# design 1

[src/rtl/apb_completer_regfile.sv]
// rtl/apb_completer_regfile.sv - APB completer with a flat-exported bank of control/status registers
module apb_completer_regfile #(
    parameter int APB_ADDR_WIDTH = 32,
    parameter int APB_DATA_WIDTH = 32,
    parameter int NUM_REGS       = 8,
    parameter int WAIT_STATES    = 0,
    parameter logic [APB_DATA_WIDTH-1:0] RESET_VALUE = '0
) (
    input  logic                               apbClk,
    input  logic                               rst,
    input  logic                               PSEL,
    input  logic                               PENABLE,
    input  logic                               PWRITE,
    input  logic [APB_ADDR_WIDTH-1:0]          PADDR,
    input  logic [APB_DATA_WIDTH-1:0]          PWDATA,
    output logic                               PREADY,
    output logic [APB_DATA_WIDTH-1:0]          PRDATA,
    output logic                               PSLVERR,
    output logic [NUM_REGS*APB_DATA_WIDTH-1:0] regs_flat
);

    localparam int IDX_W  = (NUM_REGS > 1) ? $clog2(NUM_REGS) : 1;
    localparam int WORD_W = APB_ADDR_WIDTH - 2;
    localparam logic [WORD_W-1:0] NUM_REGS_W = WORD_W'(NUM_REGS);
    localparam logic [3:0] WAIT_INIT = (WAIT_STATES > 0) ? 4'(WAIT_STATES - 1) : 4'd0;

    typedef enum logic [1:0] {S_IDLE, S_WAIT, S_READY} state_t;

    state_t                    state_q, state_d;
    logic [3:0]                cnt_q, cnt_d;
    logic                      pready_q, pready_d;
    logic                      pslverr_q, pslverr_d;
    logic [APB_DATA_WIDTH-1:0] prdata_q, prdata_d;
    logic                      wr_q, wr_d;
    logic [APB_ADDR_WIDTH-1:0] addr_q, addr_d;
    logic [APB_DATA_WIDTH-1:0] wdata_q, wdata_d;
    logic [APB_DATA_WIDTH-1:0] regs_q [NUM_REGS];
    logic [APB_DATA_WIDTH-1:0] regs_d [NUM_REGS];
    logic                      access;

    function automatic logic addr_ok(input logic [APB_ADDR_WIDTH-1:0] a);
        return (a[1:0] == 2'b00) && (a[APB_ADDR_WIDTH-1:2] < NUM_REGS_W);
    endfunction

    function automatic logic [IDX_W-1:0] addr_idx(input logic [APB_ADDR_WIDTH-1:0] a);
        return a[IDX_W+1:2];
    endfunction

    assign access = PSEL & PENABLE;

    always_comb begin
        state_d   = state_q;
        cnt_d     = cnt_q;
        pready_d  = pready_q;
        pslverr_d = pslverr_q;
        prdata_d  = prdata_q;
        wr_d      = wr_q;
        addr_d    = addr_q;
        wdata_d   = wdata_q;
        regs_d    = regs_q;
        case (state_q)
            S_IDLE: begin
                // Only a true setup phase starts a transfer; PSEL&PENABLE here is ignored.
                if (PSEL && !PENABLE) begin
                    wr_d    = PWRITE;
                    addr_d  = PADDR;
                    wdata_d = PWDATA;
                    if (WAIT_STATES == 0) begin
                        state_d   = S_READY;
                        pready_d  = 1'b1;
                        pslverr_d = !addr_ok(PADDR);
                        prdata_d  = (!PWRITE && addr_ok(PADDR)) ? regs_q[addr_idx(PADDR)] : '0;
                    end else begin
                        state_d = S_WAIT;
                        cnt_d   = WAIT_INIT;
                    end
                end
            end
            S_WAIT: begin
                if (!access) begin
                    state_d = S_IDLE;
                end else if (cnt_q == 4'd0) begin
                    state_d   = S_READY;
                    pready_d  = 1'b1;
                    pslverr_d = !addr_ok(addr_q);
                    prdata_d  = (!wr_q && addr_ok(addr_q)) ? regs_q[addr_idx(addr_q)] : '0;
                end else begin
                    cnt_d = cnt_q - 4'd1;
                end
            end
            S_READY: begin
                if (access && wr_q && addr_ok(addr_q)) begin
                    regs_d[addr_idx(addr_q)] = wdata_q;
                end
                state_d   = S_IDLE;
                pready_d  = 1'b0;
                pslverr_d = 1'b0;
                prdata_d  = '0;
            end
            default: begin
                state_d   = S_IDLE;
                pready_d  = 1'b0;
                pslverr_d = 1'b0;
                prdata_d  = '0;
            end
        endcase
    end

    always_ff @(posedge apbClk) begin
        if (rst) begin
            state_q   <= S_IDLE;
            cnt_q     <= 4'd0;
            pready_q  <= 1'b0;
            pslverr_q <= 1'b0;
            prdata_q  <= '0;
            wr_q      <= 1'b0;
            addr_q    <= '0;
            wdata_q   <= '0;
            for (int i = 0; i < NUM_REGS; i++) begin
                regs_q[i] <= RESET_VALUE;
            end
        end else begin
            state_q   <= state_d;
            cnt_q     <= cnt_d;
            pready_q  <= pready_d;
            pslverr_q <= pslverr_d;
            prdata_q  <= prdata_d;
            wr_q      <= wr_d;
            addr_q    <= addr_d;
            wdata_q   <= wdata_d;
            regs_q    <= regs_d;
        end
    end

    assign PREADY  = pready_q;
    assign PSLVERR = pslverr_q;
    assign PRDATA  = prdata_q;

    for (genvar g = 0; g < NUM_REGS; g++) begin : g_flat
        assign regs_flat[g*APB_DATA_WIDTH +: APB_DATA_WIDTH] = regs_q[g];
    end

endmodule

[config.mk]
export PLATFORM = sky130hd
export DESIGN_NAME = apb_completer_regfile
export DESIGN_NICKNAME = d
export VERILOG_FILES = /design/src/rtl/apb_completer_regfile.sv
export SDC_FILE = /design/constraint.sdc
export NUM_CORES = 1
export LEC_CHECK = 0
export CORE_AREA = 2 2 172 174
export DETAILED_ROUTE_END_ITERATION = 10
export DIE_AREA = 0 0 174 176
export GPL_TIMING_DRIVEN = 0
export PLACE_DENSITY = 0.9
export SKIP_LAST_GASP = 1
export SLEW_MARGIN = 5
export SYNTH_ARGS = -nofsm -noshare
export SYNTH_HDL_FRONTEND = slang
export SYNTH_SLANG_ARGS = --single-unit
export TNS_END_PERCENT = 30
[constraint.sdc]
create_clock -name apbClk -period 5.4 [get_ports apbClk]
set_clock_uncertainty 0.1 [all_clocks]
set_input_delay 1.35 -clock apbClk [delete_from_list [all_inputs] [get_ports apbClk]]
set_output_delay 1.35 -clock apbClk [all_outputs]
set_load 0.01 [all_outputs]
# design 2

## src/rtl/sisc_mem_pkg.sv

```systemverilog
// Shared types and constants for the SISC memory arbiter.
package sisc_mem_pkg;

  // Width of the wait-state and streak counters.
  localparam int CNT_W = 4;

  // Counter increment step.
  localparam logic [CNT_W-1:0] CNT_ONE = {{(CNT_W-1){1'b0}}, 1'b1};

  // Arbiter sequencing states.
  typedef enum logic [1:0] {
    ST_IDLE   = 2'd0,
    ST_ACCESS = 2'd1,
    ST_DONE   = 2'd2
  } state_e;

  // Which requester owns the access in flight.
  typedef enum logic {
    OWN_IF = 1'b0,
    OWN_DM = 1'b1
  } owner_e;

  // Increment that sticks at the given limit.
  function automatic logic [CNT_W-1:0] sat_inc(input logic [CNT_W-1:0] val,
                                               input logic [CNT_W-1:0] limit);
    logic [CNT_W-1:0] res;
    if (val >= limit) begin
      res = limit;
    end else begin
      res = val + CNT_ONE;
    end
    return res;
  endfunction

endpackage

```

## src/rtl/sisc_mem_arb_pick.sv

```systemverilog
// Combinational winner selection: data first, unless the fetch port has
// waited out a full streak of data grants.
module sisc_mem_arb_pick
  import sisc_mem_pkg::*;
#(
  parameter int MAX_STREAK = 3
) (
  input  logic             if_req,
  input  logic             dm_req,
  input  logic [CNT_W-1:0] streak,
  output owner_e           owner,
  output logic             valid
);

  localparam logic [CNT_W-1:0] STREAK_LIM = CNT_W'(MAX_STREAK);

  logic fetch_starved_s;

  // Choose the owner of the next access and flag whether anyone is asking.
  always_comb begin
    owner           = OWN_IF;
    valid           = 1'b0;
    fetch_starved_s = if_req && (streak == STREAK_LIM);
    if (dm_req && !fetch_starved_s) begin
      owner = OWN_DM;
      valid = 1'b1;
    end else if (if_req) begin
      owner = OWN_IF;
      valid = 1'b1;
    end else begin
      owner = OWN_IF;
      valid = 1'b0;
    end
  end

endmodule

```

## src/rtl/sisc_mem_arb.sv

```systemverilog
// Single-port memory arbiter/sequencer for the SISC fetch and data ports.
// Each access holds mem_en for WAIT_CYC cycles, then pulses done once.
module sisc_mem_arb
  import sisc_mem_pkg::*;
#(
  parameter int ADDR_W     = 16,
  parameter int DATA_W     = 32,
  parameter int WAIT_CYC   = 2,
  parameter int MAX_STREAK = 3
) (
  input  logic              clk,
  input  logic              rst,
  input  logic              if_req,
  input  logic [ADDR_W-1:0] if_addr,
  output logic              if_gnt,
  output logic              if_done,
  output logic [DATA_W-1:0] if_rdata,
  input  logic              dm_req,
  input  logic              dm_we,
  input  logic [ADDR_W-1:0] dm_addr,
  input  logic [DATA_W-1:0] dm_wdata,
  output logic              dm_gnt,
  output logic              dm_done,
  output logic [DATA_W-1:0] dm_rdata,
  output logic              mem_en,
  output logic              mem_we,
  output logic [ADDR_W-1:0] mem_addr,
  output logic [DATA_W-1:0] mem_wdata,
  input  logic [DATA_W-1:0] mem_rdata,
  output logic              busy
);

  localparam logic [CNT_W-1:0] WAIT_LAST  = CNT_W'(WAIT_CYC - 1);
  localparam logic [CNT_W-1:0] STREAK_LIM = CNT_W'(MAX_STREAK);

  generate
    if (WAIT_CYC < 1 || WAIT_CYC > 15) begin : g_bad_wait
      $error("sisc_mem_arb: WAIT_CYC must be in 1..15");
    end
    if (MAX_STREAK < 0 || MAX_STREAK > 15) begin : g_bad_streak
      $error("sisc_mem_arb: MAX_STREAK must be in 0..15");
    end
  endgenerate

  state_e            state_r,    state_nxt_s;
  owner_e            owner_r,    owner_nxt_s;
  logic [CNT_W-1:0]  cnt_r,      cnt_nxt_s;
  logic [CNT_W-1:0]  streak_r,   streak_nxt_s;
  logic [ADDR_W-1:0] addr_r,     addr_nxt_s;
  logic              we_r,       we_nxt_s;
  logic [DATA_W-1:0] wdata_r,    wdata_nxt_s;
  logic [DATA_W-1:0] if_rdata_r, if_rdata_nxt_s;
  logic [DATA_W-1:0] dm_rdata_r, dm_rdata_nxt_s;
  logic              if_gnt_r,   if_gnt_nxt_s;
  logic              dm_gnt_r,   dm_gnt_nxt_s;
  owner_e            pick_owner_s;
  logic              pick_valid_s;

  sisc_mem_arb_pick #(
    .MAX_STREAK(MAX_STREAK)
  ) u_pick (
    .if_req(if_req),
    .dm_req(dm_req),
    .streak(streak_r),
    .owner (pick_owner_s),
    .valid (pick_valid_s)
  );

  // Next-state, latch and capture decisions for the IDLE/ACCESS/DONE sequence.
  always_comb begin
    state_nxt_s    = state_r;
    owner_nxt_s    = owner_r;
    cnt_nxt_s      = cnt_r;
    streak_nxt_s   = streak_r;
    addr_nxt_s     = addr_r;
    we_nxt_s       = we_r;
    wdata_nxt_s    = wdata_r;
    if_rdata_nxt_s = if_rdata_r;
    dm_rdata_nxt_s = dm_rdata_r;
    if_gnt_nxt_s   = 1'b0;
    dm_gnt_nxt_s   = 1'b0;
    case (state_r)
      ST_IDLE: begin
        if (pick_valid_s) begin
          state_nxt_s = ST_ACCESS;
          owner_nxt_s = pick_owner_s;
          cnt_nxt_s   = {CNT_W{1'b0}};
          if (pick_owner_s == OWN_DM) begin
            addr_nxt_s   = dm_addr;
            we_nxt_s     = dm_we;
            wdata_nxt_s  = dm_wdata;
            dm_gnt_nxt_s = 1'b1;
            // Only grants that bypass a waiting fetch lengthen the streak.
            if (if_req) begin
              streak_nxt_s = sat_inc(streak_r, STREAK_LIM);
            end else begin
              streak_nxt_s = {CNT_W{1'b0}};
            end
          end else begin
            addr_nxt_s   = if_addr;
            we_nxt_s     = 1'b0;
            wdata_nxt_s  = {DATA_W{1'b0}};
            if_gnt_nxt_s = 1'b1;
            streak_nxt_s = {CNT_W{1'b0}};
          end
        end else begin
          state_nxt_s = ST_IDLE;
        end
      end
      ST_ACCESS: begin
        cnt_nxt_s = cnt_r + CNT_ONE;
        if (cnt_r == WAIT_LAST) begin
          state_nxt_s = ST_DONE;
          // Read data is only valid in the last cycle; stores leave rdata alone.
          if (owner_r == OWN_IF) begin
            if_rdata_nxt_s = mem_rdata;
          end else if (!we_r) begin
            dm_rdata_nxt_s = mem_rdata;
          end else begin
            dm_rdata_nxt_s = dm_rdata_r;
          end
        end else begin
          state_nxt_s = ST_ACCESS;
        end
      end
      ST_DONE: begin
        state_nxt_s = ST_IDLE;
      end
      default: begin
        state_nxt_s = ST_IDLE;
      end
    endcase
  end

  // Sequencer state, wait counter, streak and grant pulses.
  always_ff @(posedge clk or posedge rst) begin
    if (rst) begin
      state_r  <= ST_IDLE;
      owner_r  <= OWN_IF;
      cnt_r    <= {CNT_W{1'b0}};
      streak_r <= {CNT_W{1'b0}};
      if_gnt_r <= 1'b0;
      dm_gnt_r <= 1'b0;
    end else begin
      state_r  <= state_nxt_s;
      owner_r  <= owner_nxt_s;
      cnt_r    <= cnt_nxt_s;
      streak_r <= streak_nxt_s;
      if_gnt_r <= if_gnt_nxt_s;
      dm_gnt_r <= dm_gnt_nxt_s;
    end
  end

  // Access parameters latched at grant and per-port read data.
  always_ff @(posedge clk or posedge rst) begin
    if (rst) begin
      addr_r     <= {ADDR_W{1'b0}};
      we_r       <= 1'b0;
      wdata_r    <= {DATA_W{1'b0}};
      if_rdata_r <= {DATA_W{1'b0}};
      dm_rdata_r <= {DATA_W{1'b0}};
    end else begin
      addr_r     <= addr_nxt_s;
      we_r       <= we_nxt_s;
      wdata_r    <= wdata_nxt_s;
      if_rdata_r <= if_rdata_nxt_s;
      dm_rdata_r <= dm_rdata_nxt_s;
    end
  end

  assign if_gnt    = if_gnt_r;
  assign dm_gnt    = dm_gnt_r;
  assign if_done   = (state_r == ST_DONE) && (owner_r == OWN_IF);
  assign dm_done   = (state_r == ST_DONE) && (owner_r == OWN_DM);
  assign if_rdata  = if_rdata_r;
  assign dm_rdata  = dm_rdata_r;
  assign mem_en    = (state_r == ST_ACCESS);
  assign mem_we    = (state_r == ST_ACCESS) && we_r;
  assign mem_addr  = addr_r;
  assign mem_wdata = wdata_r;
  assign busy      = (state_r != ST_IDLE);

endmodule

```

## config.mk

```make
export PLATFORM = sky130hd
export DESIGN_NAME = sisc_mem_arb
export DESIGN_NICKNAME = d
export VERILOG_FILES = /design/src/rtl/sisc_mem_pkg.sv /design/src/rtl/sisc_mem_arb_pick.sv /design/src/rtl/sisc_mem_arb.sv
export SDC_FILE = /design/constraint.sdc
export NUM_CORES = 1
export LEC_CHECK = 0
export CORE_MARGIN = 4
export CORE_UTILIZATION = 45
export CTS_CLUSTER_SIZE = 12
export DETAILED_ROUTE_END_ITERATION = 7
export PLACE_DENSITY_LB_ADDON = 0.08
export SYNTH_ARGS = -nofsm -noshare
export SYNTH_HDL_FRONTEND = slang
export SYNTH_SLANG_ARGS = --single-unit
```

## constraint.sdc

```tcl
create_clock -name clk -period 11.1 [get_ports clk]
set_clock_uncertainty 0.1 [all_clocks]
set_input_delay 2.22 -clock clk [delete_from_list [all_inputs] [get_ports clk]]
set_output_delay 2.22 -clock clk [all_outputs]
set_load 0.01 [all_outputs]
```

# design 3

## config.mk

```make
export PLATFORM = sky130hd
export DESIGN_NAME = rv_decode_stage
export DESIGN_NICKNAME = d
export VERILOG_FILES = /design/src/rtl/rv_decode_stage.sv
export SDC_FILE = /design/constraint.sdc
export NUM_CORES = 1
export LEC_CHECK = 0
export CORE_ASPECT_RATIO = 1.1
export CORE_MARGIN = 4
export CORE_UTILIZATION = 35
export DETAILED_ROUTE_END_ITERATION = 7
export GPL_TIMING_DRIVEN = 0
export PLACE_DENSITY = 0.79
export SLEW_MARGIN = 20
export SYNTH_ARGS = -nofsm -noshare
export SYNTH_HDL_FRONTEND = slang
export SYNTH_SLANG_ARGS = --single-unit
```

## constraint.sdc

```tcl
create_clock -name clk -period 2.5 [get_ports clk]
set_input_delay 0.5 -clock clk [delete_from_list [all_inputs] [get_ports clk]]
set_output_delay 0.5 -clock clk [all_outputs]
set_load 0.01 [all_outputs]
```

## src/rtl/rv_decode_stage.sv

```systemverilog
// Registered RV32I/RV64 decode stage with valid/ready handshake, flush and illegal detection.
// Optional macro DECODE_MEXT_EN accepts R-type func7=0000001 (M extension).
module rv_decode_stage #(
  parameter int              XLEN         = 32,
  parameter logic [XLEN-1:0] RESET_PC_VAL = '0
) (
  input  logic            clk,
  input  logic            reset,
  input  logic            flush,
  input  logic            in_valid,
  output logic            in_ready,
  input  logic [31:0]     in_instr,
  input  logic [XLEN-1:0] in_pc,
  output logic            out_valid,
  input  logic            out_ready,
  output logic [XLEN-1:0] out_pc,
  output logic [4:0]      rs1,
  output logic [4:0]      rs2,
  output logic [4:0]      rd,
  output logic [2:0]      func3,
  output logic [6:0]      func7,
  output logic [6:0]      opcode,
  output logic [XLEN-1:0] imm,
  output logic [5:0]      itype,
  output logic            rd_valid,
  output logic            rs1_valid,
  output logic            rs2_valid,
  output logic            func3_valid,
  output logic            func7_valid,
  output logic            imm_valid,
  output logic            illegal
);

  localparam logic [6:0] OP_R      = 7'b0110011;
  localparam logic [6:0] OP_LOAD   = 7'b0000011;
  localparam logic [6:0] OP_IMM    = 7'b0010011;
  localparam logic [6:0] OP_JALR   = 7'b1100111;
  localparam logic [6:0] OP_FENCE  = 7'b0001111;
  localparam logic [6:0] OP_SYSTEM = 7'b1110011;
  localparam logic [6:0] OP_STORE  = 7'b0100011;
  localparam logic [6:0] OP_BRANCH = 7'b1100011;
  localparam logic [6:0] OP_LUI    = 7'b0110111;
  localparam logic [6:0] OP_AUIPC  = 7'b0010111;
  localparam logic [6:0] OP_JAL    = 7'b1101111;

  function automatic logic [XLEN-1:0] sext32(input logic [31:0] v);
    logic [XLEN-1:0] r;
    r       = {XLEN{v[31]}};
    r[31:0] = v;
    return r;
  endfunction

  logic [6:0]      opc_p0, f7_p0;
  logic [2:0]      f3_p0;
  logic            r_p0, i_p0, s_p0, b_p0, u_p0, j_p0;
  logic            bad_p0, mext_p0;
  logic [31:0]     imm32_p0;
  logic [XLEN-1:0] imm_p0;
  logic            accept;

  assign opc_p0   = in_instr[6:0];
  assign f3_p0    = in_instr[14:12];
  assign f7_p0    = in_instr[31:25];
  assign in_ready = !out_valid || out_ready;
  assign accept   = in_valid && in_ready;

`ifdef DECODE_MEXT_EN
  assign mext_p0 = (f7_p0 == 7'b0000001);
`else
  assign mext_p0 = 1'b0;
`endif

  // p0: combinational decode of the incoming instruction
  always_comb begin
    bad_p0 = 1'b0;
    if (in_instr[1:0] != 2'b11) bad_p0 = 1'b1;
    if (!(opc_p0 inside {OP_R, OP_LOAD, OP_IMM, OP_JALR, OP_FENCE, OP_SYSTEM,
                         OP_STORE, OP_BRANCH, OP_LUI, OP_AUIPC, OP_JAL}))
      bad_p0 = 1'b1;
    if (opc_p0 == OP_R) begin
      if (!(f7_p0 == 7'b0000000 || f7_p0 == 7'b0100000 || mext_p0)) bad_p0 = 1'b1;
      if (f7_p0 == 7'b0100000 && !(f3_p0 == 3'b000 || f3_p0 == 3'b101)) bad_p0 = 1'b1;
    end
    if (opc_p0 == OP_IMM) begin
      if (f3_p0 == 3'b001 && f7_p0 != 7'b0000000) bad_p0 = 1'b1;
      if (f3_p0 == 3'b101 && !(f7_p0 == 7'b0000000 || f7_p0 == 7'b0100000)) bad_p0 = 1'b1;
      // RV32 shifts only have a 5-bit shamt
      if (XLEN == 32 && (f3_p0 == 3'b001 || f3_p0 == 3'b101) && in_instr[25]) bad_p0 = 1'b1;
    end

    r_p0 = !bad_p0 && (opc_p0 == OP_R);
    i_p0 = !bad_p0 && (opc_p0 inside {OP_LOAD, OP_IMM, OP_JALR, OP_FENCE, OP_SYSTEM});
    s_p0 = !bad_p0 && (opc_p0 == OP_STORE);
    b_p0 = !bad_p0 && (opc_p0 == OP_BRANCH);
    u_p0 = !bad_p0 && (opc_p0 inside {OP_LUI, OP_AUIPC});
    j_p0 = !bad_p0 && (opc_p0 == OP_JAL);

    imm32_p0 = 32'd0;
    if (i_p0) imm32_p0 = {{20{in_instr[31]}}, in_instr[31:20]};
    if (s_p0) imm32_p0 = {{20{in_instr[31]}}, in_instr[31:25], in_instr[11:7]};
    if (b_p0) imm32_p0 = {{19{in_instr[31]}}, in_instr[31], in_instr[7],
                          in_instr[30:25], in_instr[11:8], 1'b0};
    if (u_p0) imm32_p0 = {in_instr[31:12], 12'd0};
    if (j_p0) imm32_p0 = {{11{in_instr[31]}}, in_instr[31], in_instr[19:12],
                          in_instr[20], in_instr[30:21], 1'b0};
    imm_p0 = sext32(imm32_p0);
  end

  // p1: output registers
  always_ff @(posedge clk) begin
    if (reset) begin
      out_valid   <= 1'b0;
      out_pc      <= RESET_PC_VAL;
      rs1         <= '0;
      rs2         <= '0;
      rd          <= '0;
      func3       <= '0;
      func7       <= '0;
      opcode      <= '0;
      imm         <= '0;
      itype       <= '0;
      rd_valid    <= 1'b0;
      rs1_valid   <= 1'b0;
      rs2_valid   <= 1'b0;
      func3_valid <= 1'b0;
      func7_valid <= 1'b0;
      imm_valid   <= 1'b0;
      illegal     <= 1'b0;
    end else begin
      if (flush)          out_valid <= 1'b0;
      else if (accept)    out_valid <= 1'b1;
      else if (out_ready) out_valid <= 1'b0;

      if (accept) begin
        out_pc      <= in_pc;
        rs1         <= in_instr[19:15];
        rs2         <= in_instr[24:20];
        rd          <= in_instr[11:7];
        func3       <= f3_p0;
        func7       <= f7_p0;
        opcode      <= opc_p0;
        imm         <= imm_p0;
        itype       <= {r_p0, i_p0, s_p0, b_p0, u_p0, j_p0};
        rd_valid    <= (r_p0 || i_p0 || u_p0 || j_p0) && (in_instr[11:7] != 5'd0);
        rs1_valid   <= r_p0 || i_p0 || s_p0 || b_p0;
        rs2_valid   <= r_p0 || s_p0 || b_p0;
        func3_valid <= r_p0 || i_p0 || s_p0 || b_p0;
        func7_valid <= r_p0;
        imm_valid   <= i_p0 || s_p0 || b_p0 || u_p0 || j_p0;
        illegal     <= bad_p0;
      end
    end
  end

endmodule

```

==> design_1/flops_by_reg.png <==
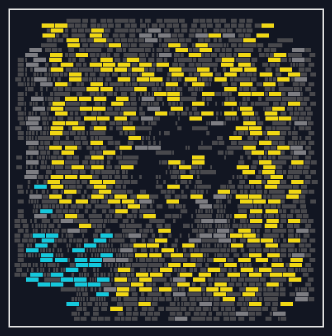
legend:
  cyan:
    name_in_the_netlist: `addr_q`
    flops: 32
    where: bottom left
  yellow:
    name_in_the_netlist: `regs_flat`
    flops: 256
    where: widely spread
not colored: 67

==> changes_impl.md, design 1 <==
### Physical design

- Adder Area Share: 0
- Global-route wire length before repair: around 76000 µm
- Grt met3 use: 0.0760
- H-tree Lvls: 2
- Critical R2R Capture: PRDATA[17]
- CP Launch Type: input port
- Fin cells: about 2200
- Dpl cells: 2177
- IO Pins: 359
- Final min period: approximately 3.3 ns
- Core area: 0.0285 mm²
- Final setup vio count: 0
- Final WS setup: around 2.1 ns
- Number of flip-flops under the largest register name: 256
- Total track usage: 0.323
- Met1 usage: 0.384
- Via count: 12700
- Tool warnings: 26
- Grt ovf: 0
- Synth flops: 355
- Area leader, netlist: dfxtp_1
- Avg Cell Area, Syn: 10.7 µm²
- Psw: approximately 0.0012 W
- Status: finished clean
- Achievable Freq: 0.304 GHz
- Met2 WL: 24300 µm
- Worst min-delay path class: reg -> reg
- Synth Instances: 1439
==> design 1: final cells by class <==
class                   count  area, µm²  share of cell area
multi-input cells         945       7600               0.368
flip-flops and latches    355       7110               0.344
repair buffers            354       3540               0.172
clock buffers              53       1090              0.0527
plain buffers             139        676              0.0327
well taps                 384        480              0.0233
clock inverters             9        149             0.00721
diodes                      3       7.51            0.000363
==> design 1: cell usage after synthesis, drive strengths merged, types with 3 or more instances <==
cell type	count
nor3b	3
nor4	11
nand2b	288
nor2	4
nand4	7
nand2	164
mux2i	288
and4	5
o21ai	32
buf	76
mux4	64
a21oi	65
nor3	4
clkbuf	63
dfxtp	355
==> design 1: worst max-delay path, delay by kind of cell <==
kind / cells / cell delay (ns)
simple gates: 3 / 1.13
compound gates: 1 / 0.10
buf+inv: 2 / 1.01
==> design 1: power groups by stage <==
| stage | combinational, W | sequential (W) | clock [W] |
|---|---|---|---|
| finish | 0.000320 | 0.00266 | 0.00263 |
| global route | 0.000340 | 0.00266 | 0.00275 |
| CTS | 0.000318 | 0.00266 | 0.00264 |
| detailed placement | 0.000317 | 0.00271 | 0 |
| global placement | 0.000309 | 0.00271 | 0 |
| floorplan | 0.000185 | 0.00271 | 0 |
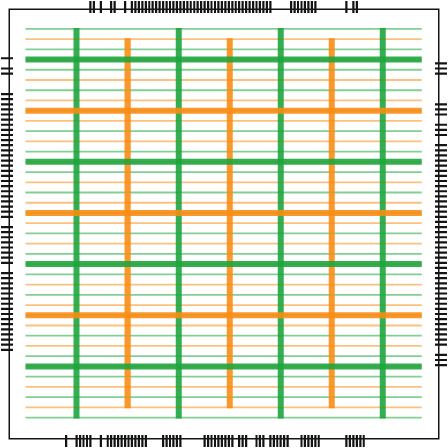
(design_2/power_grid.png)
Pins as bars on the die edge.
legend:
  orange:
    net: VDD
  green:
    net: VSS
met4 straps: 7
rows: 38

==> changes_impl.md, design 2 <==
### Physical design

- Grt ovf: 0
- RSZ-0062 raised after global routing: false
- Detail Route Antenna Nets: 0
- Synth warn: 0
- DRC Markers: 0
- Worst hold slack: 0.394 ns
- Setup TNS: 0 ns
- Synth flops: 126
- Antenna violations before repair: 0
- Grt met3 use: 0.0674
- DIE AREA: 0.0130 mm²
- Wire per inst: about 18 µm
- Largest net degree at the start of global routing: 77
- Status: finished clean
- Area leader, netlist: dfrtp_1
- HPWL Detailed: 8920 µm
- RD Place Congestion: 0.787
- Headroom to the max-slew limit: 0.153
- Die X: 114 µm
- Fill count: slightly below 800
- CP Capture Point: busy
- Fin. max-slew vios: 0
- Achievable Freq: about 0.21 GHz
- Async set or reset register ratio after synthesis: 1.00
- Critical R2R Capture: streak_r[1]
- Clock buffer depth: 2
- Post-synth seq share: 0.626
- Antenna diodes: 0
- YS chip area: 0.00504 mm²
design 2: cell usage after synthesis (2+ instances only):
master / n
dfrtp_1: 126
mux2_2: 62
a22o_1: 34
o21ai_0: 19
nand4_1: 17
o211ai_1: 17
nand3_1: 16
clkbuf_1: 12
buf_2: 10
buf_6: 6
nor2_1: 6
and2_1: 4
ha_1: 3
inv_1: 3
nand2_1: 3
mux2_1: 2
nor3b_1: 2
design 2: logic make-up after synthesis:
logic type,Yosys count,synth area share
XOR/XNOR,1,0.00174
adder cells (fa/ha/maj),3,0.00745
multiplexers,65,0.145
buffers and inverters,33,0.0368
AND/OR/NAND/NOR,59,0.0733
flip-flops,126,0.626
AND-OR/OR-AND,74,0.110
design 2: layout make-up:
type / instances / share of cell area
sequential: 126 / 0.403
timing repair buffer: 222 / 0.284
multi-input combinational: 202 / 0.217
clock buffer: 25 / 0.0632
tap: 140 / 0.0224
clock inverter: 6 / 0.00736
inverter: 4 / 0.00224
design 2: per-stage QoR:
stage               area (µm²)  worst slack [ns]
floorplan                 5040              5.42
CTS                       7800              5.64
global route              7820              6.19
global placement          7250              6.08
finish                    7820              6.38
detailed placement        7250              6.02
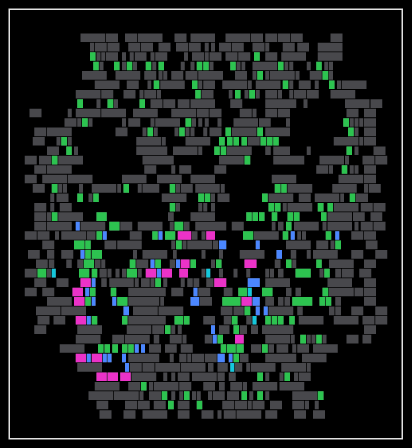
(design_3/logic_types.png)
legend:
  green:
    family: inverting AOI/OAI gates
    cells: 147
    most_used: a21oi_1
  cyan:
    family: inverters
    cells: 5
    most_used: inv_1
  blue:
    family: NOR gates
    cells: 35
    most_used: nor2_1
  magenta:
    family: AND-OR and OR-AND gates
    cells: 19
    most_used: o22a_1

==> changes_impl.md, design 3 <==
### Physical design

- Max incr delay on CP: 0.51 ns
- Storage cell area: between 0.002 and 0.0025 mm²
- FF-to-FF path depth: 8
- Arr. time, crit path: 2.59 ns
- Fill count: 1086
- CP cell instances: clkdlybuf4s50_1 > buf_2 > and4b_1 > nand3_1 > clkbuf_1 > a21oi_1 > nor2_1 > o22a_1
- CP Launch Type: input port
- Highest metal used: met4
- Most common logic cells in the final layout: 177 x clkdlybuf4s50_1, 134 x nand2_1, 108 x dfxtp_1, 92 x a21oi_1, 34 x o21ai_0
- Dominant comb cell: AND-OR/OR-AND gates
- Final Cycle Share: 0.942
- Buffering overhead: 0.301
- Crit. End Element: flop
- Status: finished clean
- Final clock-cell share: 0.0510
- N_taps: around 150
- Synthesized cell area: 0.00425 mm²
- Flop count: between 100 and 150
- Floorplan Utilization: 0.364
-- design 3: power breakdown --
group	switching, W	internal, W
sequential	0.0000471	0.00181
clock	0.000638	0.000935
combinational	0.000329	0.000325
-- design 3: synth_stat cells (all sizes together), types with 4 or more instances --
master | number | share of area
buf | 11 | 0.015
nor2 | 28 | 0.025
dfxtp | 108 | 0.51
nand3 | 21 | 0.025
nand2 | 134 | 0.12
a21oi | 92 | 0.11
o21ai | 36 | 0.043
a221oi | 6 | 0.014
o22a | 11 | 0.023
clkbuf | 35 | 0.031
inv | 5 | 0.0044
o2bb2ai | 4 | 0.0082
-- design 3: metrics by stage --
| stage | area (µm²) | instances |
|---|---|---|
| after detailed placement | 6210 | 860 |
| after CTS | 6550 | 876 |
| final | 6550 | 876 |
| after global routing | 6550 | 876 |
| after global placement | 6210 | 860 |
| after floorplan | 4250 | 533 |
-- design 3: registers in the layout, summed over array words and instances, names as in the netlist, 5 cells and up --
| register | cells |
|---|---|
| func7 | 7 |
| imm | 32 |
| itype | 6 |
| opcode | 7 |
| out_pc | 32 |
| rd | 5 |
| rs1 | 5 |
| rs2 | 5 |

# design 4

==> design_4/clocks.png <==
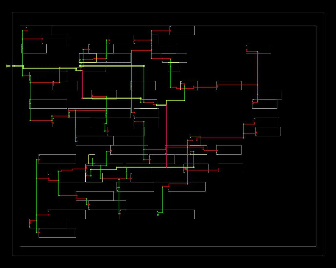

--- src/rtl/saturn_bus_ctrl.sv ---
// Nibble-serial HP48 bus controller: turns core requests into command/address/data nibbles.
// Optional trace output: define SATURN_BUS_DEBUG_EN.
//
// state       | meaning
// S_IDLE      | nothing to drive this bus cycle
// S_SEND_CMD  | drive cmd_q as a command nibble
// S_SEND_ADDR | drive the next address nibble (cnt_q = 0..4, LSB first)
// S_XFER      | one data nibble: DP_WRITE payload or PC_READ strobe
module saturn_bus_ctrl (
   input  logic        i_clk,
   input  logic        i_reset,
   input  logic [31:0] i_cycle_ctr,
   input  logic        i_en_bus_send,
   input  logic        i_en_bus_recv,
   input  logic        i_en_bus_ecmd,
   input  logic        i_stalled,
   input  logic        i_read_stall,
   output logic        o_stalled_by_bus,
   input  logic [3:0]  i_bus_data,
   output logic [3:0]  o_bus_data,
   output logic        o_bus_strobe,
   output logic        o_bus_cmd_data,
   input  logic [19:0] i_alu_pc,
   input  logic [19:0] i_address,
   input  logic        i_load_pc,
   input  logic        i_cmd_load_dp,
   input  logic        i_read_pc,
   input  logic        i_cmd_dp_write,
   input  logic        i_cmd_reset,
   input  logic        i_cmd_config,
   input  logic [3:0]  i_nibble,
   output logic [3:0]  o_nibble
);
   typedef enum logic [1:0] {S_IDLE, S_SEND_CMD, S_SEND_ADDR, S_XFER} state_t;

   localparam logic [3:0] CMD_PC_READ   = 4'h0;
   localparam logic [3:0] CMD_DP_WRITE  = 4'h3;
   localparam logic [3:0] CMD_LOAD_PC   = 4'h4;
   localparam logic [3:0] CMD_LOAD_DP   = 4'h5;
   localparam logic [3:0] CMD_CONFIGURE = 4'h6;
   localparam logic [3:0] CMD_RESET     = 4'h8;
   localparam logic [3:0] MODE_NONE     = 4'hF;

   state_t      state_q;
   logic [3:0]  cmd_q, mode_q, data_q, bus_data_q, nibble_q;
   logic [19:0] addr_q;
   logic [2:0]  cnt_q;
   logic        boot_q, stall_q, strobe_q, cmd_data_q;

   logic        req_valid_d, req_skip_cmd_d;
   logic [3:0]  req_cmd_d, req_data_d;

   // Request arbitration; only acted on at an ecmd edge while not stalled by the bus.
   always_comb begin
      req_valid_d    = 1'b1;
      req_skip_cmd_d = 1'b0;
      req_cmd_d      = CMD_RESET;
      req_data_d     = i_nibble;
      if (i_cmd_reset)
         req_cmd_d = CMD_RESET;
      else if (i_cmd_config)
         req_cmd_d = CMD_CONFIGURE;
      else if (i_load_pc)
         req_cmd_d = CMD_LOAD_PC;
      else if (i_cmd_load_dp)
         req_cmd_d = CMD_LOAD_DP;
      else if (i_cmd_dp_write) begin
         req_cmd_d      = CMD_DP_WRITE;
         req_skip_cmd_d = (mode_q == CMD_DP_WRITE);
      end else if ((i_read_pc || mode_q == CMD_PC_READ) && !i_read_stall) begin
         req_cmd_d      = CMD_PC_READ;
         req_data_d     = 4'h0;
         req_skip_cmd_d = (mode_q == CMD_PC_READ);
      end else
         req_valid_d = 1'b0;
   end

   always_ff @(posedge i_clk) begin
      if (!i_reset) begin
         state_q    <= S_SEND_CMD;
         cmd_q      <= CMD_LOAD_PC;
         addr_q     <= i_alu_pc;
         cnt_q      <= 3'd0;
         data_q     <= 4'h0;
         mode_q     <= MODE_NONE;
         boot_q     <= 1'b1;
         stall_q    <= 1'b1;
         strobe_q   <= 1'b0;
         bus_data_q <= 4'h0;
         cmd_data_q <= 1'b0;
         nibble_q   <= 4'h0;
      end else begin
         strobe_q <= 1'b0;
         if (!i_stalled) begin
            if (i_en_bus_send && state_q != S_IDLE) begin
               strobe_q <= 1'b1;
               unique case (state_q)
                  S_SEND_CMD:  begin bus_data_q <= cmd_q;       cmd_data_q <= 1'b1; end
                  S_SEND_ADDR: begin bus_data_q <= addr_q[3:0]; cmd_data_q <= 1'b0; end
                  default:     begin bus_data_q <= data_q;      cmd_data_q <= 1'b0; end
               endcase
            end
            if (i_en_bus_recv && state_q == S_XFER && cmd_q == CMD_PC_READ)
               nibble_q <= i_bus_data;
            if (i_en_bus_ecmd) begin
               if (!stall_q) begin
                  if (req_valid_d) begin
                     cmd_q   <= req_cmd_d;
                     addr_q  <= i_address;
                     data_q  <= req_data_d;
                     state_q <= req_skip_cmd_d ? S_XFER : S_SEND_CMD;
                     stall_q <= !req_skip_cmd_d;
                  end else begin
                     state_q <= S_IDLE;
                     stall_q <= 1'b0;
                  end
               end else begin
                  unique case (state_q)
                     S_SEND_CMD: begin
                        if (cmd_q == CMD_DP_WRITE || cmd_q == CMD_PC_READ) begin
                           mode_q  <= cmd_q;
                           state_q <= S_XFER;
                           stall_q <= 1'b0;
                        end else if (cmd_q == CMD_RESET) begin
                           mode_q  <= MODE_NONE;
                           state_q <= S_IDLE;
                           stall_q <= 1'b0;
                        end else begin
                           mode_q  <= MODE_NONE;
                           state_q <= S_SEND_ADDR;
                           cnt_q   <= 3'd0;
                        end
                     end
                     S_SEND_ADDR: begin
                        addr_q <= {4'h0, addr_q[19:4]};
                        cnt_q  <= cnt_q + 3'd1;
                        if (cnt_q == 3'd4) begin
                           // The post-reset PC load chains straight into the PC_READ command.
                           if (boot_q) begin
                              boot_q  <= 1'b0;
                              state_q <= S_SEND_CMD;
                              cmd_q   <= CMD_PC_READ;
                              data_q  <= 4'h0;
                           end else begin
                              state_q <= S_IDLE;
                              stall_q <= 1'b0;
                           end
                        end
                     end
                     default: begin
                        state_q <= S_IDLE;
                        stall_q <= 1'b0;
                     end
                  endcase
               end
            end
         end
      end
   end

   assign o_stalled_by_bus = stall_q;
   assign o_bus_data       = bus_data_q;
   assign o_bus_strobe     = strobe_q;
   assign o_bus_cmd_data   = cmd_data_q;
   assign o_nibble         = nibble_q;

`ifdef SATURN_BUS_DEBUG_EN
   function automatic string cmd_name(input logic [3:0] c);
      case (c)
         CMD_PC_READ:   return "PC_READ";
         CMD_DP_WRITE:  return "DP_WRITE";
         CMD_LOAD_PC:   return "LOAD_PC";
         CMD_LOAD_DP:   return "LOAD_DP";
         CMD_CONFIGURE: return "CONFIGURE";
         default:       return "RESET";
      endcase
   endfunction

   always_ff @(posedge i_clk) begin
      if (i_reset && !i_stalled) begin
         if (i_en_bus_send && state_q != S_IDLE)
            $display("[%0d] BUS SEND %s %h", i_cycle_ctr,
                     (state_q == S_SEND_CMD) ? "cmd" : "data",
                     (state_q == S_SEND_CMD) ? cmd_q :
                     (state_q == S_SEND_ADDR) ? addr_q[3:0] : data_q);
         if (i_en_bus_recv && state_q == S_XFER && cmd_q == CMD_PC_READ)
            $display("[%0d] BUS RECV data %h", i_cycle_ctr, i_bus_data);
         if (i_en_bus_ecmd && !stall_q && req_valid_d && !req_skip_cmd_d)
            $display("[%0d] BUS %s addr %h", i_cycle_ctr, cmd_name(req_cmd_d), i_address);
      end
   end
`else
   logic unused_cycle_ctr;
   assign unused_cycle_ctr = ^i_cycle_ctr;
`endif

endmodule

--- config.mk ---
export PLATFORM = sky130hd
export DESIGN_NAME = saturn_bus_ctrl
export DESIGN_NICKNAME = d
export VERILOG_FILES = /design/src/rtl/saturn_bus_ctrl.sv
export SDC_FILE = /design/constraint.sdc
export NUM_CORES = 1
export LEC_CHECK = 0
export ABC_CLOCK_PERIOD_IN_PS = 8050
export CORE_AREA = 2 2 90 70
export DETAILED_ROUTE_END_ITERATION = 8
export DIE_AREA = 0 0 92 72
export PLACE_DENSITY = 0.85
export RECOVER_POWER = 100
export SLEW_MARGIN = 20
export SYNTH_ARGS = -nofsm -noshare
export SYNTH_HDL_FRONTEND = slang
export SYNTH_SLANG_ARGS = --single-unit
--- constraint.sdc ---
create_clock -name i_clk -period 8.05 [get_ports i_clk]
set_clock_uncertainty 0.2 [all_clocks]
set_input_delay 1.61 -clock i_clk [delete_from_list [all_inputs] [get_ports i_clk]]
set_output_delay 1.61 -clock i_clk [all_outputs]
set_load 0.01 [all_outputs]
# design 5

### config.mk
export PLATFORM = sky130hd
export DESIGN_NAME = instr_fetch_seq_flat
export DESIGN_NICKNAME = d
export VERILOG_FILES = /design/src/rtl/instr_fetch_seq_pkg.sv /design/src/rtl/instr_fetch_seq_if.sv /design/src/rtl/instr_fetch_seq_wdog.sv /design/src/rtl/instr_fetch_seq.sv /design/src/flat_wrapper.sv
export SDC_FILE = /design/constraint.sdc
export NUM_CORES = 1
export LEC_CHECK = 0
export CORE_MARGIN = 10
export CORE_UTILIZATION = 40
export DETAILED_ROUTE_END_ITERATION = 10
export HOLD_SLACK_MARGIN = 0.03
export PLACE_DENSITY = 0.78
export SYNTH_ARGS = -nofsm -noshare
export SYNTH_HDL_FRONTEND = slang
export SYNTH_SLANG_ARGS = --single-unit
### constraint.sdc
create_clock -name clk -period 2.44 [get_ports clk]
set_clock_uncertainty 0.2 [all_clocks]
set_input_delay 0.366 -clock clk [delete_from_list [all_inputs] [get_ports clk]]
set_output_delay 0.366 -clock clk [all_outputs]
set_load 0.02 [all_outputs]
### src/rtl/instr_fetch_seq_pkg.sv
// Shared definitions for the fetch sequencer: FSM states, IR field layout, icodes.
package instr_fetch_seq_pkg;

   typedef enum logic [2:0] {
      S_IDLE    = 3'd0,
      S_FETCH_I = 3'd1,
      S_DECODE  = 3'd2,
      S_FETCH_D = 3'd3,
      S_ISSUE   = 3'd4,
      S_EXEC    = 3'd5,
      S_HALT    = 3'd6
   } state_t;

   // IR[15:0] layout, fixed regardless of DATA_W
   localparam int HALT_BIT  = 15;
   localparam int ICODE_MSB = 14;
   localparam int ICODE_LSB = 13;
   localparam int IMM_BIT   = 12;

   // Instruction codes in IR[14:13], shared with the processor's control FSM
   typedef enum logic [1:0] {
      IC_MV  = 2'd0,
      IC_MVT = 2'd1,
      IC_ADD = 2'd2,
      IC_SUB = 2'd3
   } icode_t;

endpackage

### src/rtl/instr_fetch_seq_if.sv
// Program memory read port: request held until a one-cycle ack with data.
interface instr_fetch_seq_if #(
   parameter int ADDR_W = 8,
   parameter int DATA_W = 16
);
   logic              req;
   logic [ADDR_W-1:0] addr;
   logic              ack;
   logic [DATA_W-1:0] rdata;

   modport master (output req, addr, input ack, rdata);
   modport slave  (input req, addr, output ack, rdata);
endinterface

### src/rtl/instr_fetch_seq_wdog.sv
// Execution watchdog: counts EXEC cycles and flags the cycle whose increment
// reaches all-ones, so the timeout lands after 2**WDOG_W-1 EXEC cycles.
module fetch_wdog #(
   parameter int WDOG_W = 4
) (
   input  logic clk,
   input  logic rst,
   input  logic clr,
   input  logic en,
   output logic sat
);
   localparam logic [WDOG_W-1:0] MAX = '1;

   logic [WDOG_W-1:0] cnt;

   assign sat = en && (cnt == MAX - WDOG_W'(1));

   // Clear wins over enable; the count parks at all-ones
   always_ff @(posedge clk or negedge rst) begin
      if (!rst)                  cnt <= '0;
      else if (clr)              cnt <= '0;
      else if (en && cnt != MAX) cnt <= cnt + WDOG_W'(1);
   end
endmodule

### src/rtl/instr_fetch_seq.sv
// Instruction fetch sequencer: loads IR (and DIN for immediates) from program
// memory, pulses run, waits for Done, and stops on halt or watchdog timeout.
module instr_fetch_seq
   import instr_fetch_seq_pkg::*;
#(
   parameter int ADDR_W = 8,
   parameter int DATA_W = 16,
   parameter int WDOG_W = 4
) (
   input  logic              clk,
   input  logic              rst,
   input  logic              start,
   input  logic [ADDR_W-1:0] start_addr,
   instr_fetch_seq_if.master mem,
   output logic [DATA_W-1:0] ir,
   output logic [DATA_W-1:0] din,
   output logic              run,
   input  logic              proc_done,
   output logic [ADDR_W-1:0] pc,
   output logic              busy,
   output logic              halted,
   output logic              wdog_err
);
   state_t            state;
   logic              req_q;
   logic [ADDR_W-1:0] addr_q;
   logic              wdog_sat;

   assign mem.req  = req_q;
   assign mem.addr = addr_q;

   fetch_wdog #(.WDOG_W(WDOG_W)) u_wdog (
      .clk (clk),
      .rst (rst),
      .clr (state == S_ISSUE),
      .en  (state == S_EXEC),
      .sat (wdog_sat)
   );

   // Sequencer FSM; every output is registered and set on entry to its state
   always_ff @(posedge clk or negedge rst) begin
      if (!rst) begin
         state    <= S_IDLE;
         pc       <= '0;
         ir       <= '0;
         din      <= '0;
         req_q    <= 1'b0;
         addr_q   <= '0;
         run      <= 1'b0;
         busy     <= 1'b0;
         halted   <= 1'b0;
         wdog_err <= 1'b0;
      end else begin
         run <= 1'b0;
         case (state)
            // HALT is left the same way as IDLE: a new start
            S_IDLE, S_HALT: begin
               if (start) begin
                  pc       <= start_addr;
                  addr_q   <= start_addr;
                  req_q    <= 1'b1;
                  wdog_err <= 1'b0;
                  busy     <= 1'b1;
                  halted   <= 1'b0;
                  state    <= S_FETCH_I;
               end
            end
            S_FETCH_I: begin
               if (mem.ack) begin
                  ir    <= mem.rdata;
                  pc    <= pc + ADDR_W'(1);
                  req_q <= 1'b0;
                  state <= S_DECODE;
               end
            end
            S_DECODE: begin
               if (ir[HALT_BIT]) begin
                  busy   <= 1'b0;
                  halted <= 1'b1;
                  state  <= S_HALT;
               end else if (ir[IMM_BIT]) begin
                  addr_q <= pc;
                  req_q  <= 1'b1;
                  state  <= S_FETCH_D;
               end else begin
                  run   <= 1'b1;
                  state <= S_ISSUE;
               end
            end
            S_FETCH_D: begin
               if (mem.ack) begin
                  din   <= mem.rdata;
                  pc    <= pc + ADDR_W'(1);
                  req_q <= 1'b0;
                  run   <= 1'b1;
                  state <= S_ISSUE;
               end
            end
            // Done is stale here (reported while the processor was idle)
            S_ISSUE: state <= S_EXEC;
            // A Done in the same cycle as the timeout still counts as completion
            S_EXEC: begin
               if (proc_done) begin
                  addr_q <= pc;
                  req_q  <= 1'b1;
                  state  <= S_FETCH_I;
               end else if (wdog_sat) begin
                  wdog_err <= 1'b1;
                  busy     <= 1'b0;
                  halted   <= 1'b1;
                  state    <= S_HALT;
               end
            end
            default: begin
               req_q  <= 1'b0;
               busy   <= 1'b0;
               halted <= 1'b0;
               state  <= S_IDLE;
            end
         endcase
      end
   end
endmodule

### src/flat_wrapper.sv
// flat-port wrapper written by rule: the top's interface ports become plain ports
module instr_fetch_seq_flat import instr_fetch_seq_pkg::*;
#(
   parameter int ADDR_W = 8,
   parameter int DATA_W = 16,
   parameter int WDOG_W = 4
)
  (clk, rst, start, start_addr, ir, din, run, proc_done, pc, busy, halted, wdog_err, mem_req, mem_addr, mem_ack, mem_rdata);
  instr_fetch_seq_if #(.ADDR_W(ADDR_W), .DATA_W(DATA_W)) mem_i ();
  input  logic clk;
  input  logic rst;
  input  logic start;
  input  logic [ADDR_W-1:0] start_addr;
  output logic [DATA_W-1:0] ir;
  output logic [DATA_W-1:0] din;
  output logic run;
  input  logic proc_done;
  output logic [ADDR_W-1:0] pc;
  output logic busy;
  output logic halted;
  output logic wdog_err;
  output wire logic [$bits(mem_i.req)-1:0] mem_req;
  output wire logic [$bits(mem_i.addr)-1:0] mem_addr;
  input wire logic [$bits(mem_i.ack)-1:0] mem_ack;
  input wire logic [$bits(mem_i.rdata)-1:0] mem_rdata;
  assign mem_req = mem_i.req;
  assign mem_addr = mem_i.addr;
  assign mem_i.ack = mem_ack;
  assign mem_i.rdata = mem_rdata;
  instr_fetch_seq #(.ADDR_W(ADDR_W), .DATA_W(DATA_W), .WDOG_W(WDOG_W)) u_core (.clk(clk), .rst(rst), .start(start), .start_addr(start_addr), .mem(mem_i), .ir(ir), .din(din), .run(run), .proc_done(proc_done), .pc(pc), .busy(busy), .halted(halted), .wdog_err(wdog_err));
endmodule
# design 6

`src/rtl/bounded_array_pkg.sv`:
```
// Shared types and helpers for the bounds-checked register file.
// Holds the read-outcome encoding, the range check and the saturating add.
package bounded_array_pkg;

  typedef enum logic [1:0] {ST_OK, ST_OOB, ST_UNINIT} rd_status_e;

  function automatic logic in_range(input logic [31:0] addr, input int unsigned depth);
    return addr < depth;
  endfunction

  function automatic logic [31:0] sat_add(input logic [31:0] a, input logic [31:0] b,
                                          input logic [31:0] max);
    logic [32:0] s;
    s = {1'b0, a} + {1'b0, b};
    return (s > {1'b0, max}) ? max : s[31:0];
  endfunction

endpackage

```
`src/rtl/bounded_array_addr_chk.sv`:
```
// Combinational unsigned range check of one address against DEPTH.
module bounded_array_addr_chk
  import bounded_array_pkg::*;
#(
  parameter int          ADDR_W = 3,
  parameter int unsigned DEPTH  = 4
) (
  input  logic [ADDR_W-1:0] addr,
  output logic              ok
);

  assign ok = in_range(32'(addr), DEPTH);

endmodule

```
`src/rtl/bounded_array_rf.sv`:
```
// Bounds-checked register file: 1 write port, 1 registered read port, per-entry
// valid bits, and a saturating violation counter with sticky flag.
module bounded_array_rf
  import bounded_array_pkg::*;
#(
  parameter int               WIDTH     = 32,
  parameter int               DEPTH     = 4,
  parameter int               ADDR_W    = $clog2(DEPTH) + 1,
  parameter logic [WIDTH-1:0] OOB_VALUE = '0,
  parameter int               CNT_W     = 8
) (
  input  logic              clk,
  input  logic              rst,
  input  logic              wr_en,
  input  logic [ADDR_W-1:0] wr_addr,
  input  logic [WIDTH-1:0]  wr_data,
  input  logic              rd_en,
  input  logic [ADDR_W-1:0] rd_addr,
  output logic [WIDTH-1:0]  rd_data,
  output logic              rd_valid,
  output logic              rd_oob,
  output logic              rd_uninit,
  output logic              wr_oob,
  output logic [CNT_W-1:0]  oob_count,
  output logic              oob_sticky,
  input  logic              clr_err
);

  localparam int               IDX_W   = (DEPTH > 1) ? $clog2(DEPTH) : 1;
  localparam logic [CNT_W-1:0] CNT_MAX = '1;

  logic [WIDTH-1:0] mem_q [DEPTH];
  logic [DEPTH-1:0] vld_q, vld_d;

  logic             rd_ok, wr_ok, rd_viol, wr_viol, wr_hit;
  logic [IDX_W-1:0] rd_idx, wr_idx;
  logic [1:0]       v;

  logic [WIDTH-1:0] rd_data_q, rd_data_d;
  logic             rd_valid_q, rd_valid_d;
  rd_status_e       rd_status_q, rd_status_d;
  logic             wr_oob_q, wr_oob_d;
  logic [CNT_W-1:0] oob_count_q, oob_count_d;
  logic             oob_sticky_q, oob_sticky_d;

  bounded_array_addr_chk #(.ADDR_W(ADDR_W), .DEPTH(DEPTH)) u_rd_chk (
    .addr(rd_addr), .ok(rd_ok)
  );
  bounded_array_addr_chk #(.ADDR_W(ADDR_W), .DEPTH(DEPTH)) u_wr_chk (
    .addr(wr_addr), .ok(wr_ok)
  );

  assign rd_idx  = rd_addr[IDX_W-1:0];
  assign wr_idx  = wr_addr[IDX_W-1:0];
  assign rd_viol = rd_en && !rd_ok;
  assign wr_viol = wr_en && !wr_ok;
  assign wr_hit  = wr_en && wr_ok;
  assign v       = 2'(rd_viol) + 2'(wr_viol);

  always_comb begin
    vld_d = vld_q;
    if (wr_hit) vld_d[wr_idx] = 1'b1;
  end

  // Status is only non-OK in a cycle that carries rd_valid, so the qualifiers
  // drop to 0 automatically between reads while rd_data holds.
  always_comb begin
    rd_valid_d  = rd_en;
    rd_data_d   = rd_data_q;
    rd_status_d = ST_OK;
    if (rd_en) begin
      if (!rd_ok) begin
        rd_data_d   = OOB_VALUE;
        rd_status_d = ST_OOB;
      end else if (wr_hit && (wr_idx == rd_idx)) begin
        rd_data_d   = wr_data;
      end else if (!vld_q[rd_idx]) begin
        rd_data_d   = '0;
        rd_status_d = ST_UNINIT;
      end else begin
        rd_data_d   = mem_q[rd_idx];
      end
    end
  end

  // New violations take priority over a clear issued in the same cycle.
  always_comb begin
    wr_oob_d     = wr_viol;
    oob_count_d  = oob_count_q;
    oob_sticky_d = oob_sticky_q;
    if (v != 2'd0) begin
      oob_count_d  = CNT_W'(sat_add(clr_err ? 32'd0 : 32'(oob_count_q), 32'(v), 32'(CNT_MAX)));
      oob_sticky_d = 1'b1;
    end else if (clr_err) begin
      oob_count_d  = '0;
      oob_sticky_d = 1'b0;
    end
  end

  // Storage is left unreset; vld masks stale contents.
  always_ff @(posedge clk) begin
    if (wr_hit) mem_q[wr_idx] <= wr_data;
  end

  always_ff @(posedge clk or posedge rst) begin
    if (rst) begin
      vld_q        <= '0;
      rd_data_q    <= '0;
      rd_valid_q   <= 1'b0;
      rd_status_q  <= ST_OK;
      wr_oob_q     <= 1'b0;
      oob_count_q  <= '0;
      oob_sticky_q <= 1'b0;
    end else begin
      vld_q        <= vld_d;
      rd_data_q    <= rd_data_d;
      rd_valid_q   <= rd_valid_d;
      rd_status_q  <= rd_status_d;
      wr_oob_q     <= wr_oob_d;
      oob_count_q  <= oob_count_d;
      oob_sticky_q <= oob_sticky_d;
    end
  end

  assign rd_data    = rd_data_q;
  assign rd_valid   = rd_valid_q;
  assign rd_oob     = (rd_status_q == ST_OOB);
  assign rd_uninit  = (rd_status_q == ST_UNINIT);
  assign wr_oob     = wr_oob_q;
  assign oob_count  = oob_count_q;
  assign oob_sticky = oob_sticky_q;

endmodule

```
`config.mk`:
```
export PLATFORM = sky130hd
export DESIGN_NAME = bounded_array_rf
export DESIGN_NICKNAME = d
export VERILOG_FILES = /design/src/rtl/bounded_array_pkg.sv /design/src/rtl/bounded_array_addr_chk.sv /design/src/rtl/bounded_array_rf.sv
export SDC_FILE = /design/constraint.sdc
export NUM_CORES = 1
export LEC_CHECK = 0
export CORE_UTILIZATION = 38
export DETAILED_ROUTE_END_ITERATION = 7
export GPL_ROUTABILITY_DRIVEN = 0
export SETUP_SLACK_MARGIN = 0.15
export SLEW_MARGIN = 20
export SYNTH_ARGS = -nofsm -noshare
export SYNTH_HDL_FRONTEND = slang
export SYNTH_SLANG_ARGS = --single-unit
```
`constraint.sdc`:
```
create_clock -name clk -period 3.6 [get_ports clk]
set_input_delay 0.36 -clock clk [delete_from_list [all_inputs] [get_ports clk]]
set_output_delay 0.36 -clock clk [all_outputs]
set_load 0.03 [all_outputs]
```
# design 7

<file path="src/rtl/itcm_port_arbiter.sv">
// itcm_port_arbiter: shares the single-port ITCM SRAM between instruction
// fetch (default owner) and one external requester (debug / system-bus loader).
// Default build: fetch priority, with a starvation counter that forces an
// external grant once it has waited STARVE_LIMIT cycles.
// Optional macro ITCM_ARB_RR_EN: round-robin arbitration using a last_owner
// register; STARVE_LIMIT and the wait counter are not used in that build.
module itcm_port_arbiter #(
   parameter int unsigned ADDR_WIDTH   = 32,
   parameter int unsigned ITCM_AW      = 14,
   parameter int unsigned STARVE_LIMIT = 4
) (
   input  logic                  cpu_clk,
   input  logic                  cpu_rstn,
   // fetch port
   input  logic                  if_req,
   input  logic [ADDR_WIDTH-1:0] if_addr,
   output logic                  instr_read_data_valid,
   output logic [31:0]           instr_read_data,
   // external port
   input  logic                  ext_req,
   input  logic                  ext_we,
   input  logic [ADDR_WIDTH-1:0] ext_addr,
   input  logic [31:0]           ext_wdata,
   input  logic [3:0]            ext_be,
   output logic                  ext_gnt,
   output logic                  ext_rvalid,
   output logic [31:0]           ext_rdata,
   // SRAM port
   output logic                  mem_cs,
   output logic                  mem_we,
   output logic [ITCM_AW-1:0]    mem_addr,
   output logic [31:0]           mem_wdata,
   output logic [3:0]            mem_be,
   input  logic [31:0]           mem_rdata
);

   localparam logic [0:0] OWNER_FETCH = 1'b0;
   localparam logic [0:0] OWNER_EXT   = 1'b1;

   logic grant_ext;
   logic instr_valid_q;
   logic ext_rvalid_q;
   logic ext_is_read_q;

   // Byte-address bits outside the word index are ignored (the ITCM aliases).
   logic unused_addr_bits;
   assign unused_addr_bits = ^{if_addr[ADDR_WIDTH-1:ITCM_AW+2], if_addr[1:0],
                               ext_addr[ADDR_WIDTH-1:ITCM_AW+2], ext_addr[1:0]};

`ifdef ITCM_ARB_RR_EN
   logic [0:0] last_owner;

   // Contended slot goes to whoever did not own the previous issued slot.
   always_comb begin
      grant_ext = ext_req && (!if_req || (last_owner == OWNER_FETCH));
   end

   // Track the owner of the most recent issued slot; idle slots leave it alone.
   always_ff @(posedge cpu_clk or negedge cpu_rstn) begin
      if (!cpu_rstn) begin
         last_owner <= OWNER_FETCH;
      end else if (grant_ext) begin
         last_owner <= OWNER_EXT;
      end else if (if_req) begin
         last_owner <= OWNER_FETCH;
      end
   end

   logic unused_starve;
   assign unused_starve = ^{STARVE_LIMIT[0], OWNER_EXT};
`else
   localparam logic [7:0] STARVE_LIMIT_8 = 8'(STARVE_LIMIT);

   logic [7:0] wait_cnt;

   // Fetch wins unless idle or the external request has waited long enough.
   always_comb begin
      grant_ext = ext_req && (!if_req || (wait_cnt >= STARVE_LIMIT_8));
   end

   // Cycles the pending external request has been refused, saturating.
   always_ff @(posedge cpu_clk or negedge cpu_rstn) begin
      if (!cpu_rstn) begin
         wait_cnt <= '0;
      end else if (grant_ext || !ext_req) begin
         wait_cnt <= '0;
      end else if (wait_cnt != 8'hFF) begin
         wait_cnt <= wait_cnt + 8'd1;
      end
   end

   logic unused_owner;
   assign unused_owner = ^{OWNER_FETCH, OWNER_EXT};
`endif

   assign ext_gnt = grant_ext;

   // Request phase: steer the selected requester onto the SRAM port.
   always_comb begin
      mem_cs    = 1'b0;
      mem_we    = 1'b0;
      mem_addr  = '0;
      mem_wdata = '0;
      mem_be    = '0;
      if (grant_ext) begin
         mem_cs    = 1'b1;
         mem_we    = ext_we;
         mem_addr  = ext_addr[ITCM_AW+1:2];
         mem_wdata = ext_wdata;
         mem_be    = ext_be;
      end else if (if_req) begin
         mem_cs    = 1'b1;
         mem_we    = 1'b0;
         mem_addr  = if_addr[ITCM_AW+1:2];
         mem_be    = 4'hF;
      end
   end

   // Data phase: remember who owns the SRAM output in the next cycle.
   always_ff @(posedge cpu_clk or negedge cpu_rstn) begin
      if (!cpu_rstn) begin
         instr_valid_q <= 1'b0;
         ext_rvalid_q  <= 1'b0;
         ext_is_read_q <= 1'b0;
      end else begin
         instr_valid_q <= if_req && !grant_ext;
         ext_rvalid_q  <= grant_ext;
         ext_is_read_q <= grant_ext && !ext_we;
      end
   end

   // Data routing: each return bus reads zero unless it owns the data phase.
   always_comb begin
      instr_read_data = instr_valid_q ? mem_rdata : '0;
      ext_rdata       = (ext_rvalid_q && ext_is_read_q) ? mem_rdata : '0;
   end

   assign instr_read_data_valid = instr_valid_q;
   assign ext_rvalid            = ext_rvalid_q;

endmodule

</file>
<file path="config.mk">
export PLATFORM = sky130hd
export DESIGN_NAME = itcm_port_arbiter
export DESIGN_NICKNAME = d
export VERILOG_FILES = /design/src/rtl/itcm_port_arbiter.sv
export SDC_FILE = /design/constraint.sdc
export NUM_CORES = 1
export LEC_CHECK = 0
export CAP_MARGIN = 20
export CELL_PAD_IN_SITES_DETAIL_PLACEMENT = 1
export CELL_PAD_IN_SITES_GLOBAL_PLACEMENT = 1
export CORE_ASPECT_RATIO = 1.4
export CORE_MARGIN = 2
export CORE_UTILIZATION = 11
export CTS_BUF_LIST = sky130_fd_sc_hd__clkbuf_2 sky130_fd_sc_hd__clkbuf_4 sky130_fd_sc_hd__clkbuf_8
export DETAILED_ROUTE_END_ITERATION = 12
export PLACE_DENSITY_LB_ADDON = 0.1
export SYNTH_ARGS = -nofsm -noshare
export SYNTH_HDL_FRONTEND = slang
export SYNTH_SLANG_ARGS = --single-unit
</file>
<file path="constraint.sdc">
create_clock -name cpu_clk -period 1.9 [get_ports cpu_clk]
set_input_delay 0.38 -clock cpu_clk [delete_from_list [all_inputs] [get_ports cpu_clk]]
set_output_delay 0.38 -clock cpu_clk [all_outputs]
set_load 0.03 [all_outputs]
</file>

==> layout pictures side by side <==
Sequential cells grouped by signal name.
picture 1
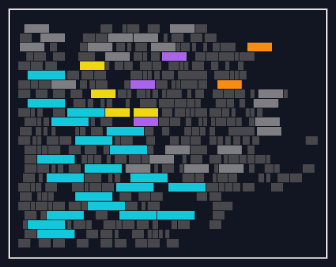
picture 2
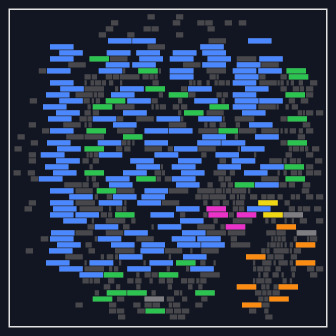
picture 3
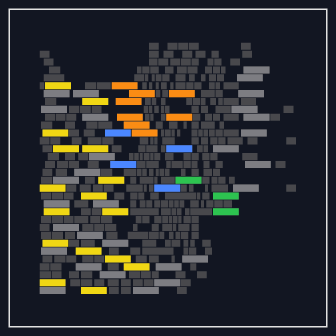
Picture 2 comes from design 6.
Picture 1 comes from design 4.
Picture 3 comes from design 5.
- fewest sequential cells: picture 1

==> design_4/logic_types.png <==
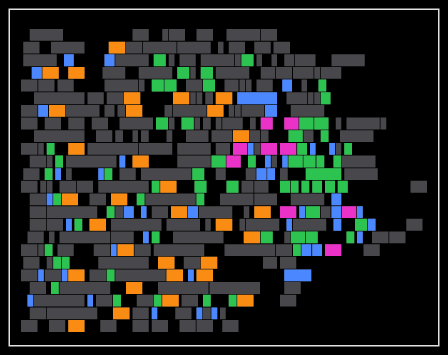
legend:
  magenta:
    family: AND-OR and OR-AND gates
    cells: 9
  orange:
    family: multiplexers
    cells: 31
    most_used: mux2i_1
  blue:
    family: NOR gates
    cells: 43
    most_used: nor2_1
  green:
    family: inverting AOI/OAI gates
    cells: 60
    most_used: a21oi_1

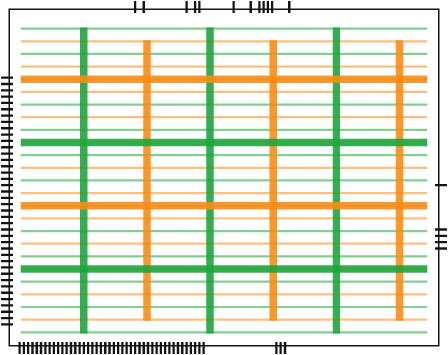
(design_4/power_grid.png)
Pins as bars on the die edge.
legend:
  orange:
    net: VDD
  green:
    net: VSS
rows: 24
signal pins: 104
met4 straps: 6

## Picture notes: design_4/clocks.png
Clk power: 0.000150 W
clk latency late pin: 0.31 ns
Inserted Clock Buffers: 5
clock sinks: 49

==> changes_impl.md, design 4 <==
### Physical design

- Fin. max-slew vios: 114
- Top Usage Layer GRT: met2
- RD Place Congestion: ~0.84
- Worst min-delay path class: reg -> reg
- Fin nets: 437
- Req. time, crit path: 7.65 ns
- Status: finished with violations
- Power per cell area: about 150 mW/mm²
- Xor/xnor share: 0.00334
- Core area: 0.00571 mm²
- Placed cell area: around 0.0034 mm²
- Post-CTS Setup Repair Bufs: 0
- Max incr delay on CP: between 1.5 and 2 ns
- Violated checks: capacitance limit, slew limit
- Synthesized Nets: around 380
- # Max-Cap Violations: 2
- Tool warnings: ~62
- Pre-antenna DRT Iters: 4
[design 4: cell type report]
type	instances	area, µm²	area share
Sequential cell	49	1180	0.342
Tap cell	78	97.6	0.0283
Inverter	10	37.5	0.0109
Multi-Input combinational cell	199	1330	0.385
Timing Repair Buffer	73	713	0.207
Clock buffer	5	68.8	0.0199
Clock inverter	3	22.5	0.00653
[design 4: where the power goes]
group,internal (W),switching [W]
combinational,0.0000526,0.0000467
clock,0.0000618,0.0000877
sequential,0.000273,0.00000445
[design 4: cell families (layout without fill, tap and decap cells)]
kind of cell / after synthesis / after routing
xor gates and xnor gates: 1 / 1
adders and majority gates: 6 / 6
muxes: 31 / 31
AOI/OAI and AO/OA: 69 / 69
DFF: 49 / 49
and+or+nand+nor: 92 / 92
buffers and inverters: 30 / 91
[design 4: through the flow]
stage	total power (W)	hold WS, ns	instances	utilization
after floorplan	0.000335	0.238	278	-
after global placement	0.000379	0.247	409	0.590
after detailed placement	0.000382	0.259	409	0.590
after CTS	0.000529	0.273	417	0.606
after global routing	0.000553	0.307	417	0.605
final	0.000526	0.270	417	0.605
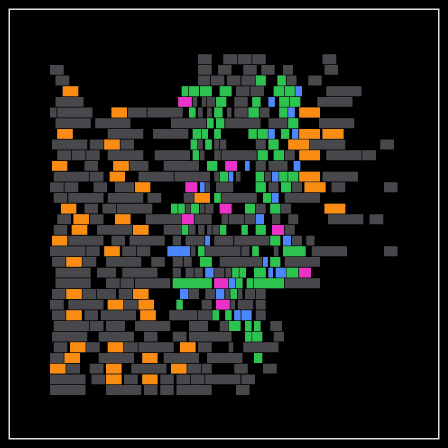
(design_5/logic_types.png)
legend:
  green:
    family: inverting AOI/OAI gates
    cells: 73
    most_used: a21oi_1
  magenta:
    family: AND-OR and OR-AND gates
    cells: 9
    most_used: a22o_1
    where: middle
  blue:
    family: NOR gates
    cells: 24
    most_used: nor3_1
    where: middle
  orange:
    family: multiplexers
    cells: 41
    most_used: mux2_2

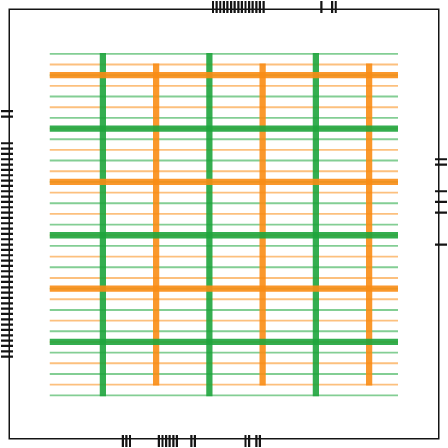
(design_5/power_grid.png)
Pins as bars on the die edge.
legend:
  green:
    net: VSS
  orange:
    net: VDD
signal pins: 82
rows: 32
met5 straps: 6

==> changes_impl.md, design 5 <==
### Physical design

- Status: finished clean
- Routed wl met3: 1150 µm
- Cell Type Count: between 50 and 60
- Crit. End Element: flop
- Arr. time, crit path: 2.25 ns
- AO/OA Area Share: 0.188
- Max incr delay on CP: 0.75 ns
- Met2 WL: 4080 µm
- Sequential power: a little under 0.002 W
- Final hold vios: 0
- Xor/xnor share: 0
- FF-to-FF path depth: 5
- Placed cell area: just over 0.004 mm²
- Clock buffer depth: 2
- Floorplan Utilization: 0.411
- # Max-Cap Violations: 0
- YS chip area: 0.00318 mm²
- Worst-path cell with the longest stage delay: dfrtp_1
[design 5: registers in the layout, indices dropped and copies added, names as in the netlist]
signal	cells
u_core.run	1
u_core.mem.addr	8
u_core.halted	1
u_core.mem.req	1
u_core.u_wdog.cnt	4
u_core.din	16
u_core.ir	16
u_core.busy	1
u_core.wdog_err	1
u_core.pc	8
u_core.state	3
[design 5: logic make-up (layout without fill, tap and decap cells)]
| kind of cell | Yosys count | count (layout) |
|---|---|---|
| and+or+nand+nor | 72 | 72 |
| DFF | 60 | 60 |
| AOI/OAI and AO/OA | 82 | 82 |
| muxes | 41 | 41 |
| buffers and inverters | 25 | 119 |
| adders and majority gates | 3 | 3 |
[design 5: worst reg2reg max path: cells and delay by family (launching register included)]
family / cells / cell delay, ns
compound gates: 2 / 0.33
simple gates: 1 / 0.25
flops: 1 / 0.75
buf+inv: 1 / 0.32
mux: 1 / 0.27
[design 5: timing repair]
item,4_1_cts,5_1_grt
hold buffers,1,0
endpoints found under the setup margin,0,0
hold endpoints to repair,60,0
[design 5: metrics by stage]
stage          instances  hold slack, ns
2_1_floorplan        283          -0.130
3_3_place_gp         463           0.193
3_5_place_dp         463           0.200
4_1_cts              479           0.291
5_1_grt              479           0.313
6_report             479           0.285
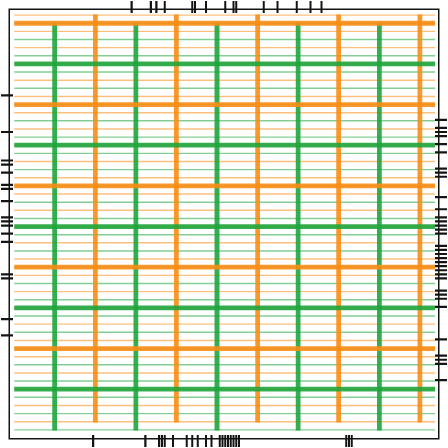
(design_6/power_grid.png)
Pins as bars on the die edge.
legend:
  orange:
    net: VDD
  green:
    net: VSS
signal pins: 88
met4 straps: 10
rows: 51

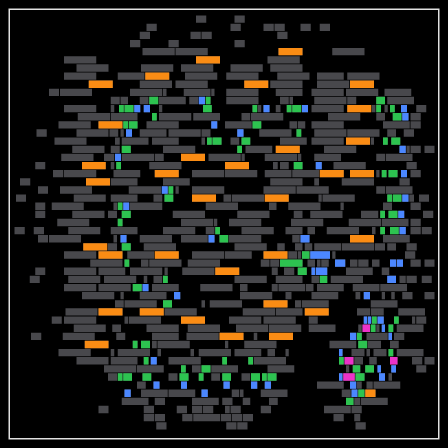
(design_6/logic_types.png)
legend:
  green:
    family: inverting AOI/OAI gates
    cells: 79
    most_used: a41oi_1
    where: widely spread
  blue:
    family: NOR gates
    cells: 53
    most_used: nor2b_1
    where: widely spread
  magenta:
    family: AND-OR and OR-AND gates
    cells: 4
    where: bottom right
  orange:
    family: multiplexers
    cells: 34
    most_used: mux4_2

==> changes_impl.md, design 6 <==
### Physical design

- Synth Instances: 485
- Max incr delay on CP: 0.48 ns
- Status: finished clean
- Kind of critical path: in -> reg
- Num rows: 51
- Via count: around 4600
- Delay-heaviest family, CP: adder cells
- Yosys top cell by instances: edfxtp_1
- Placed cell area: roughly 0.0087 mm²
- Synthesized cell area: 0.00757 mm²
- Floorplan Utilization: 0.388
- Antenna diodes: 0
- Worst hold slack: 0.279 ns
- Post-CTS Setup Repair Bufs: 0
- CP cell instances: clkdlybuf4s50_1 > nand2_1 > ha_1 > ha_1 > fa_1 > and4bb_2 > and4_1 > a211oi_1
- HPWL Detailed: around 10000 µm
- Fin nets: 619
- Buffering overhead: 0.107
- Clock root buffer: clkbuf_16
- Die Ht: 143 µm
- Final clock-cell share: 0.0587
- Worst Max-Slew Pin Slew: 0.727 ns
- Routed wl met3: between 800 and 900 µm
- Worst-path cell with the longest stage delay: clkdlybuf4s50_1
## design 6: cells by family (layout without fill, tap and decap cells)
| family | Yosys count | count (layout) | synth area share |
|---|---|---|---|
| DFF | 177 | 177 | 0.670 |
| AOI/OAI and AO/OA | 83 | 83 | 0.0778 |
| adders and majority gates | 5 | 5 | 0.00926 |
| buffers and inverters | 46 | 145 | 0.0294 |
| muxes | 34 | 34 | 0.0995 |
| xor gates and xnor gates | 4 | 4 | 0.00463 |
| and+or+nand+nor | 136 | 136 | 0.110 |
## design 6: power by group
| part | switching, W | leakage [nW] | internal [W] |
|---|---|---|---|
| Combinational | 0.000336 | 1.28 | 0.000248 |
| Sequential | 0.0000419 | 1.79 | 0.00229 |
| Clock | 0.000784 | 0.264 | 0.000952 |
| Total | 0.00116 | 3.33 | 0.00349 |
## design 6: path summary, 6_finish.rpt
path | from | to | slack [ns]
min | rd_en | rd_status_q[0] | 0.28
min reg2reg | vld_q[0] | vld_q[0] | 0.47
max | rd_addr[2] | oob_count[6] | 1.27
max reg2reg | oob_count[0] | oob_count[6] | 1.61
max in group asynchronous | rst | rd_data[1] | 2.50
min in group asynchronous | rst | rd_data[17] | 0.32
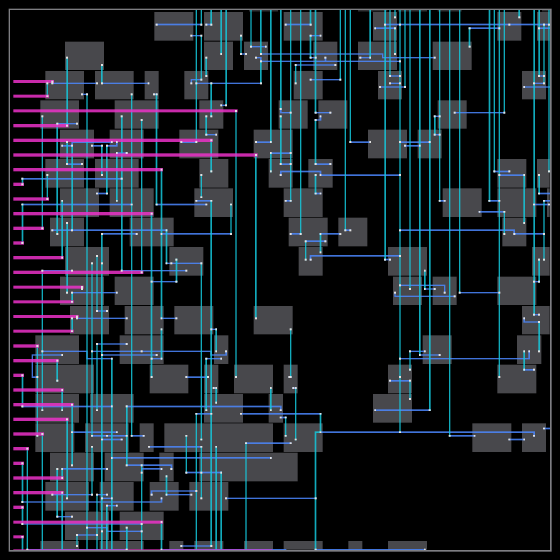
(design_7/detail.png)
Region (0, 78) to (50, 128) µm. Cells in gray, sequential cells in the stronger gray; small squares are vias.
legend:
  cyan:
    layer: metal 2
  blue:
    layer: metal 1
  magenta:
    layer: metal 3
cells with their middle in the window: 97
sequential cells in the window: 0
most frequent: clkdlybuf4s50_1 (32), and2_1 (19), buf_4 (12)

==> changes_impl.md, design 7 <==
### Physical design

- Grt ovf: 0
- Number of global-route vias before repair: 2283
- HP Start: wait_cnt[0]
- Ys flop type: dfrtp_1
- Status: finished with violations
- Avg Cell Area, Syn: 7.35 µm²
- Num rows: 48
- Detail Route Antenna Nets: 0
- Final setup vio count: 52
- Violated checks: setup timing
- Arr. time, crit path: 1.80 ns
- AND/OR/NAND/NOR Cells, Area Fraction: 0.526
- Worst-path cell with the longest stage delay: dfrtp_1
- Global-route wire length before repair: 11400 µm
- Stages on the worst setup path: 6
- Final WS setup: -0.279 ns
- Reg-to-Reg Start: wait_cnt[7]
- Fin nets: between 500 and 600
- Achievable Freq: 0.459 GHz
- Critical R2R Capture: ext_is_read_q
design 7: repair_timing:
item | CTS | global route
gates resized | 43 | 6
cloned | 1 | 1
buffers inserted | 5 | 1
pin swaps | 5 | 9
setup endpoints to repair | 53 | 52
hold endpoints to repair | 0 | 0
design 7: power breakdown:
group	switching, W	internal (W)
sequential	0.00000463	0.000244
combinational	0.000449	0.000477
clock	0.0000806	0.000161
design 7: metal layers:
layer	vias up	routed length, µm	part of all wire	global-route usage
li1	1050	-	-	-
met1	971	2560	0.32	0.105
met2	153	4300	0.54	0.202
met3	4	1010	0.13	0.0370
met4	0	57	0.0072	0.0190
met5	-	0	0	0
design 7: area by class of cell:
type | count | area [µm²]
inverter | 17 | 63.8
clock buffer | 4 | 48.8
tap | 150 | 188
multi-input combinational | 149 | 1050
fill | 1502 | 8510
sequential | 11 | 275
timing repair buffer | 236 | 2240
design 7: flip-flops by register name, indices dropped and copies added (netlist names):
register / cells
wait_cnt: 8
instr_read_data_valid: 1
ext_rvalid: 1
ext_is_read_q: 1


==> notes/layouts.md <==
Pictures saved along the way, in no particular order.

Clock nets.
Plate I
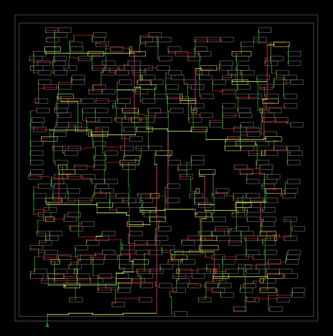
Plate II
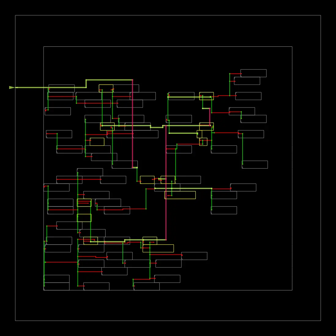
Plate III
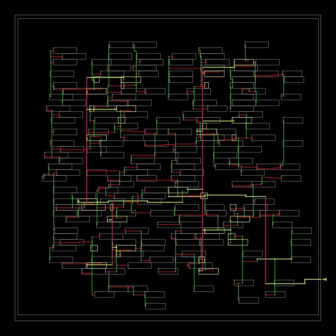
Plate IV
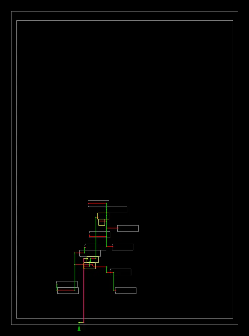
Plate V
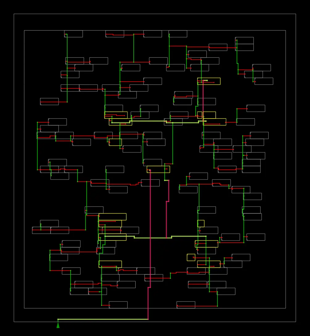
Plate VI
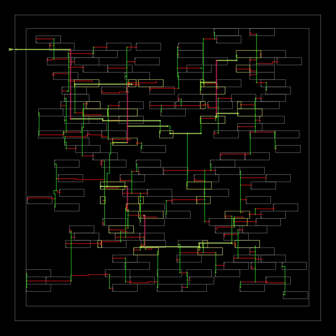
Design 2 is Plate VI.
Design 1 is Plate I.
Design 5 is Plate II.
Design 3 is Plate V.
Design 6 is Plate III.
Design 7 is Plate IV.


==> screenshots <==
Power grid.
Pins as bars on the die edge.
(a)
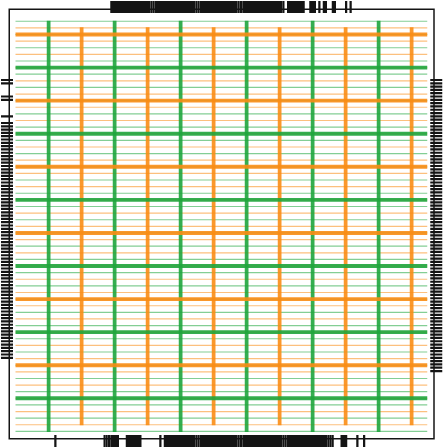
(b)
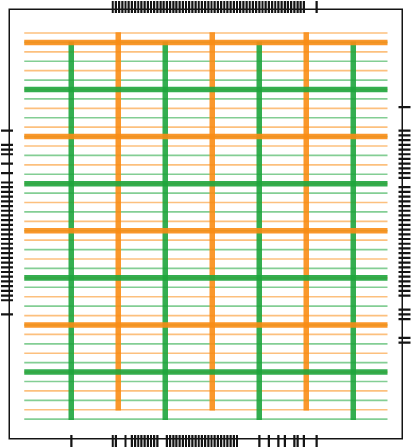
(c)
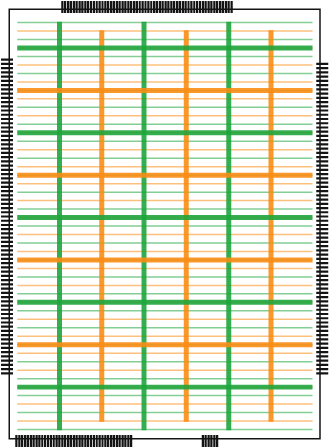
| picture | from |
|---|---|
| (c) | design 7 |
| (a) | design 1 |
| (b) | design 3 |

Key to (a):
legend:
  green:
    net: VSS
  orange:
    net: VDD
met1 rails: 63
met4 straps: 12
signal pins: 359
rows: 62

Power figures rest on the tool's default switching activity, not on a simulated workload.
